######## design 1 ########
Figure 1. Routed metal, one colour a layer (design 1).
Scale: 2 px per µm.
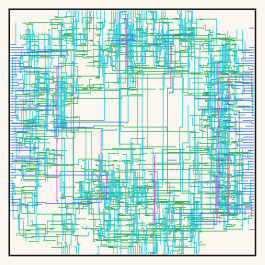
Figure 2. I/O pins on the die edge (design 1).
Scale: 3 px per µm. Pins as bars across the die edge, other pins in grey.
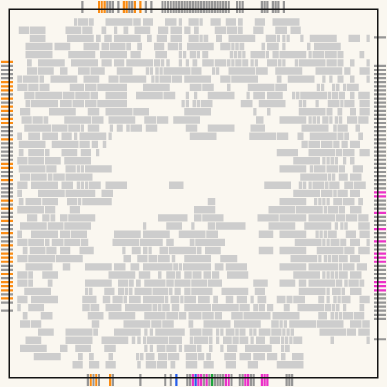
`config.mk`:
```
export PLATFORM = sky130hd
export DESIGN_NAME = mem_initiator
export DESIGN_NICKNAME = d
export VERILOG_FILES = /design/src/rtl/mem_initiator.sv
export SDC_FILE = /design/constraint.sdc
export NUM_CORES = 1
export LEC_CHECK = 0
export CAP_MARGIN = 10
export CORE_MARGIN = 2
export CORE_UTILIZATION = 35
export CTS_BUF_LIST = sky130_fd_sc_hd__clkbuf_2 sky130_fd_sc_hd__clkbuf_4 sky130_fd_sc_hd__clkbuf_8
export DETAILED_ROUTE_END_ITERATION = 6
export PLACE_DENSITY = 0.8
export SETUP_SLACK_MARGIN = 0.5
export SLEW_MARGIN = 20
export SYNTH_ARGS = -nofsm -noshare
export SYNTH_HDL_FRONTEND = slang
export SYNTH_SLANG_ARGS = --single-unit
```
`constraint.sdc`:
```
create_clock -name clk -period 1.88 [get_ports clk]
set_input_delay 0.47 -clock clk [delete_from_list [all_inputs] [get_ports clk]]
set_output_delay 0.47 -clock clk [all_outputs]
set_load 0.01 [all_outputs]
```
`src/rtl/mem_initiator.sv`:
```
// KS10 backplane bus initiator: accepts one client command, runs it as a bus
// cycle, and reports completion or NXM on timeout. Optional retry: MEMINIT_RETRY_EN.
module mem_initiator #(
  parameter int TIMEOUT = 16
) (
  input  logic        clk,
  input  logic        rst_n,
  input  logic        clken,
  input  logic        cmdREQ,
  input  logic        cmdREAD,
  input  logic        cmdWRITE,
  input  logic        cmdPHYS,
  input  logic        cmdIO,
  input  logic [21:0] cmdADDR,
  input  logic [35:0] cmdDATA,
  output logic        cmdBUSY,
  output logic        rspVALID,
  output logic        rspNXM,
  output logic [35:0] rspDATA,
  output logic        busREQO,
  input  logic        busACKI,
  output logic [35:0] busADDRO,
  output logic [35:0] busDATAO,
  input  logic [35:0] busDATAI,
  output logic [1:0]  dbg_state
);

  // Handshake: a command is taken on a clken edge in IDLE with cmdREQ=1; the
  // responder's busACKI is honoured only on clken edges while busREQO=1, and
  // rspVALID is a single-clk pulse that needs no acknowledge from the client.

  typedef enum logic [1:0] {
    S_IDLE  = 2'd0,
    S_REQ   = 2'd1,
    S_DONE  = 2'd2
`ifdef MEMINIT_RETRY_EN
    ,
    S_RETRY = 2'd3
`endif
  } state_t;

  localparam logic [7:0] CNT_LIMIT = 8'(TIMEOUT - 1);

  state_t      state_q;
  state_t      state_d;
  logic [7:0]  count_q;
  logic        rd_q;
  logic        wr_q;
  logic        phys_q;
  logic        io_q;
  logic [21:0] addr_q;
  logic [35:0] data_q;
  logic        nxm_q;
  logic [35:0] rsp_data_q;
`ifdef MEMINIT_RETRY_EN
  logic        retried_q;
`endif

  logic legal_cmd;
  logic at_limit;

  assign legal_cmd = cmdREAD ^ cmdWRITE;
  assign at_limit  = (count_q == CNT_LIMIT);

  always_comb begin
    state_d  = state_q;
    cmdBUSY  = 1'b1;
    busREQO  = 1'b0;
    rspVALID = 1'b0;
    rspNXM   = 1'b0;
    busADDRO = '0;
    busDATAO = '0;
    case (state_q)
      S_IDLE: begin
        cmdBUSY = 1'b0;
        if (clken && cmdREQ) begin
          state_d = legal_cmd ? S_REQ : S_DONE;
        end
      end
      S_REQ: begin
        busREQO  = 1'b1;
        busADDRO = {3'b000, rd_q, 1'b0, wr_q, 2'b00, phys_q, 1'b0, io_q,
                    3'b000, addr_q};
        busDATAO = wr_q ? data_q : '0;
        if (clken) begin
          if (busACKI) begin
            state_d = S_DONE;
          end else if (at_limit) begin
`ifdef MEMINIT_RETRY_EN
            state_d = retried_q ? S_DONE : S_RETRY;
`else
            state_d = S_DONE;
`endif
          end
        end
      end
`ifdef MEMINIT_RETRY_EN
      S_RETRY: begin
        if (clken) begin
          state_d = S_REQ;
        end
      end
`endif
      S_DONE: begin
        rspVALID = 1'b1;
        rspNXM   = nxm_q;
        state_d  = S_IDLE;
      end
      default: begin
        state_d = S_IDLE;
      end
    endcase
  end

  always_ff @(posedge clk or negedge rst_n) begin
    if (!rst_n) begin
      state_q    <= S_IDLE;
      count_q    <= '0;
      rd_q       <= 1'b0;
      wr_q       <= 1'b0;
      phys_q     <= 1'b0;
      io_q       <= 1'b0;
      addr_q     <= '0;
      data_q     <= '0;
      nxm_q      <= 1'b0;
      rsp_data_q <= '0;
`ifdef MEMINIT_RETRY_EN
      retried_q  <= 1'b0;
`endif
    end else begin
      state_q <= state_d;
      case (state_q)
        S_IDLE: begin
          if (clken && cmdREQ) begin
            nxm_q <= !legal_cmd;
            if (legal_cmd) begin
              rd_q   <= cmdREAD;
              wr_q   <= cmdWRITE;
              phys_q <= cmdPHYS;
              io_q   <= cmdIO;
              addr_q <= cmdADDR;
              data_q <= cmdDATA;
`ifdef MEMINIT_RETRY_EN
              retried_q <= 1'b0;
`endif
            end
          end
        end
        S_REQ: begin
          if (clken) begin
            if (busACKI) begin
              // Ack beats a timeout landing on the same edge.
              nxm_q <= 1'b0;
              if (rd_q) begin
                rsp_data_q <= busDATAI;
              end
            end else if (at_limit) begin
              nxm_q <= 1'b1;
`ifdef MEMINIT_RETRY_EN
              retried_q <= 1'b1;
`endif
            end else begin
              count_q <= count_q + 8'd1;
            end
          end
        end
        default: begin
        end
      endcase
      // Every entry into REQ, first pass or retry, starts a fresh count.
      if (state_d == S_REQ && state_q != S_REQ) begin
        count_q <= '0;
      end
    end
  end

  assign rspDATA   = rsp_data_q;
  assign dbg_state = state_q;

endmodule
```
==> flow_summary.toml <==
# synthesis and place-and-route metrics
[detailed_routing]
vias_per_cell = 4.83
drt_iter0_markers = 205
wl_um = 16700
wl_met2_um = 8440
route.antenna.remaining_nets = 0

[clock_tree]
hold_buffers = 0
cts_root_buffer = "clkbuf_8"

[job]
warning_count = 29
max-cap-violations = 0

[logic_synthesis]
common_cells = "nand2_1, dfrtp_1, and3_1"
most_common_cell = "nand2_1"
ys.flops = 109
ys_cells = 488
synth.comb.largest_family = "simple AND/OR/NAND/NOR gates"
ff_type = "dfrtp_1"
synth_warnings = 0
yosysUniqueCellTypes = 40
ys_sh_xor_pct = 0.715
mux_share_pct = 8.88

[grt]
grt_first_pass_wirelength_um = 21100
overflow = 0
top_usage_layer = "met2"

[final_layout]
diodes = 0

[critical_path]
r2r_end = "rspDATA[30]$_DFFE_PN0P_"
critPathCapture = "busDATAO[15]"
path_cells = "nand2b_4 > clkinv_8 > buf_12 > and3_1 > buf_2"
rrSetupSlack_ns = -0.05
critPathLaunchType = "flip-flop"
r2r_cells = 9
worst-path-buf-inv = 3
arrival_ns = 1.51

[final_timing]
setup_tns_ns = -4.32
maxSlewViolCount = 0
fin_ws_ns = -0.102
setup_viol = 81
worst_pin_slew_ns = 0.527
skew_ns = 0.00958
grt_setup_unrepaired = "yes"
fmax_mhz = 505
hold_viol = 0
fin_crit_sh_pct = 105

[min_path]
holdCritPathClass = "in -> async"

[pwr]
power_mw = 8.90
power_leakage_nw = 4.22
p_per_area_mw_per_mm2 = 1050

[run_status]
status = "complete, but fails checks"
violations = "setup timing"

[floorplan]
fp_util_pct = 35.6
die-area_mm2 = 0.0150

[placement]
portBuffers = 206
Notes on Figure 1 above:
colour	layer	wire length
green	met1	6,520 µm
magenta	met4	455 µm
cyan	met2	8,440 µm
blue	met3	1,260 µm

Notes on Figure 2 above:
colour	port	pins	direction	edge
blue	`dbg_state`	2	output	bottom
green	`cmdBUSY`	1	output	bottom
magenta	`cmdADDR`	22	input	11 right, 11 bottom
orange	`busDATAI`	36	input	26 left, 7 top, 3 bottom
all pins by edge	65 right, 61 left, 51 top, 40 bottom

## through the flow
stage	utilization (%)	cells
after floorplan	-	497
final	61.6	932
after global placement	53.7	870
after global routing	61.6	932
after CTS	55.2	901
after detailed placement	53.7	870
## registers in the layout (all words and copies together) (netlist names)
name and count:
data_q 36, rspDATA 36, addr_q 22, count_q 8, dbg_state 2, io_q 1
nxm_q 1, phys_q 1, rd_q 1, wr_q 1
## where the power goes
group | switching, mW | leakage, nW | internal [mW] | total (mW)
clock network | 0.778 | 0.0925 | 0.584 | 1.36
registers | 0.537 | 1.35 | 3.25 | 3.79
logic | 1.59 | 2.77 | 2.16 | 3.75
total | 2.90 | 4.22 | 5.99 | 8.90
## repair_timing
item | 4_1_cts | 5_1_grt
gates resized | 480 | 102
endpoints found under the setup margin | 211 | 213
pin swaps | 4 | 22
setup buffers | 9 | 11
gates cloned | 6 | 20
endpoints found under the hold margin | 0 | 0
## cell type report
class                      count  area [µm²]
clock inverter                 3        20.0
sequential                   109        2730
timing repair buffer         276        2950
multi-input combinational    348        2370
clock buffer                  13         166
tap                          180         225
inverter                       3        23.8
fill                        1098        5280

######## design 2 ########
## config.mk

```make
export PLATFORM = sky130hd
export DESIGN_NAME = rssb_core_p
export DESIGN_NICKNAME = d
export VERILOG_FILES = /design/src/rtl/rssb_pkg.sv /design/src/rtl/rssb_mem.sv /design/src/rtl/rssb_core_p.sv
export SDC_FILE = /design/constraint.sdc
export NUM_CORES = 1
export LEC_CHECK = 0
export ABC_AREA = 1
export CAP_MARGIN = 0
export CORE_MARGIN = 2
export CORE_UTILIZATION = 55
export DETAILED_ROUTE_END_ITERATION = 10
export GPL_TIMING_DRIVEN = 1
export HOLD_SLACK_MARGIN = 0.02
export PLACE_DENSITY = 0.71
export SLEW_MARGIN = 0
export SYNTH_ARGS = -nofsm -noshare
export SYNTH_HDL_FRONTEND = slang
export SYNTH_SLANG_ARGS = --single-unit
```

## constraint.sdc

```tcl
create_clock -name clk -period 4.45 [get_ports clk]
set_input_delay 0.6675 -clock clk [delete_from_list [all_inputs] [get_ports clk]]
set_output_delay 0.6675 -clock clk [all_outputs]
set_load 0.01 [all_outputs]
```

## src/rtl/rssb_pkg.sv

```systemverilog
// rssb_pkg: shared FSM encoding, memory-mapped cell addresses and the HALT word helper
package rssb_pkg;
  typedef enum logic [2:0] {
    S_IDLE,
    S_FETCH,
    S_OPER,
    S_EXEC,
    S_WAIT_IN,
    S_WAIT_OUT,
    S_HALT
  } state_t;
  localparam int unsigned ADDR_PC   = 0;
  localparam int unsigned ADDR_ACC  = 1;
  localparam int unsigned ADDR_ZERO = 2;
  localparam int unsigned ADDR_IN   = 3;
  localparam int unsigned ADDR_OUT  = 4;
  function automatic logic [63:0] halt_word(input int unsigned width);
    return (64'd1 << width) - 64'd1;
  endfunction
endpackage

```

## src/rtl/rssb_mem.sv

```systemverilog
// rssb_mem: single-port synchronous RAM, 1-cycle read, load port overrides the execution port
module rssb_mem #(
  parameter int WIDTH  = 8,
  parameter int ADDR_W = 5
) (
  input  logic              clk,
  input  logic              ld_sel,
  input  logic [ADDR_W-1:0] ld_addr,
  input  logic [WIDTH-1:0]  ld_data,
  input  logic              ex_we,
  input  logic [ADDR_W-1:0] ex_addr,
  input  logic [WIDTH-1:0]  ex_data,
  output logic [WIDTH-1:0]  rdata
);
  logic [WIDTH-1:0] mem [2**ADDR_W];
  logic [ADDR_W-1:0] addr;
  logic [WIDTH-1:0] wdata;
  logic we;
  always_comb begin
    addr  = ld_sel ? ld_addr : ex_addr;
    wdata = ld_sel ? ld_data : ex_data;
    we    = ld_sel || ex_we;
  end
  always_ff @(posedge clk) begin
    if (we) mem[addr] <= wdata;
    rdata <= mem[addr];
  end
endmodule

```

## src/rtl/rssb_core_p.sv

```systemverilog
// rssb_core_p: parametrised multi-cycle RSSB processor with memory-mapped PC/ACC/zero/in/out cells
// Define RSSB_INSTR_CNT_EN to add the saturating instr_cnt output.
module rssb_core_p
  import rssb_pkg::*;
#(
  parameter int WIDTH    = 8,
  parameter int ADDR_W   = 5,
  parameter int START_PC = 5
) (
  input  logic              clk,
  input  logic              rst,
  input  logic              start,
  input  logic              ld_en,
  input  logic [ADDR_W-1:0] ld_addr,
  input  logic [WIDTH-1:0]  ld_data,
  input  logic              in_valid,
  input  logic [WIDTH-1:0]  in_data,
  output logic              in_ready,
  output logic              out_valid,
  output logic [WIDTH-1:0]  out_data,
  input  logic              out_ready,
  output logic              busy,
  output logic              halted,
  output logic [WIDTH-1:0]  oacc,
  output logic [WIDTH-1:0]  omem,
  output logic [ADDR_W-1:0] oop1,
  output logic [ADDR_W-1:0] opc,
  output logic [WIDTH-1:0]  osub
`ifdef RSSB_INSTR_CNT_EN
  ,
  output logic [31:0]       instr_cnt
`endif
);
  localparam logic [ADDR_W-1:0] A_PC  = ADDR_W'(ADDR_PC);
  localparam logic [ADDR_W-1:0] A_ACC = ADDR_W'(ADDR_ACC);
  localparam logic [ADDR_W-1:0] A_IN  = ADDR_W'(ADDR_IN);
  localparam logic [ADDR_W-1:0] A_OUT = ADDR_W'(ADDR_OUT);
  state_t state, state_n;
  logic [WIDTH-1:0] rdata, acc, in_q, operand, diff;
  logic [ADDR_W-1:0] pc, op_addr, mem_addr, pc_seq;
  logic brw, brw_q, idle_like, ld_ok, go, halt_op, special;
  assign oacc = acc;
  assign opc  = pc;
  always_comb begin
    idle_like = state == S_IDLE || state == S_HALT;
    ld_ok     = idle_like && ld_en;
    go        = idle_like && start && !ld_en;
    halt_op   = 64'(rdata) == halt_word(WIDTH);
    op_addr   = rdata[ADDR_W-1:0];
    special   = oop1 <= A_OUT;
    operand   = oop1 == A_PC ? WIDTH'(pc) : oop1 == A_ACC ? acc : oop1 == A_IN ? in_q : special ? '0 : rdata;
    diff      = operand - acc;
    brw       = operand < acc;
    pc_seq    = pc + ((state == S_WAIT_OUT ? brw_q : brw) ? ADDR_W'(2) : ADDR_W'(1));
    mem_addr  = state == S_FETCH ? pc : state == S_OPER ? op_addr : oop1;
    in_ready  = state == S_WAIT_IN && in_valid;
    busy      = state inside {S_FETCH, S_OPER, S_EXEC, S_WAIT_IN, S_WAIT_OUT};
    halted    = state == S_HALT;
  end
  // rst gates both write paths so an aborted instruction never lands in memory
  rssb_mem #(.WIDTH(WIDTH), .ADDR_W(ADDR_W)) u_mem (
    .clk    (clk),
    .ld_sel (ld_ok && !rst),
    .ld_addr(ld_addr),
    .ld_data(ld_data),
    .ex_we  (state == S_EXEC && !special && !rst),
    .ex_addr(mem_addr),
    .ex_data(diff),
    .rdata  (rdata)
  );
  always_ff @(posedge clk) state <= rst ? S_IDLE : state_n;
  always_comb begin
    state_n = state;
    case (state)
      S_IDLE, S_HALT: state_n = go ? S_FETCH : state;
      S_FETCH:        state_n = S_OPER;
      S_OPER:         state_n = halt_op ? S_HALT : op_addr == A_IN ? S_WAIT_IN : S_EXEC;
      S_WAIT_IN:      state_n = in_valid ? S_EXEC : S_WAIT_IN;
      S_EXEC:         state_n = oop1 == A_OUT ? S_WAIT_OUT : S_FETCH;
      S_WAIT_OUT:     state_n = out_ready ? S_FETCH : S_WAIT_OUT;
      default:        state_n = S_IDLE;
    endcase
  end
  always_ff @(posedge clk) begin
    if (rst) begin
      pc        <= ADDR_W'(START_PC);
      acc       <= '0;
      omem      <= '0;
      oop1      <= '0;
      osub      <= '0;
      brw_q     <= 1'b0;
      in_q      <= '0;
      out_valid <= 1'b0;
      out_data  <= '0;
    end else begin
      if (go) pc <= ADDR_W'(START_PC);
      if (state == S_OPER && !halt_op) oop1 <= op_addr;
      if (in_ready) in_q <= in_data;
      if (state == S_EXEC) begin
        omem  <= operand;
        osub  <= diff;
        acc   <= diff;
        brw_q <= brw;
        if (oop1 == A_OUT) begin
          out_valid <= 1'b1;
          out_data  <= diff;
        end else begin
          pc <= oop1 == A_PC ? diff[ADDR_W-1:0] : pc_seq;
        end
      end
      // output write retires only once the sink takes it
      if (state == S_WAIT_OUT && out_ready) begin
        out_valid <= 1'b0;
        pc        <= pc_seq;
      end
    end
  end
`ifdef RSSB_INSTR_CNT_EN
  logic step_done;
  assign step_done = (state == S_EXEC && oop1 != A_OUT) || (state == S_WAIT_OUT && out_ready);
  always_ff @(posedge clk) begin
    if (rst || go) instr_cnt <= '0;
    else if (step_done && instr_cnt != '1) instr_cnt <= instr_cnt + 32'd1;
  end
`endif
endmodule

```

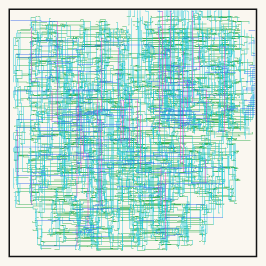
Figure 3: design 2, routed metal, one colour a layer.
Scale: 1.5 px per µm.
colour	layer	wire length
magenta	met4	1,350 µm
blue	met3	2,540 µm
green	met1	15,400 µm
cyan	met2	17,400 µm

==> flow_summary.toml <==
# synthesis and place-and-route metrics
[placement]
place_congestion = 0.917

[final_layout]
largest_register_ffs = 256
nClkBuffers = 46
fillers = 2009
combAreaFraction_pct = 28.4
layout_top_cell = "nand2_1"
multi_input_comb_cells = 1044
nets = 1638
flop_area_mm2 = 0.00879

[critical_path]
r2r-start = "oop1[4]$_SDFFE_PP0P_"
rrSetupSlack_ns = 0.39
critPathCapture = "opc[4]$_SDFF_PP0_"
r2r_end = "opc[4]$_SDFF_PP0_"
arrival_ns = 4.46
critPathLaunchType = "flip-flop"

[grt]
grt_use_met1_pct = 38.9
grtUsageMet2_pct = 45.1
grt_max_degree = 121

[run_status]
status = "finished clean"

[floorplan]
fp_util_pct = 55.9

[job]
max-cap-violations = 0

[final_timing]
maxSlewViolCount = 0
fin_crit_ns = 4.06

[logic_synthesis]
most_common_cell = "nand2_1"

[detailed_routing]
wl_met3_um = 2540
wl_met1_um = 15400
wl_um = 36800
route.detailed.drc = 0

[clock_tree]
hold_buffers = 0

[min_path]
min_to = "out_data[1]$_SDFFE_PP0P_"
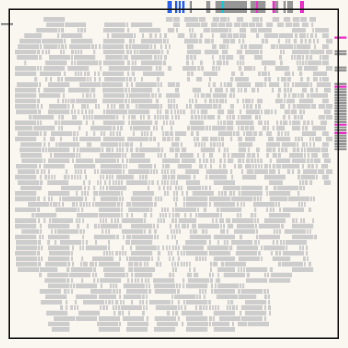
Figure 4: design 2, I/O pins on the die edge.
Scale: 2 px per µm. Pins as bars across the die edge, other pins in grey.
colour	port	pins	direction	edge
magenta	`omem`	8	output	4 top, 4 right
cyan	`ld_en`	1	input	top
blue	`ld_addr`	5	input	top
all pins by edge	42 top, 30 right, 1 left

==> metrics by stage <==
step	std cells	worst slack, ns	setup TNS, ns	area [µm²]	hold WS (ns)
2_1_floorplan	1513	0.557	0	14000	0.429
3_3_place_gp	1891	0.310	0	15300	0.458
3_5_place_dp	1891	0.178	0	15300	0.464
4_1_cts	1955	0.157	0	16400	0.475
5_1_grt	1956	-0.0352	-0.0352	16500	0.502
6_report	1956	0.387	0	16500	0.473
==> critical path, stage by stage (launching register included) <==
cell,delay [ns]
dfxtp_1,0.35
nor2_4,0.16
nand2_2,0.11
nor2_2,0.16
inv_1,0.08
nor2_2,0.10
nand2_1,0.07
o221ai_2,0.07
a21oi_1,0.09
ha_1,0.20
inv_1,0.09
fa_1,0.22
nand3_1,0.08
nand2_1,0.10
a21oi_1,0.08
o21bai_1,0.19
a21oi_1,0.11
o21bai_2,0.19
o21ai_2,0.09
inv_2,0.10
ha_1,0.17
inv_1,0.06
fa_1,0.44
nor2_2,0.13
xor2_1,0.19
a21oi_1,0.09
a21oi_1,0.15
a211oi_1,0.06

######## design 3 ########
Figure 5. I/O pins on the die edge (design 3).
Scale: 2 px per µm. Pins as bars across the die edge, other pins in grey.
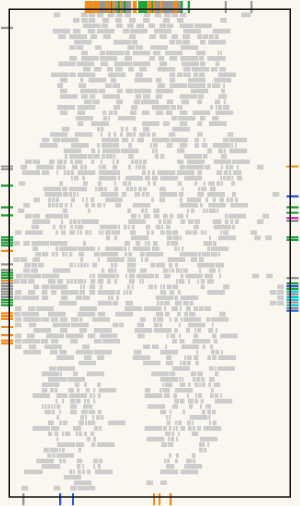
Figure 6. Cell classes on the final placement (design 3).
Scale: 1.5 px per µm.
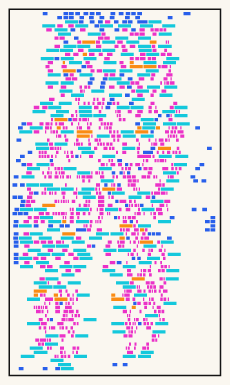
File: config.mk
export PLATFORM = sky130hd
export DESIGN_NAME = uart_wishbone_bridge
export DESIGN_NICKNAME = d
export VERILOG_FILES = /design/src/rtl/uart_wishbone_bridge_pkg.sv /design/src/rtl/uart_phy.sv /design/src/rtl/uart_wishbone_bridge.sv
export SDC_FILE = /design/constraint.sdc
export NUM_CORES = 1
export LEC_CHECK = 0
export CAP_MARGIN = 20
export CORE_ASPECT_RATIO = 1.75
export CORE_UTILIZATION = 30
export CTS_CLUSTER_SIZE = 16
export DETAILED_ROUTE_END_ITERATION = 10
export PLACE_DENSITY = 0.56
export SLEW_MARGIN = 20
export SYNTH_ARGS = -nofsm -noshare
export SYNTH_HDL_FRONTEND = slang
export SYNTH_SLANG_ARGS = --single-unit
File: constraint.sdc
create_clock -name clk -period 2.9 [get_ports clk]
set_input_delay 0.58 -clock clk [delete_from_list [all_inputs] [get_ports clk]]
set_output_delay 0.58 -clock clk [all_outputs]
set_load 0.01 [all_outputs]
File: src/rtl/uart_wishbone_bridge_pkg.sv
// Shared command codes and state encodings for the UART-to-Wishbone debug bridge.
package uart_wishbone_bridge_pkg;

  localparam logic [7:0] CMD_WRITE = 8'h01;
  localparam logic [7:0] CMD_READ  = 8'h02;

  typedef enum logic [2:0] {
    ST_IDLE  = 3'd0,
    ST_LEN   = 3'd1,
    ST_ADDR  = 3'd2,
    ST_WDATA = 3'd3,
    ST_WBUS  = 3'd4,
    ST_RBUS  = 3'd5,
    ST_RSEND = 3'd6
  } parser_state_t;

  typedef enum logic [1:0] {
    RX_HUNT  = 2'd0,
    RX_START = 2'd1,
    RX_DATA  = 2'd2,
    RX_STOP  = 2'd3
  } rx_state_t;

endpackage

File: src/rtl/uart_phy.sv
// 8N1 UART receiver and transmitter, CLK_DIV clock cycles per bit.
// tx handshake: a byte moves when tx_valid && tx_ready on a rising edge;
// tx_ready is also high in the last stop-bit cycle so bytes go out back-to-back.
module uart_phy
  import uart_wishbone_bridge_pkg::*;
#(
  parameter int CLK_DIV = 868
) (
  input  logic       clk,
  input  logic       rst_n,
  input  logic       rx,
  output logic       tx,
  output logic [7:0] rx_data,
  output logic       rx_stb,
  input  logic [7:0] tx_data,
  input  logic       tx_valid,
  output logic       tx_ready,
  output logic [1:0] dbg_rx_state
);

  localparam int CW = (CLK_DIV > 2) ? $clog2(CLK_DIV) : 2;
  localparam logic [CW-1:0] FULL = CW'(CLK_DIV - 1);
  localparam logic [CW-1:0] HALF = CW'(CLK_DIV / 2 - 1);

  rx_state_t     rx_state;
  logic          rx_s1, rx_s2, rx_s3;
  logic [CW-1:0] rx_cnt;
  logic [2:0]    rx_bit;
  logic [7:0]    rx_sh;

  logic          tx_busy;
  logic [CW-1:0] tx_cnt;
  logic [3:0]    tx_bit;
  logic [8:0]    tx_sh;

  assign dbg_rx_state = rx_state;

  // rx_s3 is the previous synchronised sample, used only for falling-edge detection
  always_ff @(posedge clk or negedge rst_n) begin
    if (!rst_n) begin
      rx_s1    <= 1'b1;
      rx_s2    <= 1'b1;
      rx_s3    <= 1'b1;
      rx_state <= RX_HUNT;
      rx_cnt   <= '0;
      rx_bit   <= '0;
      rx_sh    <= '0;
      rx_data  <= '0;
      rx_stb   <= 1'b0;
    end else begin
      rx_s1  <= rx;
      rx_s2  <= rx_s1;
      rx_s3  <= rx_s2;
      rx_stb <= 1'b0;
      case (rx_state)
        RX_HUNT: begin
          if (rx_s3 && !rx_s2) begin
            rx_state <= RX_START;
            rx_cnt   <= '0;
          end
        end
        RX_START: begin
          if (rx_cnt == HALF) begin
            rx_cnt   <= '0;
            rx_bit   <= '0;
            rx_state <= rx_s2 ? RX_HUNT : RX_DATA;
          end else begin
            rx_cnt <= rx_cnt + CW'(1);
          end
        end
        RX_DATA: begin
          if (rx_cnt == FULL) begin
            rx_cnt <= '0;
            rx_sh  <= {rx_s2, rx_sh[7:1]};
            if (rx_bit == 3'd7) rx_state <= RX_STOP;
            else                rx_bit   <= rx_bit + 3'd1;
          end else begin
            rx_cnt <= rx_cnt + CW'(1);
          end
        end
        RX_STOP: begin
          if (rx_cnt == FULL) begin
            rx_cnt   <= '0;
            rx_state <= RX_HUNT;
            if (rx_s2) begin
              rx_data <= rx_sh;
              rx_stb  <= 1'b1;
            end
          end else begin
            rx_cnt <= rx_cnt + CW'(1);
          end
        end
        default: rx_state <= RX_HUNT;
      endcase
    end
  end

  assign tx_ready = !tx_busy || ((tx_bit == 4'd9) && (tx_cnt == FULL));

  // tx_bit 0 is the start bit, 1..8 data, 9 stop
  always_ff @(posedge clk or negedge rst_n) begin
    if (!rst_n) begin
      tx      <= 1'b1;
      tx_busy <= 1'b0;
      tx_cnt  <= '0;
      tx_bit  <= '0;
      tx_sh   <= '0;
    end else if (tx_valid && tx_ready) begin
      tx      <= 1'b0;
      tx_busy <= 1'b1;
      tx_cnt  <= '0;
      tx_bit  <= '0;
      tx_sh   <= {1'b1, tx_data};
    end else if (tx_busy) begin
      if (tx_cnt == FULL) begin
        tx_cnt <= '0;
        if (tx_bit == 4'd9) begin
          tx_busy <= 1'b0;
          tx      <= 1'b1;
        end else begin
          tx     <= tx_sh[0];
          tx_sh  <= {1'b1, tx_sh[8:1]};
          tx_bit <= tx_bit + 4'd1;
        end
      end else begin
        tx_cnt <= tx_cnt + CW'(1);
      end
    end
  end

endmodule

File: src/rtl/uart_wishbone_bridge.sv
// Host debug bridge: parses CMD/LEN/ADDR/payload frames from the UART and
// runs 32-bit Wishbone master cycles, returning read data over the UART.
module uart_wishbone_bridge
  import uart_wishbone_bridge_pkg::*;
#(
  parameter int CLK_DIV = 868,
  parameter int TIMEOUT = 2000000
) (
  input  logic        clk,
  input  logic        rst_n,
  input  logic        uart_rx,
  output logic        uart_tx,
  output logic        wb_cyc,
  output logic        wb_stb,
  output logic        wb_we,
  output logic [29:0] wb_adr,
  output logic [31:0] wb_dat_w,
  output logic [3:0]  wb_sel,
  input  logic [31:0] wb_dat_r,
  input  logic        wb_ack,
  input  logic        wb_err,
  output logic        busy,
  output logic [4:0]  dbg_state
);

  localparam int TW = $clog2(TIMEOUT + 1);

  parser_state_t state;
  logic          is_read;
  logic [7:0]    words_left;
  logic [2:0]    byte_cnt;
  logic [31:0]   shift_q;
  logic [TW-1:0] tmo_cnt;
  logic          tmo_hit;

  logic [7:0]    rx_data;
  logic          rx_stb;
  logic [7:0]    tx_data;
  logic          tx_valid;
  logic          tx_ready;
  logic [1:0]    dbg_rx_state;

  uart_phy #(.CLK_DIV(CLK_DIV)) u_phy (
    .clk          (clk),
    .rst_n        (rst_n),
    .rx           (uart_rx),
    .tx           (uart_tx),
    .rx_data      (rx_data),
    .rx_stb       (rx_stb),
    .tx_data      (tx_data),
    .tx_valid     (tx_valid),
    .tx_ready     (tx_ready),
    .dbg_rx_state (dbg_rx_state)
  );

  assign wb_stb    = wb_cyc;
  assign busy      = (state != ST_IDLE);
  assign dbg_state = {dbg_rx_state, state};
  assign tmo_hit   = (tmo_cnt == TW'(TIMEOUT - 1));
  // byte_cnt == 4 in RSEND means all four bytes handed over, waiting for the last to finish
  assign tx_valid  = (state == ST_RSEND) && (byte_cnt != 3'd4);
  assign tx_data   = shift_q[31:24];

  always_ff @(posedge clk or negedge rst_n) begin
    if (!rst_n) begin
      state      <= ST_IDLE;
      is_read    <= 1'b0;
      words_left <= '0;
      byte_cnt   <= '0;
      shift_q    <= '0;
      tmo_cnt    <= '0;
      wb_cyc     <= 1'b0;
      wb_we      <= 1'b0;
      wb_adr     <= '0;
      wb_dat_w   <= '0;
      wb_sel     <= '0;
    end else begin
      case (state)
        ST_IDLE: begin
          if (rx_stb && (rx_data == CMD_WRITE || rx_data == CMD_READ)) begin
            is_read <= (rx_data == CMD_READ);
            tmo_cnt <= '0;
            state   <= ST_LEN;
          end
        end
        ST_LEN: begin
          if (rx_stb) begin
            words_left <= rx_data;
            byte_cnt   <= '0;
            tmo_cnt    <= '0;
            state      <= ST_ADDR;
          end else if (tmo_hit) begin
            state <= ST_IDLE;
          end else begin
            tmo_cnt <= tmo_cnt + TW'(1);
          end
        end
        ST_ADDR: begin
          if (rx_stb) begin
            shift_q <= {shift_q[23:0], rx_data};
            tmo_cnt <= '0;
            if (byte_cnt == 3'd3) begin
              byte_cnt <= '0;
              wb_adr   <= {shift_q[21:0], rx_data};
              if (words_left == 8'd0) begin
                state <= ST_IDLE;
              end else if (is_read) begin
                wb_cyc <= 1'b1;
                wb_we  <= 1'b0;
                wb_sel <= 4'hF;
                state  <= ST_RBUS;
              end else begin
                state <= ST_WDATA;
              end
            end else begin
              byte_cnt <= byte_cnt + 3'd1;
            end
          end else if (tmo_hit) begin
            state <= ST_IDLE;
          end else begin
            tmo_cnt <= tmo_cnt + TW'(1);
          end
        end
        ST_WDATA: begin
          if (rx_stb) begin
            shift_q <= {shift_q[23:0], rx_data};
            tmo_cnt <= '0;
            if (byte_cnt == 3'd3) begin
              byte_cnt <= '0;
              wb_dat_w <= {shift_q[23:0], rx_data};
              wb_cyc   <= 1'b1;
              wb_we    <= 1'b1;
              wb_sel   <= 4'hF;
              state    <= ST_WBUS;
            end else begin
              byte_cnt <= byte_cnt + 3'd1;
            end
          end else if (tmo_hit) begin
            state <= ST_IDLE;
          end else begin
            tmo_cnt <= tmo_cnt + TW'(1);
          end
        end
        // An error ends the cycle like an ack; the write simply moves on
        ST_WBUS: begin
          if (wb_ack || wb_err) begin
            wb_cyc     <= 1'b0;
            wb_we      <= 1'b0;
            wb_sel     <= 4'h0;
            wb_adr     <= wb_adr + 30'd1;
            words_left <= words_left - 8'd1;
            tmo_cnt    <= '0;
            state      <= (words_left == 8'd1) ? ST_IDLE : ST_WDATA;
          end
        end
        ST_RBUS: begin
          if (wb_ack || wb_err) begin
            wb_cyc     <= 1'b0;
            wb_sel     <= 4'h0;
            wb_adr     <= wb_adr + 30'd1;
            words_left <= words_left - 8'd1;
            shift_q    <= wb_err ? 32'h0 : wb_dat_r;
            byte_cnt   <= '0;
            state      <= ST_RSEND;
          end
        end
        ST_RSEND: begin
          if (byte_cnt == 3'd4) begin
            if (tx_ready) begin
              if (words_left == 8'd0) begin
                state <= ST_IDLE;
              end else begin
                wb_cyc <= 1'b1;
                wb_sel <= 4'hF;
                state  <= ST_RBUS;
              end
            end
          end else if (tx_ready) begin
            shift_q  <= {shift_q[23:0], 8'h00};
            byte_cnt <= byte_cnt + 3'd1;
          end
        end
        default: state <= ST_IDLE;
      endcase
    end
  end

endmodule

==> flow_summary.toml <==
# synthesis and place-and-route metrics
[critical_path]
r2r_cells = 7
slowest_delay_ns = 0.73
crit_type = "reg -> out"
critPathCapture = "busy"

[grt]
antenna_found_initial = 0
top_usage_layer = "met2"
grt_use_met1_pct = 20.0
grt_use_met3_pct = 3.26

[floorplan]
fp.coreArea_mm2 = 0.0328

[min_path]
holdCritPathClass = "in -> async"

[final_layout]
diodes = 0
final_cell_mix = "dfrtp_1, clkdlybuf4s50_1, nand2_1"

[clock_tree]
cts_tree = "built"
cts_root_buffer = "clkbuf_16"
worstSkewPairLatency_ns = 0.46
clock-sinks = 192

[final_timing]
skew_ns = 0.00760
holdWs_ns = 0.0895
setup_viol = 0
maxSlewViolCount = 0

[detailed_routing]
top_layer = "met4"
dr.pass1.iters = 5
drt_iter0_markers = 396
num_vias = 8183

[placement]
place_congestion = 0.842
place_ws_ns = 0.285

[run_status]
status = "finished clean"

[logic_synthesis]
common_cells = "dfrtp_1, nand2_1, mux2_2"
most_common_cell = "dfrtp_1"
yosysUniqueCellTypes = 80
yosysTopAreaCell = "dfrtp_1"
ff_type = "dfrtp_1"

[job]
max-cap-violations = 0

[pwr]
power_mw = 10.9
Notes on Figure 5 above:
colour	port	pins	direction	edge
green	`wb_adr`	30	output	13 left, 11 top, 6 right
orange	`wb_dat_w`	32	output	19 top, 9 left, 3 bottom, 1 right
blue	`dbg_state`	5	output	3 right, 2 bottom
cyan	`wb_sel`	4	output	right
magenta	`wb_err`	1	input	right

Notes on Figure 6 above:
colour	class	cells
magenta	all other logic	717
cyan	flip-flops	192
orange	clock drivers and dummy loads	32
blue	other buffers and delay cells	146

[sequential cells by signal, indices dropped and copies added, names as in the netlist, 4 cells and up, named ones only]
signal,flops
wb_adr,30
u_phy.tx_sh,9
u_phy.rx_data,8
u_phy.tx_bit,4
u_phy.tx_cnt,10
shift_q,32
tmo_cnt,21
u_phy.rx_cnt,10
u_phy.rx_sh,8
words_left,8
wb_dat_w,32
[cell families (layout without fill, tap and decap cells)]
logic type	Yosys count	count (layout)	share of synthesized area (%)
compound gates	269	269	18.9
xor+xnor	9	9	0.791
fa+ha+maj	16	16	2.01
buf+inv	84	202	3.44
flops	192	192	48.2
mux	92	92	10.3
simple gates	307	307	16.3
[final cells by class]
cell class                 instances  area, µm²
clock buffer                      18        439
multi-input combinational        693       4840
fill                            3305      20600
sequential                       192       4810
tap                              405        507
clock inverter                    14        143
inverter                          24       93.8
timing repair buffer             146       1420
[power by group through the flow]
stage,Combinational (mW),Sequential (mW),Clock [mW]
after floorplan,2.74,4.08,0
after global placement,4.15,4.39,0
after detailed placement,4.23,4.40,0
after CTS,4.24,4.35,2.45
after global routing,4.63,4.49,2.56
final,4.20,4.36,2.38

######## design 4 ########
**src/rtl/alu_sequencer.sv**
```systemverilog
// Instruction fetch/issue controller: fetches a 20-bit word plus up to two
// immediates over a req/ack handshake, then drives the ALU for a fixed window.
module alu_sequencer #(
   parameter int          EXEC_CYCLES = 2,
   parameter logic [19:0] RESET_PC    = 20'h00000
) (
   input  logic        clk,
   input  logic        rst,
   input  logic        start,
   output logic [19:0] imem_addr,
   output logic        imem_req,
   input  logic        imem_ack,
   input  logic [19:0] imem_rdata,
   output logic [4:0]  opcode,
   output logic [3:0]  dst_sel,
   output logic [3:0]  src1_sel,
   output logic [3:0]  src2_sel,
   output logic [19:0] src1_imm,
   output logic [19:0] src2_imm,
   output logic        enable,
   output logic        busy,
   output logic        halted
);

   localparam logic [2:0] S_IDLE   = 3'd0;
   localparam logic [2:0] S_FETCH  = 3'd1;
   localparam logic [2:0] S_IMM1   = 3'd2;
   localparam logic [2:0] S_IMM2   = 3'd3;
   localparam logic [2:0] S_EXEC   = 3'd4;
   localparam logic [2:0] S_HALTED = 3'd5;

   localparam logic [4:0] OP_HALT   = 5'b11111;
   localparam logic [4:0] OP_JUMP   = 5'b01100;
   localparam logic [3:0] EXEC_LAST = 4'(EXEC_CYCLES - 1);

   logic [2:0]  state_q, state_d;
   logic [19:0] pc_q, pc_d;
   logic [19:0] ipc_q, ipc_d;
   logic [4:0]  opcode_q, opcode_d;
   logic [3:0]  dst_q, dst_d;
   logic [3:0]  src1_q, src1_d;
   logic [3:0]  src2_q, src2_d;
   logic [19:0] src1_imm_q, src1_imm_d;
   logic [19:0] src2_imm_q, src2_imm_d;
   logic [3:0]  cnt_q, cnt_d;

   always_comb begin
      state_d    = state_q;
      pc_d       = pc_q;
      ipc_d      = ipc_q;
      opcode_d   = opcode_q;
      dst_d      = dst_q;
      src1_d     = src1_q;
      src2_d     = src2_q;
      src1_imm_d = src1_imm_q;
      src2_imm_d = src2_imm_q;
      cnt_d      = cnt_q;

      case (state_q)
         S_IDLE, S_HALTED: begin
            if (start) begin
               state_d = S_FETCH;
            end
         end
         S_FETCH: begin
            cnt_d = 4'd0;
            if (imem_ack) begin
               // Both immediates are cleared here; any that are fetched overwrite them.
               opcode_d   = imem_rdata[19:15];
               dst_d      = imem_rdata[14:11];
               src1_d     = imem_rdata[10:7];
               src2_d     = imem_rdata[6:3];
               src1_imm_d = 20'h00000;
               src2_imm_d = 20'h00000;
               ipc_d      = pc_q;
               pc_d       = pc_q + 20'd1;
               if (imem_rdata[19:15] == OP_HALT) begin
                  state_d = S_HALTED;
               end else if (imem_rdata[19]) begin
                  state_d = S_IMM1;
               end else if (imem_rdata[18]) begin
                  state_d = S_IMM2;
               end else begin
                  state_d = S_EXEC;
               end
            end
         end
         S_IMM1: begin
            if (imem_ack) begin
               src1_imm_d = imem_rdata;
               pc_d       = pc_q + 20'd1;
               state_d    = opcode_q[3] ? S_IMM2 : S_EXEC;
            end
         end
         S_IMM2: begin
            if (imem_ack) begin
               src2_imm_d = imem_rdata;
               pc_d       = pc_q + 20'd1;
               state_d    = S_EXEC;
            end
         end
         S_EXEC: begin
            if (opcode_q == OP_JUMP) begin
               pc_d    = ipc_q + src2_imm_q;
               state_d = S_FETCH;
            end else if (cnt_q == EXEC_LAST) begin
               cnt_d   = 4'd0;
               state_d = S_FETCH;
            end else begin
               cnt_d = cnt_q + 4'd1;
            end
         end
         default: begin
            state_d = S_IDLE;
         end
      endcase
   end

   always_ff @(posedge clk or posedge rst) begin
      if (rst) begin
         state_q    <= S_IDLE;
         pc_q       <= RESET_PC;
         ipc_q      <= RESET_PC;
         opcode_q   <= 5'd0;
         dst_q      <= 4'd0;
         src1_q     <= 4'd0;
         src2_q     <= 4'd0;
         src1_imm_q <= 20'h00000;
         src2_imm_q <= 20'h00000;
         cnt_q      <= 4'd0;
      end else begin
         state_q    <= state_d;
         pc_q       <= pc_d;
         ipc_q      <= ipc_d;
         opcode_q   <= opcode_d;
         dst_q      <= dst_d;
         src1_q     <= src1_d;
         src2_q     <= src2_d;
         src1_imm_q <= src1_imm_d;
         src2_imm_q <= src2_imm_d;
         cnt_q      <= cnt_d;
      end
   end

   assign imem_addr = pc_q;
   assign imem_req  = (state_q == S_FETCH) || (state_q == S_IMM1) || (state_q == S_IMM2);
   assign opcode    = opcode_q;
   assign dst_sel   = dst_q;
   assign src1_sel  = src1_q;
   assign src2_sel  = src2_q;
   assign src1_imm  = src1_imm_q;
   assign src2_imm  = src2_imm_q;
   // A jump spends its single EXEC cycle updating the PC, never driving the ALU.
   assign enable    = (state_q == S_EXEC) && (opcode_q != OP_JUMP);
   assign busy      = (state_q != S_IDLE) && (state_q != S_HALTED);
   assign halted    = (state_q == S_HALTED);

endmodule

```
**config.mk**
```make
export PLATFORM = sky130hd
export DESIGN_NAME = alu_sequencer
export DESIGN_NICKNAME = d
export VERILOG_FILES = /design/src/rtl/alu_sequencer.sv
export SDC_FILE = /design/constraint.sdc
export NUM_CORES = 1
export LEC_CHECK = 0
export CORE_ASPECT_RATIO = 1.2
export CORE_UTILIZATION = 57
export DETAILED_ROUTE_END_ITERATION = 6
export GPL_TIMING_DRIVEN = 1
export MAX_ROUTING_LAYER = met4
export PLACE_DENSITY = 0.86
export SLEW_MARGIN = 20
export SYNTH_ARGS = -nofsm -noshare
export SYNTH_HDL_FRONTEND = slang
export SYNTH_SLANG_ARGS = --single-unit
export TNS_END_PERCENT = 5
```
**constraint.sdc**
```tcl
create_clock -name clk -period 7.7 [get_ports clk]
set_clock_uncertainty 0.05 [all_clocks]
set_input_delay 1.155 -clock clk [delete_from_list [all_inputs] [get_ports clk]]
set_output_delay 1.155 -clock clk [all_outputs]
set_load 0.005 [all_outputs]
```
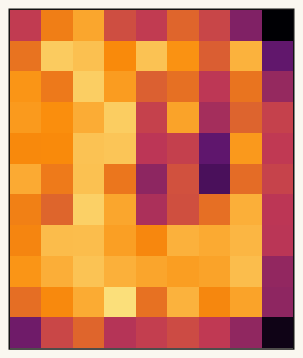
Figure 7: design 4, cell area per tile.
Scale: 3 px per µm. The die is cut into 9 by 11 equal tiles; black is low, pale yellow is high, 0 to 100% covered.
nearly empty tiles	1.0%
tiles over 75% full	40%
fullest tile	93%

==> flow_summary.toml <==
# synthesis and place-and-route metrics
[clock_tree]
clockBufferDepth = 2
cts_tree = "built"
cts_max_level = 3
worstSkewPairLatency_ns = 0.34

[placement]
place_ws_ns = 4.08
hpwl_um = 11800
place_congestion = 0.934
dp.cells = 912

[critical_path]
cp-end-kind = "output pin"
worst-path-buf-inv = 1
critical_path_depth = 3
cp_max_fo = 32
cp_slowest_cell = "or3b_1"
critPathLaunchType = "flip-flop"
critPathCapture = "enable"
rrSetupSlack_ns = 4.34

[logic_synthesis]
synth_nets = 763
yosysTopAreaCell = "dfrtp_1"
ys_sh_aoi_pct = 18.1
ys.flops = 104
synth_adder_area_share_pct = 5.07
edf_count = 0
synth_async_sr_flop_share_pct = 100
ys_sh_simple_pct = 25.1
yosysUniqueCellTypes = 64
avgSynthCellArea_um2 = 8.14

[pwr]
power_mw = 3.03
p_comb_share_pct = 50.8
power_leakage_nw = 3.13
p_int_mw = 1.73
switching_power_mw = 1.29

[detailed_routing]
avgRoutedWirePerCell_um = 17.4
drt_iter0_markers = 333
wl_um = 16100
vias_per_cell = 5.90
num_vias = 5466
route.antenna.remaining_nets = 0

[grt]
overflow = 0
antenna_found_initial = 0
grt_first_pass_wirelength_um = 26300

[final_layout]
layout_top_cell = "nand2_1"
fin_area_mm2 = 0.00714
drive_above_1_share_pct = 4.99
diodes = 0
final_cells = 927
final_cell_mix = "nand2_1, dfrtp_1, clkdlybuf4s50_1"
fin_util_pct = 71.7

[final_timing]
max_slew_margin_pct = 36.9
setup_viol = 0
fin_ws_ns = 3.80

[min_path]
min_from = "ipc_q[12]$_DFFE_PP0P_"
holdCritPathClass = "reg -> reg"

[floorplan]
core.rowCount = 40
die_x_um = 94.3

[job]
warning_count = 27

[run_status]
status = "finished clean"
## power by group through the flow
stage | Combinational, mW | Sequential [mW] | Clock [mW]
after floorplan | 0.922 | 0.981 | 0
after global placement | 1.48 | 1.05 | 0
after detailed placement | 1.52 | 1.06 | 0
after CTS | 1.53 | 1.05 | 0.430
after global routing | 1.70 | 1.09 | 0.456
final | 1.54 | 1.06 | 0.431
## per-layer routing
layer  vias to the layer above  routed length, µm  global-route usage, %
met1                      2612               6920                   42.5
li1                       2625                  -                      -
met2                       198               7920                   51.9
met4                         0                266                   10.9
met3                        31               1010                   5.98
met5                         -                  0                      -
## flip-flops by register name (all words and copies together) (netlist names)
| signal | cells |
|---|---|
| imem_addr | 20 |
| ipc_q | 20 |
| src1_imm | 20 |
| src2_imm | 20 |
| opcode | 5 |
| cnt_q | 4 |
| dst_sel | 4 |
| src1_sel | 4 |
| src2_sel | 4 |
| state_q | 3 |
## area by class of cell
class / count / area [µm²] / area share (%)
clock inverter: 6 / 42.5 / 0.596
timing repair buffer: 108 / 1070 / 15.0
multi-input combinational: 553 / 2960 / 41.5
tap: 126 / 158 / 2.21
inverter: 21 / 81.3 / 1.14
sequential: 104 / 2600 / 36.4
clock buffer: 9 / 225 / 3.15

######## design 5 ########
Figure 8. Routed metal, one colour a layer (design 5).
Scale: 3 px per µm.
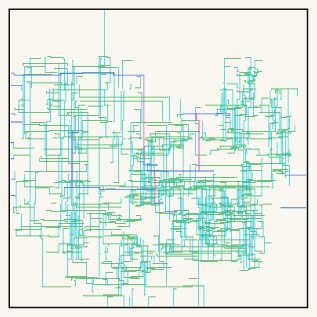
Figure 9. I/O pins on the die edge (design 5).
Scale: 4 px per µm. Pins as bars across the die edge, other pins in grey.
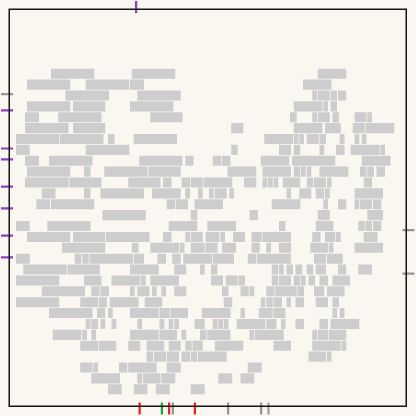
<file path="config.mk">
export PLATFORM = sky130hd
export DESIGN_NAME = uart_tx_fifo
export DESIGN_NICKNAME = d
export VERILOG_FILES = /design/src/rtl/uart_tx_fifo.sv
export SDC_FILE = /design/constraint.sdc
export NUM_CORES = 1
export LEC_CHECK = 0
export CAP_MARGIN = 20
export CORE_UTILIZATION = 35
export CTS_BUF_LIST = sky130_fd_sc_hd__clkbuf_2
export DETAILED_ROUTE_END_ITERATION = 10
export SLEW_MARGIN = 20
export SYNTH_ARGS = -nofsm -noshare
export SYNTH_HDL_FRONTEND = slang
export SYNTH_SLANG_ARGS = --single-unit
</file>
<file path="constraint.sdc">
create_clock -name clock_in -period 3.7 [get_ports clock_in]
set_input_delay 0.37 -clock clock_in [delete_from_list [all_inputs] [get_ports clock_in]]
set_output_delay 0.37 -clock clock_in [all_outputs]
set_load 0.05 [all_outputs]
</file>
<file path="src/rtl/uart_tx_fifo.sv">
// rtl/uart_tx_fifo.sv - 8N1 UART transmitter fed by a small write-side FIFO
module uart_tx_fifo #(
    parameter int CLKS_PER_BIT = 10416,
    parameter int FIFO_DEPTH   = 4
) (
    input  logic                          clock_in,
    input  logic                          reset,
    input  logic                          wr_en,
    input  logic [7:0]                    wr_data,
    output logic                          full,
    output logic                          empty,
    output logic [$clog2(FIFO_DEPTH):0]   fifo_count,
    output logic                          busy,
    output logic                          tx_done,
    output logic                          TxD
);

    localparam int PTR_W  = $clog2(FIFO_DEPTH);
    localparam int CNT_W  = PTR_W + 1;
    localparam int BAUD_W = $clog2(CLKS_PER_BIT);
    localparam logic [BAUD_W-1:0] BAUD_LAST = BAUD_W'(CLKS_PER_BIT - 1);

    typedef enum logic [1:0] {IDLE, START, DATA, STOP} state_t;

    state_t              state, state_next;
    logic [7:0]          mem [FIFO_DEPTH];
    logic [PTR_W-1:0]    wr_ptr, rd_ptr;
    logic [BAUD_W-1:0]   baud_cnt, baud_next;
    logic [2:0]          bit_idx, bit_next;
    logic [7:0]          shift_reg, shift_next;
    logic                txd_next;
    logic                push, pop, bit_end;

    // full is the registered flag, so a write in a full cycle drops even if a pop happens
    assign push    = wr_en && !full;
    assign bit_end = (baud_cnt == BAUD_LAST);
    assign busy    = (state != IDLE);

    always_ff @(posedge clock_in) begin
        if (push && !reset) begin
            mem[wr_ptr] <= wr_data;
        end
    end

    always_ff @(posedge clock_in) begin
        if (reset) begin
            wr_ptr     <= '0;
            rd_ptr     <= '0;
            fifo_count <= '0;
            full       <= 1'b0;
            empty      <= 1'b1;
        end else begin
            if (push) wr_ptr <= wr_ptr + PTR_W'(1);
            if (pop)  rd_ptr <= rd_ptr + PTR_W'(1);
            case ({push, pop})
                2'b10: begin
                    fifo_count <= fifo_count + CNT_W'(1);
                    full       <= (fifo_count + CNT_W'(1) == CNT_W'(FIFO_DEPTH));
                    empty      <= 1'b0;
                end
                2'b01: begin
                    fifo_count <= fifo_count - CNT_W'(1);
                    full       <= 1'b0;
                    empty      <= (fifo_count == CNT_W'(1));
                end
                default: ;
            endcase
        end
    end

    always_comb begin
        state_next = state;
        baud_next  = baud_cnt + BAUD_W'(1);
        bit_next   = bit_idx;
        shift_next = shift_reg;
        pop        = 1'b0;
        tx_done    = 1'b0;
        case (state)
            IDLE: begin
                baud_next = '0;
                if (!empty) begin
                    pop        = 1'b1;
                    shift_next = mem[rd_ptr];
                    bit_next   = '0;
                    state_next = START;
                end
            end
            START: begin
                if (bit_end) begin
                    baud_next  = '0;
                    bit_next   = '0;
                    state_next = DATA;
                end
            end
            DATA: begin
                if (bit_end) begin
                    baud_next = '0;
                    if (bit_idx == 3'd7) state_next = STOP;
                    else                 bit_next   = bit_idx + 3'd1;
                end
            end
            STOP: begin
                if (bit_end) begin
                    tx_done   = 1'b1;
                    baud_next = '0;
                    // chain straight into the next start bit when more data is queued
                    if (!empty) begin
                        pop        = 1'b1;
                        shift_next = mem[rd_ptr];
                        bit_next   = '0;
                        state_next = START;
                    end else begin
                        state_next = IDLE;
                    end
                end
            end
            default: state_next = IDLE;
        endcase
    end

    always_comb begin
        txd_next = 1'b1;
        case (state_next)
            START:   txd_next = 1'b0;
            DATA:    txd_next = shift_next[bit_next];
            default: txd_next = 1'b1;
        endcase
    end

    always_ff @(posedge clock_in) begin
        if (reset) begin
            state     <= IDLE;
            baud_cnt  <= '0;
            bit_idx   <= '0;
            shift_reg <= '0;
            TxD       <= 1'b1;
        end else begin
            state     <= state_next;
            baud_cnt  <= baud_next;
            bit_idx   <= bit_next;
            shift_reg <= shift_next;
            TxD       <= txd_next;
        end
    end

endmodule
</file>
==> flow_summary.toml <==
# synthesis and place-and-route metrics
[final_layout]
fillers = 877
multi_input_comb_cells = 190
seq_share_pct = 47.6
buf_share_pct = 5.33
flop_area_mm2 = 0.00174
diodes = 0
final_cell_mix = "dfxtp_1, nor2_1, edfxtp_1"
drive_above_1_share_pct = 11.6
nets = 332
buffers = 20
fin_util_pct = 41.2
combAreaFraction_pct = 38.8

[critical_path]
arrival_ns = 2.72
r2r_end = "fifo_count[2]$_SDFFE_PP0P_"
critPathCapture = "tx_done"
cp-end-kind = "output pin"
rrSetupSlack_ns = 0.79

[grt]
grtUsageMet2_pct = 23.0
first_global_vias = 2112
grt_use_met3_pct = 3.83
grt_use_met1_pct = 16.6
grt_first_pass_wirelength_um = 10300

[pwr]
power_frac_clock_pct = 19.9
seq_power_share_pct = 43.8
p_per_area_mw_per_mm2 = 609
power_leakage_nw = 1.28

[clock_tree]
post_cts_resize_count = 0
cts_root_buffer = "clkbuf_2"
clock-sinks = 71
post_cts_buffers = 0
worstSkewPairLatency_ns = 0.50

[final_timing]
fin_crit_sh_pct = 83.5
maxSlewViolCount = 0
skew_ns = 0.0376
setup_tns_ns = 0

[logic_synthesis]
edf_count = 32
ys_sh_aoi_pct = 9.98
ys_seq_share_pct = 53.0
synth_warnings = 0
yosysTopAreaCell = "edfxtp_1"
ys_cells = 291
synth_adder_area_share_pct = 6.09
synthDominantCellAreaShare_pct = 29.2
ys.flops = 71

[floorplan]
fp.coreArea_mm2 = 0.00889
fp_util_pct = 37.0
die-area_mm2 = 0.00978

[detailed_routing]
wl_um = 5960
wl_met1_um = 2780
num_vias = 2111
route.detailed.drc = 0
top_layer = "met4"

[run_status]
status = "finished clean"

[min_path]
min_path_cells = 1
## Picture notes: Figure 8
colour	layer	wire length
green	met1	2,780 µm
magenta	met4	79.1 µm
blue	met3	154 µm
cyan	met2	2,950 µm

## Picture notes: Figure 9
colour	port	pins	direction	edge
purple	`wr_data`	8	input	7 left, 1 top
red	`fifo_count`	3	output	bottom
green	`wr_en`	1	input	bottom
all pins by edge	8 bottom, 8 left, 2 right, 1 top

[power groups by stage]
stage	logic [mW]	clock network, mW	registers, mW
after floorplan	0.586	0	1.02
after global placement	0.798	0	0.993
after detailed placement	0.809	0	0.995
after CTS	0.814	0.466	0.978
after global routing	0.907	0.496	0.990
final	0.810	0.444	0.976
[worst max-delay path, cell delays in order (launching register included)]
cell and delay [ns]:
dfxtp_1 0.42, ha_1 0.22, nand4_1 0.22, nor4_2 0.26
buf_4 0.20, and2_1 0.13, clkdlybuf4s50_1 0.79
[synthesized netlist by cell type (all sizes together), types with 2 or more instances]
cell / n
o221ai: 2
dfxtp: 39
xnor2: 5
edfxtp: 32
ha: 16
o31ai: 2
xor2: 10
nor2: 36
and2: 5
or2: 4
a21oi: 14
mux2i: 4
nor4b: 2
nand4: 5
o41ai: 2
nand3: 6
inv: 13
o21ai: 7
buf: 3
mux4: 8
nand2: 16
or3: 7
nor2b: 12
a32oi: 8
clkbuf: 14
a211oi: 2
[through the flow]
step | instance area [µm²] | setup WS [ns]
after global routing | 3660 | 0.436
final | 3660 | 0.609
after detailed placement | 3540 | 0.837
after CTS | 3660 | 0.558
after global placement | 3540 | 0.930
after floorplan | 3290 | 0.789

######## design 6 ########
--- config.mk ---
export PLATFORM = sky130hd
export DESIGN_NAME = mmio_uart_tx
export DESIGN_NICKNAME = d
export VERILOG_FILES = /design/src/rtl/mmio_uart_tx_pkg.sv /design/src/rtl/sync_fifo.sv /design/src/rtl/mmio_uart_tx.sv
export SDC_FILE = /design/constraint.sdc
export NUM_CORES = 1
export LEC_CHECK = 0
export CORE_MARGIN = 5
export CORE_UTILIZATION = 40
export CTS_BUF_LIST = sky130_fd_sc_hd__clkbuf_8
export DETAILED_ROUTE_END_ITERATION = 8
export DONT_BUFFER_PORTS = 1
export GPL_TIMING_DRIVEN = 1
export PLACE_DENSITY = 0.61
export SYNTH_ARGS = -nofsm -noshare
export SYNTH_HDL_FRONTEND = slang
export SYNTH_SLANG_ARGS = --single-unit
--- constraint.sdc ---
create_clock -name clock -period 3.4 [get_ports clock]
set_clock_uncertainty 0.2 [all_clocks]
set_input_delay 0.68 -clock clock [delete_from_list [all_inputs] [get_ports clock]]
set_output_delay 0.68 -clock clock [all_outputs]
set_load 0.01 [all_outputs]
--- src/rtl/mmio_uart_tx_pkg.sv ---
// Shared types for the MMIO UART transmitter.
// Bus control bundle, register offsets, STATUS layout, FSM states.
package mmio_uart_tx_pkg;

  localparam int XLEN = 32;

  typedef enum logic [1:0] {
    MEM_BYTE = 2'd0,
    MEM_HALF = 2'd1,
    MEM_WORD = 2'd2
  } mem_width_t;

  typedef struct packed {
    logic [XLEN-1:0] addr;
    logic [XLEN-1:0] value;
    mem_width_t      width;
    logic            enable;
  } mem_write_control_t;

  localparam logic [3:0] UART_TXDATA_OFFSET  = 4'h0;
  localparam logic [3:0] UART_STATUS_OFFSET  = 4'h4;
  localparam logic [3:0] UART_DIVISOR_OFFSET = 4'h8;

  localparam int STATUS_BUSY_BIT  = 0;
  localparam int STATUS_FULL_BIT  = 1;
  localparam int STATUS_EMPTY_BIT = 2;
  localparam int STATUS_COUNT_LSB = 4;

  typedef enum logic [1:0] {
    TX_IDLE  = 2'd0,
    TX_START = 2'd1,
    TX_DATA  = 2'd2,
    TX_STOP  = 2'd3
  } uart_tx_state_t;

  typedef enum logic {
    ACC_IDLE    = 1'b0,
    ACC_RELEASE = 1'b1
  } mmio_acc_state_t;

endpackage

--- src/rtl/sync_fifo.sv ---
// Synchronous FIFO, power-of-two depth, show-ahead read port.
// Ports: clock/reset, push+push_data, pop->pop_data, full, empty, count.
module sync_fifo #(
  parameter int WIDTH = 8,
  parameter int DEPTH = 4
) (
  input  logic                     clock,
  input  logic                     reset,
  input  logic                     push,
  input  logic [WIDTH-1:0]         push_data,
  input  logic                     pop,
  output logic [WIDTH-1:0]         pop_data,
  output logic                     full,
  output logic                     empty,
  output logic [$clog2(DEPTH):0]   count
);

  localparam int AW = $clog2(DEPTH);
  localparam int CW = AW + 1;

  logic [WIDTH-1:0] mem [DEPTH];
  logic [AW-1:0]    wr_ptr;
  logic [AW-1:0]    rd_ptr;
  logic             do_push;
  logic             do_pop;

  assign full     = count == CW'(DEPTH);
  assign empty    = count == '0;
  assign do_push  = push && !full;
  assign do_pop   = pop && !empty;
  assign pop_data = mem[rd_ptr];

  always_ff @(posedge clock) begin
    if (do_push) begin
      mem[wr_ptr] <= push_data;
    end
  end

  // Pointers wrap naturally since DEPTH is a power of two.
  always_ff @(posedge clock) begin
    if (reset) begin
      wr_ptr <= '0;
      rd_ptr <= '0;
      count  <= '0;
    end else begin
      if (do_push) begin
        wr_ptr <= wr_ptr + AW'(1);
      end
      if (do_pop) begin
        rd_ptr <= rd_ptr + AW'(1);
      end
      unique case ({do_push, do_pop})
        2'b10:   count <= count + CW'(1);
        2'b01:   count <= count - CW'(1);
        default: count <= count;
      endcase
    end
  end

endmodule

--- src/rtl/mmio_uart_tx.sv ---
// MMIO UART transmitter: TXDATA/STATUS/DIVISOR window, TX FIFO, 8N1 line.
// Ports: clock, reset, memory_mapped_io_control/r_data/write_complete, uart_tx, tx_idle.
module mmio_uart_tx
  import mmio_uart_tx_pkg::*;
#(
  parameter logic [31:0] BASE_ADDR       = 32'h0001_0000,
  parameter int          FIFO_DEPTH      = 4,
  parameter logic [15:0] DEFAULT_DIVISOR = 16'd4
) (
  input  logic               clock,
  input  logic               reset,
  input  mem_write_control_t memory_mapped_io_control,
  output logic [XLEN-1:0]    memory_mapped_io_r_data,
  output logic               memory_mapped_io_write_complete,
  output logic               uart_tx,
  output logic               tx_idle
);

  localparam int CW = $clog2(FIFO_DEPTH) + 1;

  mem_write_control_t ctl;
  logic               in_win;
  logic [3:0]         off;
  logic               hit_txdata;
  logic               hit_status;
  logic               hit_div;

  assign ctl        = memory_mapped_io_control;
  assign in_win     = ctl.addr[XLEN-1:4] == BASE_ADDR[XLEN-1:4];
  assign off        = ctl.addr[3:0];
  assign hit_txdata = in_win && (off == UART_TXDATA_OFFSET);
  assign hit_status = in_win && (off == UART_STATUS_OFFSET);
  assign hit_div    = in_win && (off == UART_DIVISOR_OFFSET);

  logic unused_value_hi;
  assign unused_value_hi = ^ctl.value[XLEN-1:16];

  logic          fifo_full;
  logic          fifo_empty;
  logic [CW-1:0] fifo_count;
  logic [7:0]    fifo_data;
  logic          fifo_push;
  logic          pop;

  mmio_acc_state_t acc_q;
  mmio_acc_state_t acc_d;
  logic            accept;
  logic            wc_q;
  logic [15:0]     divisor_q;

  uart_tx_state_t tx_q;
  uart_tx_state_t tx_d;
  logic [15:0]    div_lat_q;
  logic [15:0]    div_lat_d;
  logic [15:0]    cnt_q;
  logic [15:0]    cnt_d;
  logic [7:0]     shift_q;
  logic [7:0]     shift_d;
  logic [2:0]     bit_q;
  logic [2:0]     bit_d;
  logic           bit_end;
  logic           line;
  logic           busy;
  logic [7:0]     status;

  // Full-FIFO TXDATA writes are held off by withholding the accept.
  always_comb begin
    acc_d  = acc_q;
    accept = 1'b0;
    unique case (acc_q)
      ACC_IDLE: begin
        if (ctl.enable && in_win && (!hit_txdata || !fifo_full)) begin
          accept = 1'b1;
          acc_d  = ACC_RELEASE;
        end
      end
      ACC_RELEASE: begin
        if (!ctl.enable) begin
          acc_d = ACC_IDLE;
        end
      end
      default: acc_d = ACC_IDLE;
    endcase
  end

  assign fifo_push = accept && hit_txdata;

  always_ff @(posedge clock) begin
    if (reset) begin
      acc_q     <= ACC_IDLE;
      wc_q      <= 1'b0;
      divisor_q <= DEFAULT_DIVISOR;
    end else begin
      acc_q <= acc_d;
      wc_q  <= accept;
      if (accept && hit_div && (ctl.width == MEM_WORD)) begin
        divisor_q <= (ctl.value[15:0] == 16'd0) ? 16'd1 : ctl.value[15:0];
      end
    end
  end

  sync_fifo #(
    .WIDTH (8),
    .DEPTH (FIFO_DEPTH)
  ) u_fifo (
    .clock     (clock),
    .reset     (reset),
    .push      (fifo_push),
    .push_data (ctl.value[7:0]),
    .pop       (pop),
    .pop_data  (fifo_data),
    .full      (fifo_full),
    .empty     (fifo_empty),
    .count     (fifo_count)
  );

  // cnt counts down from div-1; the divisor is frozen per frame.
  assign bit_end = cnt_q == 16'd0;

  always_comb begin
    tx_d      = tx_q;
    div_lat_d = div_lat_q;
    cnt_d     = cnt_q;
    shift_d   = shift_q;
    bit_d     = bit_q;
    pop       = 1'b0;
    line      = 1'b1;
    unique case (tx_q)
      TX_IDLE: begin
        if (!fifo_empty) begin
          pop       = 1'b1;
          shift_d   = fifo_data;
          div_lat_d = divisor_q;
          cnt_d     = divisor_q - 16'd1;
          bit_d     = '0;
          tx_d      = TX_START;
        end
      end
      TX_START: begin
        line = 1'b0;
        if (bit_end) begin
          cnt_d = div_lat_q - 16'd1;
          tx_d  = TX_DATA;
        end else begin
          cnt_d = cnt_q - 16'd1;
        end
      end
      TX_DATA: begin
        line = shift_q[0];
        if (bit_end) begin
          cnt_d   = div_lat_q - 16'd1;
          shift_d = {1'b0, shift_q[7:1]};
          bit_d   = bit_q + 3'd1;
          if (bit_q == 3'd7) begin
            tx_d = TX_STOP;
          end
        end else begin
          cnt_d = cnt_q - 16'd1;
        end
      end
      TX_STOP: begin
        if (bit_end) begin
          tx_d = TX_IDLE;
        end else begin
          cnt_d = cnt_q - 16'd1;
        end
      end
      default: tx_d = TX_IDLE;
    endcase
  end

  always_ff @(posedge clock) begin
    if (reset) begin
      tx_q      <= TX_IDLE;
      div_lat_q <= '0;
      cnt_q     <= '0;
      shift_q   <= '0;
      bit_q     <= '0;
    end else begin
      tx_q      <= tx_d;
      div_lat_q <= div_lat_d;
      cnt_q     <= cnt_d;
      shift_q   <= shift_d;
      bit_q     <= bit_d;
    end
  end

  assign busy = tx_q != TX_IDLE;

  always_comb begin
    status                              = '0;
    status[STATUS_BUSY_BIT]             = busy;
    status[STATUS_FULL_BIT]             = fifo_full;
    status[STATUS_EMPTY_BIT]            = fifo_empty;
    status[STATUS_COUNT_LSB +: 4]       = 4'(fifo_count);
  end

  always_comb begin
    memory_mapped_io_r_data = '0;
    unique case (1'b1)
      hit_status: memory_mapped_io_r_data = XLEN'(status);
      hit_div:    memory_mapped_io_r_data = XLEN'(divisor_q);
      default:    memory_mapped_io_r_data = '0;
    endcase
  end

  assign memory_mapped_io_write_complete = wc_q;
  assign uart_tx                         = line;
  assign tx_idle                         = fifo_empty && !busy;

endmodule

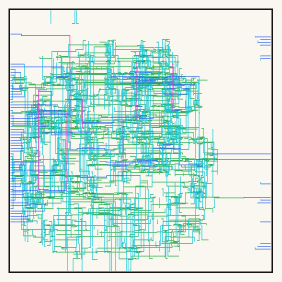
Figure 10: design 6, routed metal, one colour a layer.
Scale: 2 px per µm.
colour	layer	wire length
cyan	met2	6,640 µm
green	met1	6,030 µm
magenta	met4	262 µm
blue	met3	1,270 µm

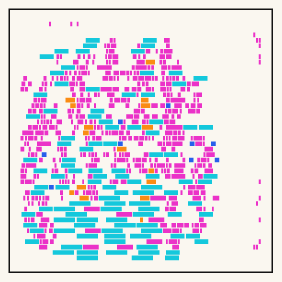
Figure 11: design 6, cell classes on the final placement.
Scale: 2 px per µm.
colour	class	cells
blue	other buffers and delay cells	9
magenta	all other logic	490
orange	clock drivers and dummy loads	16
cyan	flip-flops	104

==> flow_summary.toml <==
# synthesis and place-and-route metrics
[critical_path]
cp_max_fo = 5
critical_path_depth = 6
worstSetupStartpoint = "memory_mapped_io_control[49]"
cp_slowest_cell = "o31ai_1"

[floorplan]
die_x_um = 131
fp.coreArea_mm2 = 0.0144
die-area_mm2 = 0.0171
fp_util_pct = 40.4
nWellTaps = 184

[final_timing]
fmax_mhz = 317
fin_crit_sh_pct = 92.8
setup_tns_ns = 0
fin_ws_ns = 0.245

[final_layout]
multi_input_comb_cells = 464
fin_util_pct = 42.2
area_delta_synth_final_pct = 4.29
nets = 698
buffers = 9
logic_area_mm2 = 0.00310
inverters = 26
drive_above_1_share_pct = 9.85
diodes = 0
final_cells = 803

[min_path]
min_path_cells = 1

[detailed_routing]
dr.pass1.iters = 5
avgRoutedWirePerCell_um = 17.7

[clock_tree]
clock-sinks = 104
cts_root_buffer = "clkbuf_8"
numCtsBuffers = 9
cts_tree = "built"
worstSkewPairLatency_ns = 0.38

[logic_synthesis]
ys.flops = 104
synth_adder_area_share_pct = 3.35

[placement]
dp.cells = 787

[run_status]
status = "finished clean"

[job]
warning_count = 48

[pwr]
p_per_area_mw_per_mm2 = 732
comb-power_mw = 2.20
power.share.switching_pct = 45.5
seq_power_share_pct = 33.9

[grt]
grtUsageTotal_pct = 17.3
==> synthesized netlist by cell type, drive strengths merged, types with 3 or more instances <==
library cell,number,share of area (%)
a211oi,13,1.9
a21oi,51,4.6
a22o,6,0.90
a22oi,4,0.51
a31oi,6,0.64
and2,15,1.6
and3,4,0.43
and4,3,0.45
buf,34,3.9
clkbuf,18,1.2
dfxtp,72,25
edfxtp,32,16
ha,14,3.0
inv,24,1.5
mux2i,14,2.5
mux4,8,3.1
nand2,93,6.0
nand2b,3,0.32
nand3,9,0.77
nand4,5,0.54
nor2,55,4.1
nor3,16,2.0
nor4,20,2.9
nor4b,4,1.1
o211ai,4,0.51
o21ai,17,1.5
o31ai,7,0.90
or4,5,0.71
xnor2,23,3.5
xor2,15,2.3
==> metrics by stage <==
step | cell area, µm² | power [mW]
CTS | 6080 | 4.46
global route | 6080 | 4.74
floorplan | 5890 | 3.36
global placement | 5890 | 3.68
detailed placement | 5890 | 3.72
finish | 6080 | 4.46
==> metal layers <==
metal	track usage (%)	part of all wire, %	vias up
met3	4.76	8.9	20
met1	22.2	42	2145
met2	28.5	47	191
met5	0	0	-
met4	5.57	1.8	0
li1	-	-	2180

######## design 7 ########
Figure 12. Cell classes on the final placement (design 7).
Scale: 6 px per µm.
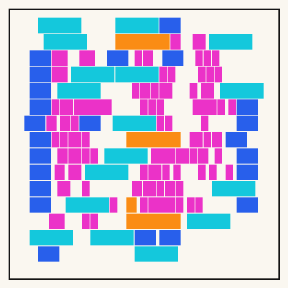
Figure 13. I/O pins on the die edge (design 7).
Scale: 8 px per µm. Pins as bars across the die edge, other pins in grey.
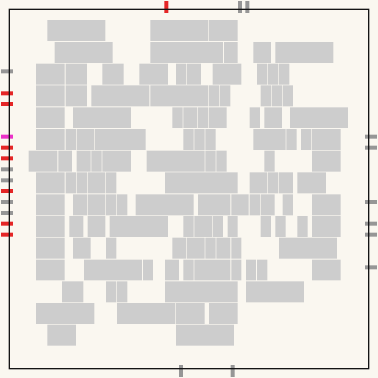
Figure 14. Cell area per tile (design 7).
Scale: 8 px per µm. The die is cut into 9 by 9 equal tiles; black is low, pale yellow is high, 0 to 100% covered.
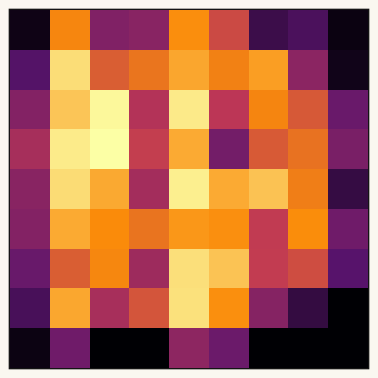
--- config.mk ---
export PLATFORM = sky130hd
export DESIGN_NAME = nand_gate_3in_flat
export DESIGN_NICKNAME = d
export VERILOG_FILES = /design/src/rtl/nand_gate_3in_if.sv /design/src/rtl/nand_gate_3in.sv /design/src/flat_wrapper.sv
export SDC_FILE = /design/constraint.sdc
export NUM_CORES = 1
export LEC_CHECK = 0
export ABC_AREA = 1
export CAP_MARGIN = 15
export CORE_UTILIZATION = 40
export CTS_BUF_LIST = sky130_fd_sc_hd__clkbuf_16
export CTS_CLUSTER_DIAMETER = 80
export DETAILED_ROUTE_END_ITERATION = 12
export PLACE_DENSITY = 0.71
export SYNTH_ARGS = -nofsm -noshare
export SYNTH_HDL_FRONTEND = slang
export SYNTH_SLANG_ARGS = --single-unit
--- constraint.sdc ---
create_clock -name clk -period 2.55 [get_ports clk]
set_clock_uncertainty 0.1 [all_clocks]
set_input_delay 0.255 -clock clk [delete_from_list [all_inputs] [get_ports clk]]
set_output_delay 0.255 -clock clk [all_outputs]
set_load 0.02 [all_outputs]
--- src/rtl/nand_gate_3in_if.sv ---
// nand_gate_3in_if
//   Bundles the operand inputs and all observable outputs of nand_gate_3in.
//   master : the side that drives a/b/c and watches the outputs.
//   slave  : the gate itself; it reads a/b/c and drives every output.
//   Parameters
//     WIDTH : number of independent NAND lanes.
//     CNT_W : width of the low-output cycle counter.
interface nand_gate_3in_if #(
   parameter int WIDTH = 1,
   parameter int CNT_W = 8
);
   logic [WIDTH-1:0] a;
   logic [WIDTH-1:0] b;
   logic [WIDTH-1:0] c;
   logic [WIDTH-1:0] out;
   logic [WIDTH-1:0] out_q;
   logic [7:0]       combo_seen;
   logic             all_seen;
   logic [CNT_W-1:0] low_count;

   modport master (
      output a, b, c,
      input  out, out_q, combo_seen, all_seen, low_count
   );

   modport slave (
      input  a, b, c,
      output out, out_q, combo_seen, all_seen, low_count
   );
endinterface

--- src/rtl/nand_gate_3in.sv ---
// nand_gate_3in
//   Per-lane 3-input NAND with a zero-latency output, a registered copy of
//   that output, and a small activity monitor on lane 0.
//   Ports
//     clk             : single clock, all state changes on the rising edge.
//     rst             : synchronous, active-high reset; wins over all updates.
//     bus.a/b/c       : operands, WIDTH lanes each.
//     bus.out         : ~(a & b & c) per lane, purely combinational.
//     bus.out_q       : bus.out registered one cycle (all ones in reset).
//     bus.combo_seen  : sticky bitmap of lane-0 {a,b,c} combinations seen.
//     bus.all_seen    : every one of the eight combinations has been seen.
//     bus.low_count   : edges at which out[0] was 0, saturating.
module nand_gate_3in #(
   parameter int WIDTH = 1,
   parameter int CNT_W = 8
) (
   input  logic               clk,
   input  logic               rst,
   nand_gate_3in_if.slave     bus
);

   logic [WIDTH-1:0] nand_out;
   logic [WIDTH-1:0] out_q_r;
   logic [7:0]       seen_r;
   logic [CNT_W-1:0] low_cnt_r;
   logic [2:0]       combo_idx;
   logic             cnt_full;

   // Output path does not touch clk or rst.
   assign nand_out  = ~(bus.a & bus.b & bus.c);

   // a[0] is the MSB of the monitor index.
   assign combo_idx = {bus.a[0], bus.b[0], bus.c[0]};
   assign cnt_full  = &low_cnt_r;

   always_ff @(posedge clk) begin
      if (rst) begin
         out_q_r   <= '1;
         seen_r    <= 8'h00;
         low_cnt_r <= '0;
      end else begin
         out_q_r <= nand_out;
         seen_r  <= seen_r | (8'h01 << combo_idx);
         // Counter sticks at its maximum rather than wrapping.
         if (!nand_out[0] && !cnt_full) begin
            low_cnt_r <= low_cnt_r + 1'b1;
         end
      end
   end

   assign bus.out        = nand_out;
   assign bus.out_q      = out_q_r;
   assign bus.combo_seen = seen_r;
   assign bus.all_seen   = &seen_r;
   assign bus.low_count  = low_cnt_r;

endmodule

--- src/flat_wrapper.sv ---
// flat-port wrapper written by rule: the top's interface ports become plain ports
module nand_gate_3in_flat 
#(
   parameter int WIDTH = 1,
   parameter int CNT_W = 8
)
  (clk, rst, bus_a, bus_b, bus_c, bus_out, bus_out_q, bus_combo_seen, bus_all_seen, bus_low_count);
  nand_gate_3in_if #(.WIDTH(WIDTH), .CNT_W(CNT_W)) bus_i ();
  input  logic clk;
  input  logic rst;
  input wire logic [$bits(bus_i.a)-1:0] bus_a;
  input wire logic [$bits(bus_i.b)-1:0] bus_b;
  input wire logic [$bits(bus_i.c)-1:0] bus_c;
  output wire logic [$bits(bus_i.out)-1:0] bus_out;
  output wire logic [$bits(bus_i.out_q)-1:0] bus_out_q;
  output wire logic [$bits(bus_i.combo_seen)-1:0] bus_combo_seen;
  output wire logic [$bits(bus_i.all_seen)-1:0] bus_all_seen;
  output wire logic [$bits(bus_i.low_count)-1:0] bus_low_count;
  assign bus_i.a = bus_a;
  assign bus_i.b = bus_b;
  assign bus_i.c = bus_c;
  assign bus_out = bus_i.out;
  assign bus_out_q = bus_i.out_q;
  assign bus_combo_seen = bus_i.combo_seen;
  assign bus_all_seen = bus_i.all_seen;
  assign bus_low_count = bus_i.low_count;
  nand_gate_3in #(.WIDTH(WIDTH), .CNT_W(CNT_W)) u_core (.clk(clk), .rst(rst), .bus(bus_i));
endmodule
==> flow_summary.toml <==
# synthesis and place-and-route metrics
[floorplan]
fp.coreArea_mm2 = 0.00173

[clock_tree]
worstSkewPairLatency_ns = 0.25
post_cts_resize_count = 0
numCtsBuffers = 3
post_cts_buffers = 0
hold_buffers = 0
clock-sinks = 17

[pwr]
power_frac_clock_pct = 47.2
vdd_drop_max_mv = 0.352
power.share.switching_pct = 21.5
p_per_area_mw_per_mm2 = 614

[critical_path]
slowest_delay_ns = 0.62
cpMostUsedCell = "clkdlybuf4s50_1"
path_cells = "clkdlybuf4s50_1 > nand3_4 > clkdlybuf4s50_1"
crit_family = "buffers and inverters"

[final_timing]
max_slew_margin_pct = 73.2
maxSlewViolCount = 0
worst_pin_slew_ns = 0.402
holdWs_ns = 0.377

[run_status]
status = "finished clean"

[placement]
place_congestion = 0.811
hpwl_um = 1120

[logic_synthesis]
synthDominantCellAreaShare_pct = 46.6
ys_cells = 95
avgSynthCellArea_um2 = 7.69
ys.flops = 17
synth.cell_area_um2 = 731
synth_async_sr_flop_share_pct = 0

[grt]
antenna_found_initial = 0
grt_max_degree = 15

[job]
max-cap-violations = 0

[final_layout]
buffers = 23
diodes = 0
nets = 128
design.seq.count = 17

[detailed_routing]
route.antenna.remaining_nets = 0
Notes on Figure 12 above:
colour	class	cells
cyan	flip-flops	17
blue	other buffers and delay cells	23
magenta	all other logic	77
orange	clock drivers and dummy loads	4

Notes on Figure 13 above:
colour	port	pins	direction	edge
red	`bus_combo_seen`	8	output	7 left, 1 top
magenta	`bus_all_seen`	1	output	left
all pins by edge	13 left, 6 right, 3 top, 2 bottom

Notes on Figure 14 above:
emptiest ninth of the die	bottom right
tiles over 75% full	30%
nearly empty tiles	7.4%
fullest tile	100%
mean over tiles	52%

worst reg2reg max path, stage by stage, from the launching register on:
cell,delay (ns)
dfxtp_1,0.38
ha_1,0.19
nand2_1,0.08
nor2_1,0.12
nand2_2,0.13
nand2_2,0.10
inv_2,0.04
nor2_1,0.09
nor2_1,0.05
final timing paths:
kind,cells past startpoint,slack [ns],from,end
max,3,0.63,bus_a,bus_out
min,2,0.38,u_core.bus.combo_seen[7]$_SDFF_PP0_,u_core.bus.combo_seen[7]$_SDFF_PP0_
max reg2reg,8,1.17,u_core.bus.low_count[0]$_SDFFE_PP0P_,u_core.bus.low_count[1]$_SDFFE_PP0P_
min reg2reg,2,0.38,u_core.bus.combo_seen[7]$_SDFF_PP0_,u_core.bus.combo_seen[7]$_SDFF_PP0_
stage by stage:
step	util, %	instance area [µm²]	std cells	worst slack, ns
3_5_place_dp	57.2	987	142	0.630
6_report	61.8	1070	146	0.627
4_1_cts	61.8	1070	146	0.630
5_1_grt	61.8	1070	146	0.575
3_3_place_gp	57.2	987	142	0.661
2_1_floorplan	-	731	95	1.12
routing by layer:
metal	share of wire [%]	GRT usage [%]
met4	3.4	12.7
met3	7.1	4.80
met2	45	29.7
met5	0	0
met1	44	20.0

######## design 8 ########
## config.mk

```make
export PLATFORM = sky130hd
export DESIGN_NAME = retire_trace_fifo_flat
export DESIGN_NICKNAME = d
export VERILOG_FILES = /design/src/rtl/retire_trace_fifo_if.sv /design/src/rtl/retire_trace_fifo.sv /design/src/flat_wrapper.sv
export SDC_FILE = /design/constraint.sdc
export NUM_CORES = 1
export LEC_CHECK = 0
export CELL_PAD_IN_SITES_DETAIL_PLACEMENT = 0
export CELL_PAD_IN_SITES_GLOBAL_PLACEMENT = 1
export CORE_AREA = 2 2 215 217
export CTS_CLUSTER_SIZE = 8
export DETAILED_ROUTE_END_ITERATION = 6
export DIE_AREA = 0 0 217 219
export PLACE_DENSITY_LB_ADDON = 0.1
export RECOVER_POWER = 50
export SLEW_MARGIN = 10
export SYNTH_ARGS = -nofsm -noshare
export SYNTH_HDL_FRONTEND = slang
export SYNTH_SLANG_ARGS = --single-unit
```

## constraint.sdc

```tcl
create_clock -name clk -period 10.1 [get_ports clk]
set_input_delay 1.01 -clock clk [delete_from_list [all_inputs] [get_ports clk]]
set_output_delay 1.01 -clock clk [all_outputs]
set_load 0.03 [all_outputs]
```

## src/rtl/retire_trace_fifo_if.sv

```systemverilog
// Read-side handshake of the retirement trace buffer: show-ahead valid/ready with
// the head entry's {pc, result}. The buffer is master, the consumer is slave.
interface retire_trace_fifo_if #(
  parameter int unsigned PC_W   = 8,
  parameter int unsigned DATA_W = 32
);
  logic              valid;
  logic              ready;
  logic [PC_W-1:0]   pc;
  logic [DATA_W-1:0] result;

  modport master (
    output valid,
    output pc,
    output result,
    input  ready
  );

  modport slave (
    input  valid,
    input  pc,
    input  result,
    output ready
  );
endinterface

```

## src/rtl/retire_trace_fifo.sv

```systemverilog
// Retirement tracer: captures {pc, result} whenever the observed PC changes and
// queues it in a circular buffer drained through a show-ahead valid/ready port.
module retire_trace_fifo #(
  parameter int unsigned DEPTH  = 16,
  parameter int unsigned PC_W   = 8,
  parameter int unsigned DATA_W = 32,
  localparam int unsigned PtrW  = $clog2(DEPTH),
  localparam int unsigned CntW  = PtrW + 1
) (
  input  logic                clk,
  input  logic                rst_n,
  input  logic                trace_en_i,
  input  logic [PC_W-1:0]     pc_i,
  input  logic [DATA_W-1:0]   result_i,
  input  logic                clear_ovf_i,
  retire_trace_fifo_if.master out_if,
  output logic [CntW-1:0]     count_o,
  output logic                overflow_o,
  output logic [7:0]          drop_count_o
);

  logic [PC_W-1:0]   pc_mem_q  [DEPTH];
  logic [DATA_W-1:0] res_mem_q [DEPTH];

  logic [PtrW-1:0] wr_ptr_q, wr_ptr_d;
  logic [PtrW-1:0] rd_ptr_q, rd_ptr_d;
  logic [CntW-1:0] count_q, count_d;
  logic            overflow_q, overflow_d;
  logic [7:0]      drop_cnt_q, drop_cnt_d;
  logic            armed_q, armed_d;
  logic [PC_W-1:0] prev_pc_q, prev_pc_d;

  logic push_req, full, not_empty, pop, do_push, drop;

  always_comb begin
    push_req  = trace_en_i && (!armed_q || (pc_i != prev_pc_q));
    full      = (count_q == CntW'(DEPTH));
    not_empty = (count_q != '0);
    pop       = not_empty && out_if.ready;
    // A pop on the same edge frees a slot, so a full buffer still accepts.
    do_push   = push_req && (!full || pop);
    drop      = push_req && full && !pop;

    wr_ptr_d  = do_push ? wr_ptr_q + 1'b1 : wr_ptr_q;
    rd_ptr_d  = pop ? rd_ptr_q + 1'b1 : rd_ptr_q;

    count_d = count_q;
    unique case ({do_push, pop})
      2'b10:   count_d = count_q + 1'b1;
      2'b01:   count_d = count_q - 1'b1;
      default: count_d = count_q;
    endcase

    armed_d   = trace_en_i;
    prev_pc_d = trace_en_i ? pc_i : prev_pc_q;

    overflow_d = overflow_q;
    drop_cnt_d = drop_cnt_q;
    if (clear_ovf_i) begin
      overflow_d = 1'b0;
      drop_cnt_d = '0;
    end else if (drop) begin
      overflow_d = 1'b1;
      if (drop_cnt_q != 8'hFF) drop_cnt_d = drop_cnt_q + 8'd1;
    end
  end

  always_ff @(posedge clk or negedge rst_n) begin
    if (!rst_n) begin
      wr_ptr_q   <= '0;
      rd_ptr_q   <= '0;
      count_q    <= '0;
      overflow_q <= 1'b0;
      drop_cnt_q <= '0;
      armed_q    <= 1'b0;
      prev_pc_q  <= '0;
    end else begin
      wr_ptr_q   <= wr_ptr_d;
      rd_ptr_q   <= rd_ptr_d;
      count_q    <= count_d;
      overflow_q <= overflow_d;
      drop_cnt_q <= drop_cnt_d;
      armed_q    <= armed_d;
      prev_pc_q  <= prev_pc_d;
    end
  end

  // Storage needs no reset: it is only observable through the gated head read.
  always_ff @(posedge clk) begin
    if (do_push) begin
      pc_mem_q[wr_ptr_q]  <= pc_i;
      res_mem_q[wr_ptr_q] <= result_i;
    end
  end

  always_comb begin
    out_if.valid  = not_empty;
    out_if.pc     = not_empty ? pc_mem_q[rd_ptr_q] : '0;
    out_if.result = not_empty ? res_mem_q[rd_ptr_q] : '0;
  end

  assign count_o      = count_q;
  assign overflow_o   = overflow_q;
  assign drop_count_o = drop_cnt_q;

endmodule

```

## src/flat_wrapper.sv

```systemverilog
// flat-port wrapper written by rule: the top's interface ports become plain ports
module retire_trace_fifo_flat 
#(
  parameter int unsigned DEPTH  = 16,
  parameter int unsigned PC_W   = 8,
  parameter int unsigned DATA_W = 32,
  localparam int unsigned PtrW  = $clog2(DEPTH),
  localparam int unsigned CntW  = PtrW + 1
)
  (clk, rst_n, trace_en_i, pc_i, result_i, clear_ovf_i, count_o, overflow_o, drop_count_o, out_if_valid, out_if_pc, out_if_result, out_if_ready);
  retire_trace_fifo_if #(.PC_W(PC_W), .DATA_W(DATA_W)) out_if_i ();
  input  logic clk;
  input  logic rst_n;
  input  logic trace_en_i;
  input  logic [PC_W-1:0] pc_i;
  input  logic [DATA_W-1:0] result_i;
  input  logic clear_ovf_i;
  output logic [CntW-1:0] count_o;
  output logic overflow_o;
  output logic [7:0] drop_count_o;
  output wire logic [$bits(out_if_i.valid)-1:0] out_if_valid;
  output wire logic [$bits(out_if_i.pc)-1:0] out_if_pc;
  output wire logic [$bits(out_if_i.result)-1:0] out_if_result;
  input wire logic [$bits(out_if_i.ready)-1:0] out_if_ready;
  assign out_if_valid = out_if_i.valid;
  assign out_if_pc = out_if_i.pc;
  assign out_if_result = out_if_i.result;
  assign out_if_i.ready = out_if_ready;
  retire_trace_fifo #(.DEPTH(DEPTH), .PC_W(PC_W), .DATA_W(DATA_W)) u_core (.clk(clk), .rst_n(rst_n), .trace_en_i(trace_en_i), .pc_i(pc_i), .result_i(result_i), .clear_ovf_i(clear_ovf_i), .out_if(out_if_i), .count_o(count_o), .overflow_o(overflow_o), .drop_count_o(drop_count_o));
endmodule
```

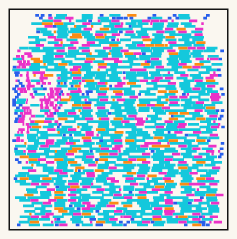
Figure 15: design 8, cell classes on the final placement.
Scale: 1 px per µm.
colour	class	cells
magenta	all other logic	378
cyan	flip-flops	671
blue	other buffers and delay cells	126
orange	clock drivers and dummy loads	128

## sequential cells by signal (all words and copies together) (netlist names)
register and flops:
u_core.armed_q 1, u_core.res_mem_q 512, u_core.drop_count_o 8, u_core.rd_ptr_q 4
u_core.pc_mem_q 128, u_core.count_o 5, u_core.wr_ptr_q 4, u_core.overflow_o 1
u_core.prev_pc_q 8
## cells in the mapped netlist, types with 8 or more instances
master | n | area share, %
xnor2_1 | 13 | 0.44
nand2_1 | 9 | 0.13
dfrtp_1 | 31 | 3.0
and2_1 | 41 | 0.99
ha_1 | 9 | 0.43
mux2_2 | 11 | 0.48
edfxtp_1 | 640 | 74
clkbuf_1 | 42 | 0.61
nor2_1 | 15 | 0.22
nor3_1 | 9 | 0.17
buf_2 | 8 | 0.15
nand3_1 | 9 | 0.17
a21oi_1 | 9 | 0.17
mux4_2 | 200 | 17
## layer usage
metal  routed length [µm]  global-route usage [%]  vias to the layer above
li1                     -                       -                     5005
met1                22500                    33.8                     6447
met2                27700                    39.5                      439
met3                 3630                    4.56                       84
met4                 1060                    7.74                        2
met5                   10                       0                        -
==> flow_summary.toml <==
# synthesis and place-and-route metrics
[job]
max-cap-violations = 2

[final_timing]
setup_tns_ns = 0
fin_crit_ns = 5.80
maxSlewViolCount = 77

[clock_tree]
post_cts_buffers = 0

[floorplan]
fp.coreArea_mm2 = 0.0451
die-area_mm2 = 0.0475
core.rowCount = 78
nWellTaps = 600

[min_path]
min_to = "u_core.overflow_o$_DFFE_PN0P_"
holdCritPathClass = "reg -> reg"

[final_layout]
seq_share_pct = 65.9
fin_util_pct = 67.3
inverters = 6
largest_class = "registers"
layout_top_cell = "edfxtp_1"

[grt]
grt_max_degree = 110

[detailed_routing]
drt_iter0_markers = 1477
route.antenna.remaining_nets = 0
avgRoutedWirePerCell_um = 28.8

[run_status]
status = "complete, but fails checks"
violations = "capacitance limit, slew limit"

[logic_synthesis]
yosysUniqueCellTypes = 45
avgSynthCellArea_um2 = 23.5
synth_adder_area_share_pct = 0.510
ys_sh_simple_pct = 2.46
ff_type = "edfxtp_1"

[critical_path]
cp_slowest_cell = "clkbuf_1"
arrival_ns = 4.79
crit_type = "reg -> out"
rrSetupSlack_ns = 4.69

[placement]
portBuffers = 99
hpwl_um = 26600

[pwr]
power.share.switching_pct = 29.3

######## design 9 ########
$ cat config.mk
export PLATFORM = sky130hd
export DESIGN_NAME = regfile_dump_reader
export DESIGN_NICKNAME = d
export VERILOG_FILES = /design/src/rtl/regfile_dump_reader.sv
export SDC_FILE = /design/constraint.sdc
export NUM_CORES = 1
export LEC_CHECK = 0
export ABC_AREA = 1
export CORE_UTILIZATION = 29
export CTS_CLUSTER_DIAMETER = 80
export CTS_CLUSTER_SIZE = 10
export DETAILED_ROUTE_END_ITERATION = 7
export PLACE_DENSITY = 0.59
export SLEW_MARGIN = 20
export SYNTH_ARGS = -nofsm -noshare
export SYNTH_HDL_FRONTEND = slang
export SYNTH_SLANG_ARGS = --single-unit
$ cat constraint.sdc
create_clock -name clk -period 2.7 [get_ports clk]
set_input_delay 0.54 -clock clk [delete_from_list [all_inputs] [get_ports clk]]
set_output_delay 0.54 -clock clk [all_outputs]
set_load 0.01 [all_outputs]
$ cat src/rtl/regfile_dump_reader.sv
// Sequential read-out engine for the register file: walks a wrap-around index range,
// captures each word from the combinational read port and streams it with valid/ready.
module regfile_dump_reader #(
    parameter int DATA_WIDTH = 64,
    parameter int ADDR_WIDTH = 5,
    parameter bit ZERO_REG   = 1'b1
) (
    input  logic                  clk,
    input  logic                  reset,
    input  logic                  start,
    input  logic [ADDR_WIDTH-1:0] start_reg,
    input  logic [ADDR_WIDTH-1:0] end_reg,
    output logic [ADDR_WIDTH-1:0] readReg,
    input  logic [DATA_WIDTH-1:0] readData,
    output logic                  out_valid,
    input  logic                  out_ready,
    output logic [DATA_WIDTH-1:0] out_data,
    output logic [ADDR_WIDTH-1:0] out_index,
    output logic                  busy,
    output logic                  done
);

    typedef enum logic [1:0] {
        IDLE,
        FETCH,
        SEND
    } state_t;

    localparam logic [ADDR_WIDTH-1:0] TOP_INDEX = '1;

    state_t                  state;
    state_t                  state_next;
    logic [ADDR_WIDTH-1:0]   idx;
    logic [ADDR_WIDTH-1:0]   last;
    logic [ADDR_WIDTH-1:0]   idx_inc;
    logic                    handshake;
    logic                    final_word;
    logic                    load_range;
    logic                    capture;
    logic [ADDR_WIDTH-1:0]   capture_index;
    logic [DATA_WIDTH-1:0]   capture_data;

    assign idx_inc    = idx + 1'b1;
    assign handshake  = (state == SEND) && out_valid && out_ready;
    assign final_word = (out_index == last);
    assign busy       = (state != IDLE);

    // SEND always presents the next index, so the address never depends on out_ready.
    always_comb begin
        state_next    = state;
        load_range    = 1'b0;
        capture       = 1'b0;
        capture_index = idx;
        readReg       = '0;
        unique case (state)
            IDLE: begin
                if (start) begin
                    load_range = 1'b1;
                    state_next = FETCH;
                end
            end
            FETCH: begin
                readReg    = idx;
                capture    = 1'b1;
                state_next = SEND;
            end
            SEND: begin
                readReg = idx_inc;
                if (handshake) begin
                    if (final_word) begin
                        state_next = IDLE;
                    end else begin
                        capture       = 1'b1;
                        capture_index = idx_inc;
                    end
                end
            end
            default: state_next = IDLE;
        endcase
    end

    assign capture_data = (ZERO_REG && (capture_index == TOP_INDEX)) ? '0 : readData;

    always_ff @(posedge clk or posedge reset) begin
        if (reset) begin
            state <= IDLE;
        end else begin
            state <= state_next;
        end
    end

    always_ff @(posedge clk or posedge reset) begin
        if (reset) begin
            idx       <= '0;
            last      <= '0;
            out_valid <= 1'b0;
            out_data  <= '0;
            out_index <= '0;
            done      <= 1'b0;
        end else begin
            done <= 1'b0;
            if (load_range) begin
                idx  <= start_reg;
                last <= end_reg;
            end
            if (capture) begin
                out_data  <= capture_data;
                out_index <= capture_index;
                out_valid <= 1'b1;
                if (state == SEND) begin
                    idx <= idx_inc;
                end
            end
            if (handshake && final_word) begin
                out_valid <= 1'b0;
                done      <= 1'b1;
            end
        end
    end

endmodule
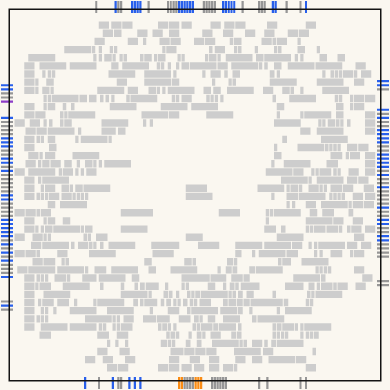
Figure 16: design 9, I/O pins on the die edge.
Scale: 3 px per µm. Pins as bars across the die edge, other pins in grey.
colour	port	pins	direction	edge
blue	`out_data`	64	output	21 left, 19 right, 19 top, 5 bottom
purple	`clk`	1	input	left
orange	`readReg`	5	output	bottom

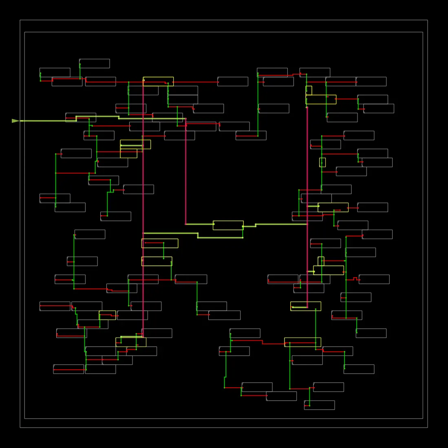
Figure 17: design 9, clock wiring as the flow saved it.
clk latency of the worst-skew pair: 0.34 ns
clock buf count: 11

==> flow_summary.toml <==
# synthesis and place-and-route metrics
[logic_synthesis]
ys_cells = 491

[final_timing]
setup_viol = 0
fmax_mhz = 392

[critical_path]
slowest_delay_ns = 0.55
critPathRequiredTime_ns = 2.16

[min_path]
holdCritPathClass = "reg -> reg"

[detailed_routing]
wl_um = 11400
dr.pass1.iters = 4

[pwr]
power_leakage_nw = 2.87
power_mw = 7.99
pg_clk_mw = 1.34

[placement]
dp.cells = 808
portBuffers = 154

[final_layout]
diodes = 0
layout_top_cell = "nand2_1"
fin_area_mm2 = 0.00633

[floorplan]
die_h_um = 123
die-area_mm2 = 0.0152

[clock_tree]
cts_max_level = 3

[run_status]
status = "finished clean"
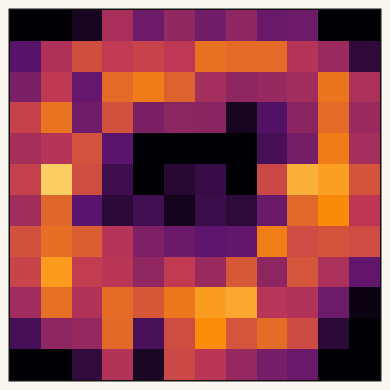
Figure 18: design 9, cell area per tile.
Scale: 3 px per µm. The die is cut into 12 by 12 equal tiles; black is low, pale yellow is high, 0 to 100% covered.
emptiest ninth of the die	middle
tiles over 75% full	4.2%
fullest tile	89%
mean over tiles	40%
nearly empty tiles	10%

## what timing repair did
item	4_1_cts	5_1_grt
buffers inserted	0	3
resized	0	6
setup endpoints to repair	0	2
## metal layers
layer / vias up / track usage [%] / part of all wire [%]
li1: 1857 / - / -
met1: 1803 / 21.6 / 47
met2: 139 / 23.4 / 44
met3: 14 / 3.69 / 6.8
met4: 0 / 5.87 / 1.6
met5: - / 0 / 0
## sequential cells by signal, summed over array words and instances, names as in the netlist
signal and cells:
last 5, idx 5, out_data 64, out_index 5, done 1, state 2
out_valid 1
## critical path, delay by kind of cell (launching register included)
kind                       cells  cell delay (ns)
buffers and inverters          3             0.83
DFF                            1             0.38
adders and majority gates      1             0.29
AOI/OAI and AO/OA              1             0.17
## logic make-up after synthesis
family / after synthesis
buffers and inverters: 45
AND/OR/NAND/NOR: 261
adder cells (fa/ha/maj): 5
flip-flops: 83
XOR/XNOR: 4
AND-OR/OR-AND: 86
multiplexers: 7
## cell type report
cell class	instances	share of cell area [%]
timing repair buffer	168	26.8
clock inverter	5	1.19
sequential	83	32.9
multi-input combinational	363	30.5
clock buffer	11	3.99
tap	180	3.56
inverter	17	1.03

######## design 10 ########
Figure 19. Cell area per tile (design 10).
Scale: 3 px per µm. The die is cut into 12 by 13 equal tiles; black is low, pale yellow is high, 0 to 100% covered.
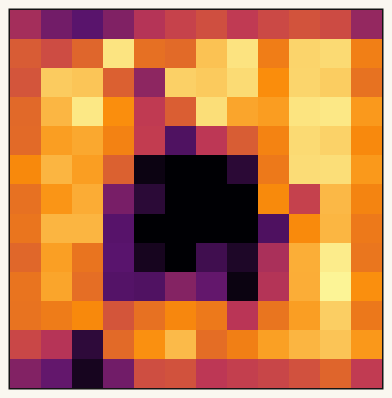
<file path="src/rtl/alu_arbiter.sv">
//==============================================================================
// alu_arbiter : shares one combinational ALU between two requesters and
//               returns each result through a registered per-port response slot
// Revision    : 1.0
//==============================================================================
`default_nettype none

module alu_arbiter #(
    parameter int WIDTH     = 32,
    parameter int PRIO_MODE = 0,
    parameter int MAX_WAIT  = 4
) (
    input  logic             clk,
    input  logic             rst_n,
    input  logic             req0Valid,
    output logic             req0Ready,
    input  logic [3:0]       req0Ctl,
    input  logic [WIDTH-1:0] req0A,
    input  logic [WIDTH-1:0] req0B,
    input  logic             req1Valid,
    output logic             req1Ready,
    input  logic [3:0]       req1Ctl,
    input  logic [WIDTH-1:0] req1A,
    input  logic [WIDTH-1:0] req1B,
    output logic [3:0]       aluCtl,
    output logic [WIDTH-1:0] aluA,
    output logic [WIDTH-1:0] aluB,
    input  logic [WIDTH-1:0] aluResult,
    output logic             rsp0Valid,
    input  logic             rsp0Ready,
    output logic [WIDTH-1:0] rsp0Data,
    output logic             rsp1Valid,
    input  logic             rsp1Ready,
    output logic [WIDTH-1:0] rsp1Data
);

    localparam logic [3:0] WAIT_LIMIT = 4'(MAX_WAIT);

    logic       elig0;
    logic       elig1;
    logic       win1;
    logic       grant0;
    logic       grant1;
    logic       last_grant;
    logic [3:0] wait_cnt;

    // rst_n gates eligibility so nothing is accepted or driven while in reset
    always_comb begin
        elig0 = rst_n & req0Valid & (~rsp0Valid | rsp0Ready);
        elig1 = rst_n & req1Valid & (~rsp1Valid | rsp1Ready);
    end

    generate
        if (PRIO_MODE == 1) begin : g_fixed_prio
            assign win1 = (wait_cnt == WAIT_LIMIT);
        end else begin : g_round_robin
            assign win1 = ~last_grant;
        end
    endgenerate

    always_comb begin
        grant0 = elig0 & ~(elig1 & win1);
        grant1 = elig1 & ~grant0;
    end

    assign req0Ready = grant0;
    assign req1Ready = grant1;

    always_comb begin
        aluCtl = 4'b0000;
        aluA   = '0;
        aluB   = '0;
        if (grant0) begin
            aluCtl = req0Ctl;
            aluA   = req0A;
            aluB   = req0B;
        end else if (grant1) begin
            aluCtl = req1Ctl;
            aluA   = req1A;
            aluB   = req1B;
        end
    end

    always_ff @(posedge clk or negedge rst_n) begin
        if (!rst_n) begin
            last_grant <= 1'b1;
            wait_cnt   <= 4'd0;
        end else begin
            if (grant0 | grant1) begin
                last_grant <= grant1;
            end
            if (!elig1 || grant1) begin
                wait_cnt <= 4'd0;
            end else if (elig0 && wait_cnt != WAIT_LIMIT) begin
                wait_cnt <= wait_cnt + 4'd1;
            end
        end
    end

    // a slot being drained this cycle may be refilled by a new grant
    always_ff @(posedge clk or negedge rst_n) begin
        if (!rst_n) begin
            rsp0Valid <= 1'b0;
            rsp0Data  <= '0;
            rsp1Valid <= 1'b0;
            rsp1Data  <= '0;
        end else begin
            if (grant0) begin
                rsp0Valid <= 1'b1;
                rsp0Data  <= aluResult;
            end else if (rsp0Ready) begin
                rsp0Valid <= 1'b0;
            end
            if (grant1) begin
                rsp1Valid <= 1'b1;
                rsp1Data  <= aluResult;
            end else if (rsp1Ready) begin
                rsp1Valid <= 1'b0;
            end
        end
    end

endmodule

`default_nettype wire

</file>
<file path="config.mk">
export PLATFORM = sky130hd
export DESIGN_NAME = alu_arbiter
export DESIGN_NICKNAME = d
export VERILOG_FILES = /design/src/rtl/alu_arbiter.sv
export SDC_FILE = /design/constraint.sdc
export NUM_CORES = 1
export LEC_CHECK = 0
export CAP_MARGIN = 20
export CORE_AREA = 2 2 122 124
export DETAILED_ROUTE_END_ITERATION = 8
export DIE_AREA = 0 0 124 126
export GPL_TIMING_DRIVEN = 1
export PLACE_DENSITY = 0.74
export REMOVE_ABC_BUFFERS = 1
export SLEW_MARGIN = 20
export SYNTH_ARGS = -nofsm -noshare
export SYNTH_HDL_FRONTEND = slang
export SYNTH_SLANG_ARGS = --single-unit
</file>
<file path="constraint.sdc">
create_clock -name clk -period 1.7 [get_ports clk]
set_input_delay 0.34 -clock clk [delete_from_list [all_inputs] [get_ports clk]]
set_output_delay 0.34 -clock clk [all_outputs]
set_load 0.03 [all_outputs]
</file>
==> flow_summary.toml <==
# synthesis and place-and-route metrics
[clock_tree]
cts_tree = "built"
clock-sinks = 67
hold_buffers = 0
cts_root_buffer = "clkbuf_16"

[logic_synthesis]
yosysTopAreaCell = "dfrtp_1"
most_common_cell = "nand2_1"
synth_async_sr_flop_share_pct = 100
yosys_area_mm2 = 0.00374
avgSynthCellArea_um2 = 9.67
synth.cell_area_mm2 = 0.00374
yosysUniqueCellTypes = 23

[floorplan]
die-area_mm2 = 0.0156
io_pins = 310
die_x_um = 124
fp.coreArea_mm2 = 0.0143

[detailed_routing]
wl_met1_um = 7650
drt_iter0_markers = 184
top_layer = "met5"
vias_per_cell = 5.10
wl_um = 21800

[pwr]
power.share.switching_pct = 38.3
comb-power_mw = 5.26
seq_power_mw = 2.31
p_per_area_mw_per_mm2 = 999
power_frac_clock_pct = 20.3
p_comb_share_pct = 55.4
power_mw = 9.49
switching_power_mw = 3.64

[critical_path]
critPathRequiredTime_ns = 1.36
worstSetupStartpoint = "rsp0Valid$_DFFE_PN0P_"
r2r_end = "rsp1Data[4]$_DFFE_PN0P_"
cp_max_fo = 8
critPathLaunchType = "flip-flop"
crit_type = "reg -> out"
critPathCapture = "aluA[21]"
r2r-start = "rsp0Valid$_DFFE_PN0P_"

[final_timing]
max_slew_margin_pct = 59.6
holdWs_ns = 0.0787
fin_ws_ns = -0.653
skew_ns = 0.00333
fmax_mhz = 425
setup_viol = 136
worst_pin_slew_ns = 0.607
hold_viol = 0
setup_tns_ns = -57.95
grt_setup_unrepaired = "yes"

[final_layout]
fillers = 985
fin_util_pct = 66.3
area_delta_synth_final_pct = 154
final_cell_mix = "clkdlybuf4s50_1, nand2_1, buf_6"
final_cells = 945
drive_above_1_share_pct = 41.0
fin_area_mm2 = 0.00949

[grt]
grtUsageTotal_pct = 23.3
top_usage_layer = "met2"

[placement]
place_area_mm2 = 0.00708

[run_status]
violations = "setup timing"
status = "complete, but fails checks"
## Picture notes: Figure 19
emptiest ninth of the die	middle
fullest tile	98%
tiles over 75% full	33%
mean over tiles	59%
nearly empty tiles	6.4%

worst max-delay path, cell delays in order (launching register included):
cell and delay [ns]:
dfrtp_1 0.40, or2b_4 0.23, buf_6 0.10, o311ai_4 0.11, buf_6 0.16, buf_12 0.14
clkbuf_16 0.19, o22ai_2 0.19, buf_6 0.16
layout make-up:
| class | instances | area, µm² | area share (%) |
|---|---|---|---|
| clock buffer | 13 | 270 | 2.85 |
| antenna | 5 | 12.5 | 0.132 |
| clock inverter | 3 | 45.0 | 0.474 |
| sequential | 67 | 1680 | 17.7 |
| inverter | 1 | 3.75 | 0.0395 |
| multi-input combinational | 285 | 2950 | 31.1 |
| timing repair buffer | 387 | 4310 | 45.3 |
| tap | 184 | 230 | 2.42 |
logic make-up (layout without fill, tap and decap cells):
family          after synthesis  in the layout  synth area share (%)
simple gates                146            146                  15.3
compound gates               74             75                  13.7
flops                        67             67                  44.8
buf+inv                      36            404                  5.08
other cells                   0              5                     0
mux                          64             64                  21.1
timing repair:
action,4_1_cts,5_1_grt
pin swaps,30,28
hold endpoints to repair,0,0
buffers inserted,25,15
resized,289,99
endpoints found under the setup margin,188,148
gates cloned,14,2

######## design 11 ########
**config.mk**
```make
export PLATFORM = sky130hd
export DESIGN_NAME = core_io_ctrl
export DESIGN_NICKNAME = d
export VERILOG_FILES = /design/src/rtl/core_io_pkg.sv /design/src/rtl/core_io_ctrl.sv
export SDC_FILE = /design/constraint.sdc
export NUM_CORES = 1
export LEC_CHECK = 0
export CORE_UTILIZATION = 36
export CTS_BUF_LIST = sky130_fd_sc_hd__clkbuf_8
export DETAILED_ROUTE_END_ITERATION = 10
export PLACE_DENSITY_LB_ADDON = 0.2
export SLEW_MARGIN = 20
export SYNTH_ARGS = -nofsm -noshare
export SYNTH_HDL_FRONTEND = slang
export SYNTH_SLANG_ARGS = --single-unit
```
**constraint.sdc**
```tcl
create_clock -name CLK -period 1.9 [get_ports CLK]
set_input_delay 0.38 -clock CLK [delete_from_list [all_inputs] [get_ports CLK]]
set_output_delay 0.38 -clock CLK [all_outputs]
set_load 0.01 [all_outputs]
```
**src/rtl/core_io_pkg.sv**
```systemverilog
// Shared types and constants for the IN/OUT sequencer on the UART-Lite AXI4-Lite port.
// Holds the FSM state enum, the status register bit positions, the AXI OKAY code
// and the default UART register offsets.
package core_io_pkg;

  typedef enum logic [2:0] {
    IDLE,
    STAT_AR,
    STAT_R,
    RX_AR,
    RX_R,
    TX_AWW,
    TX_B,
    RESP
  } io_state_t;

  // UART-Lite status register bits
  localparam int STAT_RX_VALID = 0;
  localparam int STAT_TX_FULL  = 3;

  localparam logic [1:0] RESP_OKAY = 2'b00;

  // Default register offsets
  localparam logic [3:0] DEF_RX_ADDR   = 4'h0;
  localparam logic [3:0] DEF_TX_ADDR   = 4'h4;
  localparam logic [3:0] DEF_STAT_ADDR = 4'h8;

endpackage

```
**src/rtl/core_io_ctrl.sv**
```systemverilog
// Purpose : sequences one core IN/OUT byte access at a time over AXI4-Lite to a UART-Lite:
//           poll status until RX data present / TX not full, then read RX or write TX.
// Latency : RSP_VALID 5 cycles after acceptance with a zero-wait slave; +2 cycles per extra poll.
// Backpr. : REQ_READY only in IDLE; BUSY stalls the core until the response cycle.
// Ports   : CLK/RST (async active-high); REQ_* request in, RSP_* one-cycle response out;
//           AR/R/AW/W/B AXI4-Lite master channels (4-bit offsets, 32-bit data).
module core_io_ctrl
  import core_io_pkg::*;
#(
  parameter int unsigned POLL_LIMIT = 0,
  parameter logic [3:0]  RX_ADDR    = DEF_RX_ADDR,
  parameter logic [3:0]  TX_ADDR    = DEF_TX_ADDR,
  parameter logic [3:0]  STAT_ADDR  = DEF_STAT_ADDR
) (
  input  logic        CLK,
  input  logic        RST,
  input  logic        REQ_VALID,
  input  logic        REQ_WRITE,
  input  logic [7:0]  REQ_WDATA,
  output logic        REQ_READY,
  output logic        RSP_VALID,
  output logic [7:0]  RSP_RDATA,
  output logic        RSP_ERR,
  output logic        BUSY,
  output logic [3:0]  ARADDR,
  output logic        ARVALID,
  input  logic        ARREADY,
  input  logic [31:0] RDATA,
  input  logic [1:0]  RRESP,
  input  logic        RVALID,
  output logic        RREADY,
  output logic [3:0]  AWADDR,
  output logic        AWVALID,
  input  logic        AWREADY,
  output logic [31:0] WDATA,
  output logic [3:0]  WSTRB,
  output logic        WVALID,
  input  logic        WREADY,
  input  logic [1:0]  BRESP,
  input  logic        BVALID,
  output logic        BREADY
);

  localparam int unsigned PW = (POLL_LIMIT == 0) ? 1 : $clog2(POLL_LIMIT + 1);
  localparam logic [PW-1:0] LIMIT_V = PW'(POLL_LIMIT);

  io_state_t     state_q, state_d;
  logic          is_wr_q;
  logic [7:0]    byte_q;
  logic [PW-1:0] poll_q;
  logic [PW-1:0] poll_inc;
  logic          err_q;
  logic [7:0]    rdata_q;
  logic          aw_done_q, w_done_q;
  logic          aw_hs, w_hs;
  logic          stat_ok;
  logic          limit_hit;
  logic          unused_rdata;

  assign aw_hs = AWVALID & AWREADY;
  assign w_hs  = WVALID & WREADY;

  // Status says the pending access can proceed (RX has data for IN, TX has room for OUT)
  assign stat_ok = is_wr_q ? ~RDATA[STAT_TX_FULL] : RDATA[STAT_RX_VALID];

  // Saturating poll count; with POLL_LIMIT=0 it just sticks at its max and is never compared
  assign poll_inc  = (poll_q == {PW{1'b1}}) ? poll_q : poll_q + 1'b1;
  assign limit_hit = (POLL_LIMIT != 0) && (poll_inc == LIMIT_V);

  assign unused_rdata = ^RDATA[31:8];

  assign RSP_VALID = (state_q == RESP);
  assign RSP_ERR   = RSP_VALID & err_q;
  assign RSP_RDATA = (RSP_VALID && !err_q) ? rdata_q : 8'h00;
  assign BUSY      = (state_q != IDLE) && (state_q != RESP);

  always_ff @(posedge CLK or posedge RST) begin
    if (RST) begin
      state_q <= IDLE;
    end else begin
      state_q <= state_d;
    end
  end

  always_comb begin
    state_d   = state_q;
    REQ_READY = 1'b0;
    ARVALID   = 1'b0;
    ARADDR    = 4'h0;
    RREADY    = 1'b0;
    AWVALID   = 1'b0;
    AWADDR    = 4'h0;
    WVALID    = 1'b0;
    WDATA     = 32'h0;
    WSTRB     = 4'h0;
    BREADY    = 1'b0;
    case (state_q)
      IDLE: begin
        // Held low while reset is asserted so every output reads 0 during reset
        REQ_READY = ~RST;
        if (REQ_VALID) state_d = STAT_AR;
      end
      STAT_AR: begin
        ARVALID = 1'b1;
        ARADDR  = STAT_ADDR;
        if (ARREADY) state_d = STAT_R;
      end
      STAT_R: begin
        RREADY = 1'b1;
        if (RVALID) begin
          if (RRESP != RESP_OKAY)  state_d = RESP;
          else if (stat_ok)        state_d = is_wr_q ? TX_AWW : RX_AR;
          else if (limit_hit)      state_d = RESP;
          else                     state_d = STAT_AR;
        end
      end
      RX_AR: begin
        ARVALID = 1'b1;
        ARADDR  = RX_ADDR;
        if (ARREADY) state_d = RX_R;
      end
      RX_R: begin
        RREADY = 1'b1;
        if (RVALID) state_d = RESP;
      end
      TX_AWW: begin
        // AW and W are independent; each valid drops after its own handshake
        AWVALID = ~aw_done_q;
        WVALID  = ~w_done_q;
        AWADDR  = TX_ADDR;
        WDATA   = {24'h0, byte_q};
        WSTRB   = 4'b0001;
        if ((aw_done_q || aw_hs) && (w_done_q || w_hs)) state_d = TX_B;
      end
      TX_B: begin
        BREADY = 1'b1;
        if (BVALID) state_d = RESP;
      end
      RESP:    state_d = IDLE;
      default: state_d = IDLE;
    endcase
  end

  always_ff @(posedge CLK or posedge RST) begin
    if (RST) begin
      is_wr_q   <= 1'b0;
      byte_q    <= 8'h00;
      poll_q    <= '0;
      err_q     <= 1'b0;
      rdata_q   <= 8'h00;
      aw_done_q <= 1'b0;
      w_done_q  <= 1'b0;
    end else begin
      case (state_q)
        IDLE: begin
          if (REQ_VALID) begin
            is_wr_q   <= REQ_WRITE;
            byte_q    <= REQ_WDATA;
            poll_q    <= '0;
            err_q     <= 1'b0;
            rdata_q   <= 8'h00;
            aw_done_q <= 1'b0;
            w_done_q  <= 1'b0;
          end
        end
        STAT_R: begin
          if (RVALID) begin
            poll_q <= poll_inc;
            if ((RRESP != RESP_OKAY) || (!stat_ok && limit_hit)) err_q <= 1'b1;
          end
        end
        RX_R: begin
          if (RVALID) begin
            rdata_q <= RDATA[7:0];
            if (RRESP != RESP_OKAY) err_q <= 1'b1;
          end
        end
        TX_AWW: begin
          if (aw_hs) aw_done_q <= 1'b1;
          if (w_hs)  w_done_q  <= 1'b1;
        end
        TX_B: begin
          if (BVALID && (BRESP != RESP_OKAY)) err_q <= 1'b1;
        end
        default: ;
      endcase
    end
  end

endmodule

```
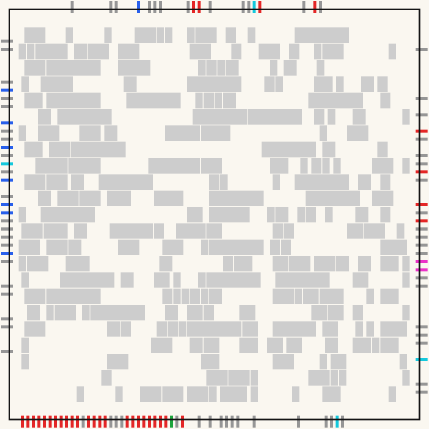
Figure 20: design 11, I/O pins on the die edge.
Scale: 6 px per µm. Pins as bars across the die edge, other pins in grey.
colour	port	pins	direction	edge
cyan	`WSTRB`	4	output	1 left, 1 right, 1 top, 1 bottom
magenta	`RRESP`	2	input	right
red	`RDATA`	32	input	24 bottom, 4 right, 4 top
blue	`REQ_WDATA`	8	input	7 left, 1 top
green	`RVALID`	1	input	bottom

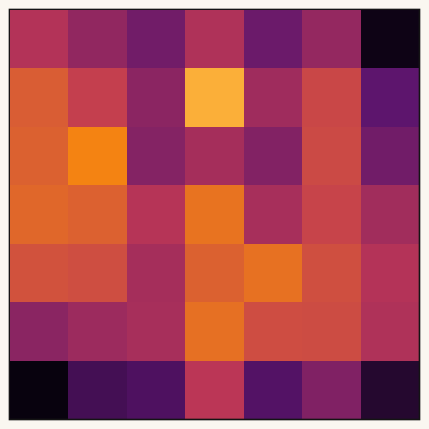
Figure 21: design 11, cell area per tile.
Scale: 6 px per µm. The die is cut into 7 by 7 equal tiles; black is low, pale yellow is high, 0 to 100% covered.
tiles over 75% full	2.0%
mean over tiles	45%
fullest tile	83%
densest ninth of the die	left middle

==> flow_summary.toml <==
# synthesis and place-and-route metrics
[grt]
grtUsageTotal_pct = 14.3
grt_max_degree = 24

[final_layout]
final_cell_mix = "conb_1, clkdlybuf4s50_1, dfrtp_1"
fin_util_pct = 52.7
drive_above_1_share_pct = 19.0
inverters = 5
nets = 291

[logic_synthesis]
synthDominantCellAreaShare_pct = 36.6
syn_inst = 172

[critical_path]
cp-end-kind = "output pin"

[clock_tree]
clk_pin_slew_ns = 0.08
hold_buffers = 0
numCtsBuffers = 3
cts_max_level = 1

[pwr]
power_leakage_nw = 1.07
seq_power_share_pct = 32.6

[min_path]
holdCritPathClass = "reg -> reg"

[job]
max-cap-violations = 0

[run_status]
status = "finished clean"

[detailed_routing]
dr.pass1.iters = 4
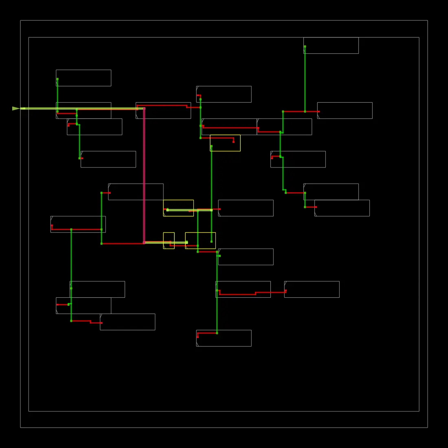
Figure 22: design 11, clock wiring as the flow saved it.
clk latency of the worst-skew pair: 0.26 ns
skew final: 0.00115 ns
Clk. pwr: 0.302 mW

cells in the mapped netlist:
library cell  number
buf_2              4
mux2_4             5
and2_1            18
buf_4             34
and3b_1            1
a311oi_1           1
o21ai_2            2
inv_1              5
nor2b_1            5
nor4b_4            1
o21ai_1            6
nand2b_1           1
o21ai_0            3
clkbuf_1           1
a21oi_2            1
a21oi_1            7
a31oi_1            2
nor4_1             1
nor3_1             3
mux2i_1            3
a22oi_1            1
xnor2_1            1
conb_1             1
mux2_2             3
a211oi_1           1
and3_1             1
buf_6              4
a21boi_0           1
a32o_1             1
dfrtp_1           23
nor2_1             8
nand2_1           21
nor3b_4            1
o22ai_1            1
registers in the layout, indices dropped and copies added (netlist names):
signal	cells
aw_done_q	1
byte_q	8
err_q	1
is_wr_q	1
rdata_q	8
state_q	3
w_done_q	1
timing repair:
action                                  CTS  global route
gates resized                            47            20
buffers inserted                          0             0
pin swaps                                 0             1
endpoints found under the setup margin   26            25
layer usage:
layer / GRT usage (%) / share of wire [%]
met5: 0 / 0
met4: 4.17 / 0.70
met2: 23.7 / 48
met3: 3.67 / 8.9
met1: 18.3 / 43

######## design 12 ########
Figure 23. Routed metal, one colour a layer (design 12).
Scale: 2 px per µm.
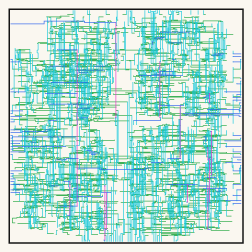
Figure 24. Clock wiring as the flow saved it (design 12).
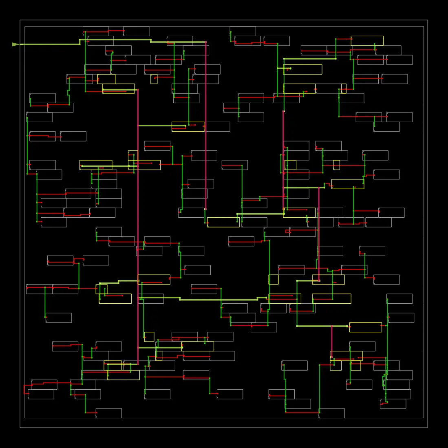
Figure 25. Cell area per tile (design 12).
Scale: 3 px per µm. The die is cut into 12 by 12 equal tiles; black is low, pale yellow is high, 0 to 100% covered.
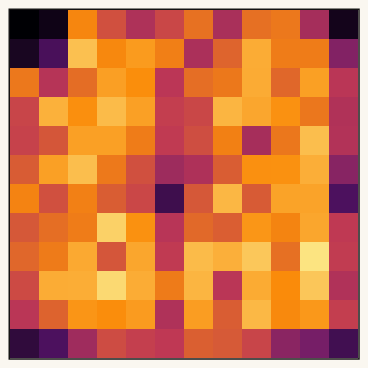
==> src/rtl/muon_pkg.sv <==
// Shared types and default timing constants for the muon-lifetime sequencer.
package muon_pkg;

  typedef enum logic [1:0] {
    IDLE   = 2'd0,
    VETO   = 2'd1,
    WAIT   = 2'd2,
    REPORT = 2'd3
  } muon_state_t;

  localparam int DEFAULT_WINDOW_CYCLES   = 2000;
  localparam int DEFAULT_DEADTIME_CYCLES = 10;
  localparam int DEFAULT_TIME_W          = 16;
  localparam int DEFAULT_CNT_W           = 32;

endpackage

==> src/rtl/rising_edge_detect.sv <==
// Single-cycle pulse on each low-to-high transition of a level input.
module rising_edge_detect (
  input  logic clk,
  input  logic rst,
  input  logic d,
  output logic pulse
);

  logic d_q;

  always_ff @(posedge clk) begin
    if (rst) d_q <= 1'b0;
    else     d_q <= d;
  end

  assign pulse = d & ~d_q;

endmodule

==> src/rtl/muon_decay_sequencer.sv <==
// Times the gap between a muon-stop coincidence and the decay-electron coincidence,
// hands the result to readout over valid/ready and keeps saturating event counters.
module muon_decay_sequencer
  import muon_pkg::*;
#(
  parameter int WINDOW_CYCLES   = DEFAULT_WINDOW_CYCLES,
  parameter int DEADTIME_CYCLES = DEFAULT_DEADTIME_CYCLES,
  parameter int TIME_W          = DEFAULT_TIME_W,
  parameter int CNT_W           = DEFAULT_CNT_W
) (
  input  logic              clk,
  input  logic              rst,
  input  logic              enable,
  input  logic              coincidence,
  input  logic              out_ready,
  output logic              lifetime_valid,
  output logic [TIME_W-1:0] lifetime_cycles,
  output logic              busy,
  output logic [CNT_W-1:0]  start_count,
  output logic [CNT_W-1:0]  decay_count,
  output logic [CNT_W-1:0]  timeout_count
);

  localparam logic [TIME_W-1:0] VETO_LAST   = TIME_W'(DEADTIME_CYCLES - 1);
  localparam logic [TIME_W-1:0] WINDOW_LAST = TIME_W'(WINDOW_CYCLES - 1);

  muon_state_t       state, state_next;
  logic [TIME_W-1:0] timer, timer_next;
  logic [TIME_W-1:0] lifetime_q, lifetime_next;
  logic [CNT_W-1:0]  start_q, decay_q, timeout_q;
  logic              start_hit, decay_hit, timeout_hit;
  logic              coinc_edge;

  function automatic logic [CNT_W-1:0] sat_inc(input logic [CNT_W-1:0] v);
    return (&v) ? v : v + CNT_W'(1);
  endfunction

  rising_edge_detect u_edge (
    .clk   (clk),
    .rst   (rst),
    .d     (coincidence),
    .pulse (coinc_edge)
  );

  always_ff @(posedge clk) begin
    if (rst) begin
      state      <= IDLE;
      timer      <= '0;
      lifetime_q <= '0;
      start_q    <= '0;
      decay_q    <= '0;
      timeout_q  <= '0;
    end else begin
      state      <= state_next;
      timer      <= timer_next;
      lifetime_q <= lifetime_next;
      if (start_hit)   start_q   <= sat_inc(start_q);
      if (decay_hit)   decay_q   <= sat_inc(decay_q);
      if (timeout_hit) timeout_q <= sat_inc(timeout_q);
    end
  end

  // Dropping enable abandons a running timer, but a captured lifetime is still delivered.
  always_comb begin
    state_next    = state;
    timer_next    = timer;
    lifetime_next = lifetime_q;
    start_hit     = 1'b0;
    decay_hit     = 1'b0;
    timeout_hit   = 1'b0;
    unique case (state)
      IDLE: begin
        if (enable && coinc_edge) begin
          state_next = VETO;
          timer_next = TIME_W'(1);
          start_hit  = 1'b1;
        end
      end
      VETO: begin
        if (!enable) begin
          state_next = IDLE;
          timer_next = '0;
        end else begin
          timer_next = timer + TIME_W'(1);
          if (timer == VETO_LAST) state_next = WAIT;
        end
      end
      WAIT: begin
        if (!enable) begin
          state_next = IDLE;
          timer_next = '0;
        end else if (coinc_edge) begin
          lifetime_next = timer;
          state_next    = REPORT;
        end else if (timer == WINDOW_LAST) begin
          state_next  = IDLE;
          timer_next  = '0;
          timeout_hit = 1'b1;
        end else begin
          timer_next = timer + TIME_W'(1);
        end
      end
      REPORT: begin
        if (out_ready) begin
          decay_hit  = 1'b1;
          state_next = IDLE;
          timer_next = '0;
        end
      end
      default: begin
        state_next = IDLE;
        timer_next = '0;
      end
    endcase
  end

  assign lifetime_valid  = (state == REPORT);
  assign busy            = (state != IDLE);
  assign lifetime_cycles = lifetime_q;
  assign start_count     = start_q;
  assign decay_count     = decay_q;
  assign timeout_count   = timeout_q;

endmodule

==> config.mk <==
export PLATFORM = sky130hd
export DESIGN_NAME = muon_decay_sequencer
export DESIGN_NICKNAME = d
export VERILOG_FILES = /design/src/rtl/muon_pkg.sv /design/src/rtl/rising_edge_detect.sv /design/src/rtl/muon_decay_sequencer.sv
export SDC_FILE = /design/constraint.sdc
export NUM_CORES = 1
export LEC_CHECK = 0
export CORE_UTILIZATION = 50
export DETAILED_ROUTE_END_ITERATION = 16
export PLACE_DENSITY = 0.73
export SLEW_MARGIN = 20
export SYNTH_ARGS = -nofsm -noshare
export SYNTH_HDL_FRONTEND = slang
export SYNTH_SLANG_ARGS = --single-unit
==> constraint.sdc <==
create_clock -name clk -period 2.57 [get_ports clk]
set_clock_uncertainty 0.2 [all_clocks]
set_input_delay 0.257 -clock clk [delete_from_list [all_inputs] [get_ports clk]]
set_output_delay 0.257 -clock clk [all_outputs]
set_load 0.02 [all_outputs]
==> flow_summary.toml <==
# synthesis and place-and-route metrics
[logic_synthesis]
ys_sh_simple_pct = 31.9
ys.flops = 131
syn_inst = 789
synthDominantCellAreaShare_pct = 40.3
ys_cells = 789

[final_layout]
fin_area_mm2 = 0.00866
final_cell_mix = "dfxtp_1, clkdlybuf4s50_1, nand2_1"

[critical_path]
r2r_cells = 6
cp-end-kind = "output pin"
slowest_delay_ns = 0.68
path_cells = "nor2_1 > inv_1 > clkdlybuf4s50_1"

[detailed_routing]
route.detailed.drc = 0
num_vias = 6485

[clock_tree]
clk_pin_slew_ns = 0.06
cts_root_buffer = "clkbuf_16"
post_cts_resize_count = 0
post_cts_buffers = 0

[floorplan]
die_h_um = 116
die_x_um = 116

[grt]
first_global_vias = 5845
overflow = 0

[final_timing]
setup_viol = 0
fin_crit_ns = 2.47
setup_tns_ns = 0

[pwr]
power_mw = 4.67

[run_status]
status = "finished clean"
About Figure 23:
colour	layer	wire length
magenta	met4	328 µm
cyan	met2	8,240 µm
green	met1	7,650 µm
blue	met3	761 µm

About Figure 24:
Inserted Clock Buffers: 17
Num Clock Sinks: 131
Clk. pwr: 2.40 mW

About Figure 25:
fullest tile	94%
mean over tiles	63%
tiles over 75% full	33%
nearly empty tiles	0.70%

-- layout make-up --
| type | instances | area, µm² |
|---|---|---|
| Clock inverter | 12 | 131 |
| Inverter | 20 | 75.1 |
| Tap cell | 172 | 215 |
| Multi-Input combinational cell | 603 | 3670 |
| Clock buffer | 20 | 457 |
| Fill cell | 1062 | 4010 |
| Sequential cell | 131 | 2620 |
| Timing Repair Buffer | 160 | 1500 |
-- worst max-delay path: cells and delay by family (launching register included) --
| kind | cells | cell delay [ns] |
|---|---|---|
| buffers and inverters | 2 | 0.96 |
| AND/OR/NAND/NOR | 1 | 0.12 |
| flip-flops | 1 | 0.50 |
-- kinds of logic (layout without fill, tap and decap cells) --
logic type                 count (synthesis)  after routing
AOI/OAI and AO/OA                        182            182
xor gates and xnor gates                  33             33
adders and majority gates                  5              5
buffers and inverters                     55            212
DFF                                      131            131
muxes                                     10             10
and+or+nand+nor                          373            373
-- state kept, by name, indices dropped and copies added, names as in the netlist --
signal,flops
timer,16
start_count,32
lifetime_cycles,16
timeout_count,32
decay_count,32
state,2
u_edge.d_q,1


==> layout pictures side by side <==
Clock wiring as the flow saved it.
picture 1
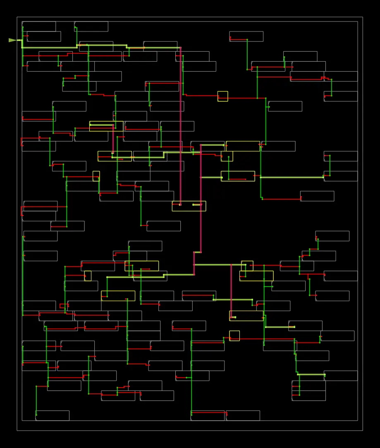
picture 2
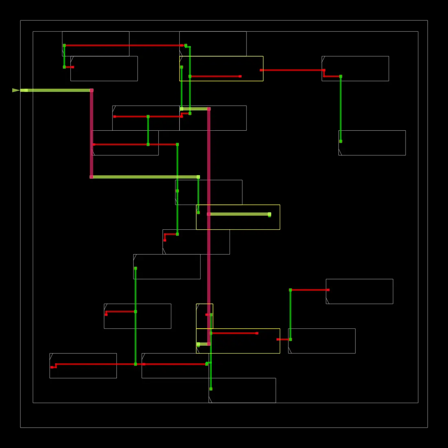
picture 3
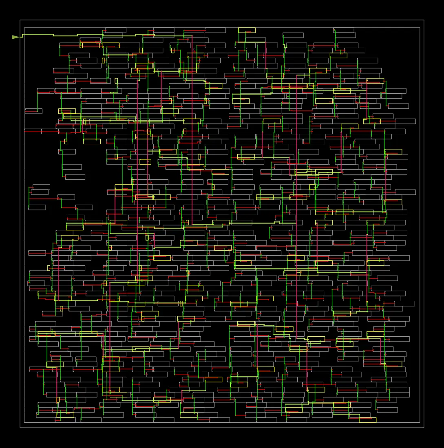
picture 4
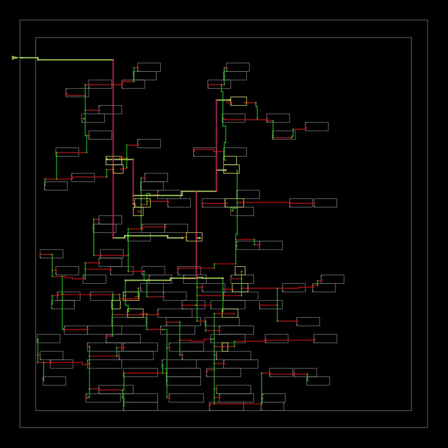
picture 5
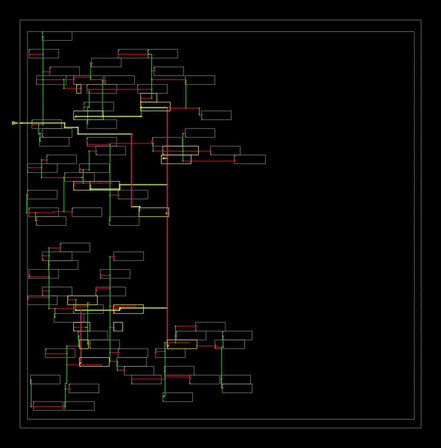
picture 6
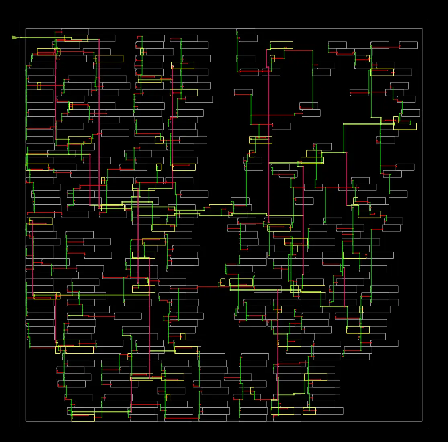
Picture 6 is design 2.
Picture 1 is design 4.
Picture 4 is design 6.
Picture 5 is design 10.
Picture 2 is design 7.
Picture 3 is design 8.
Of these, most sequential cells: picture 3


==> notes/layouts.md <==
Pictures saved along the way, in no particular order.

Routed metal, one colour a layer.
shot_01.png
Scale: 1 px per µm.
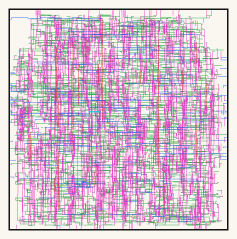
shot_02.png
Scale: 6 px per µm.
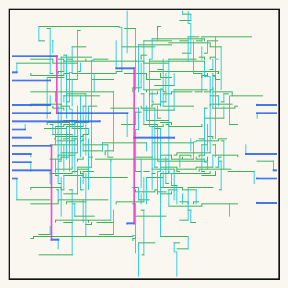
shot_03.png
Scale: 1.5 px per µm.
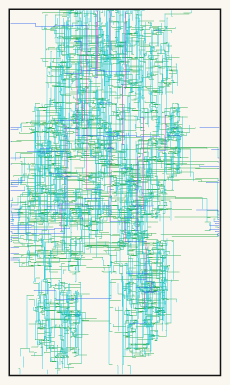
shot_04.png
Scale: 4 px per µm.
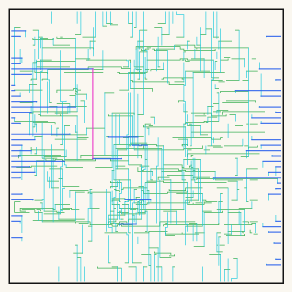
shot_05.png
Scale: 2 px per µm.
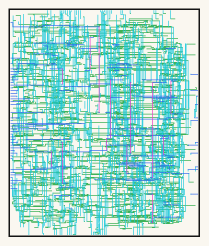
shot_06.png
Scale: 2 px per µm.
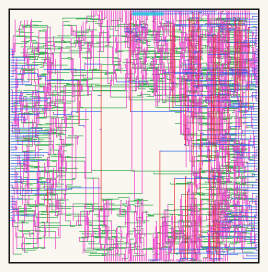
shot_02.png is design 7.
shot_06.png is design 10.
shot_03.png is design 3.
shot_05.png is design 4.
shot_04.png is design 11.
shot_01.png is design 8.

No activity file was given, so power comes from the tool's default toggle rates.
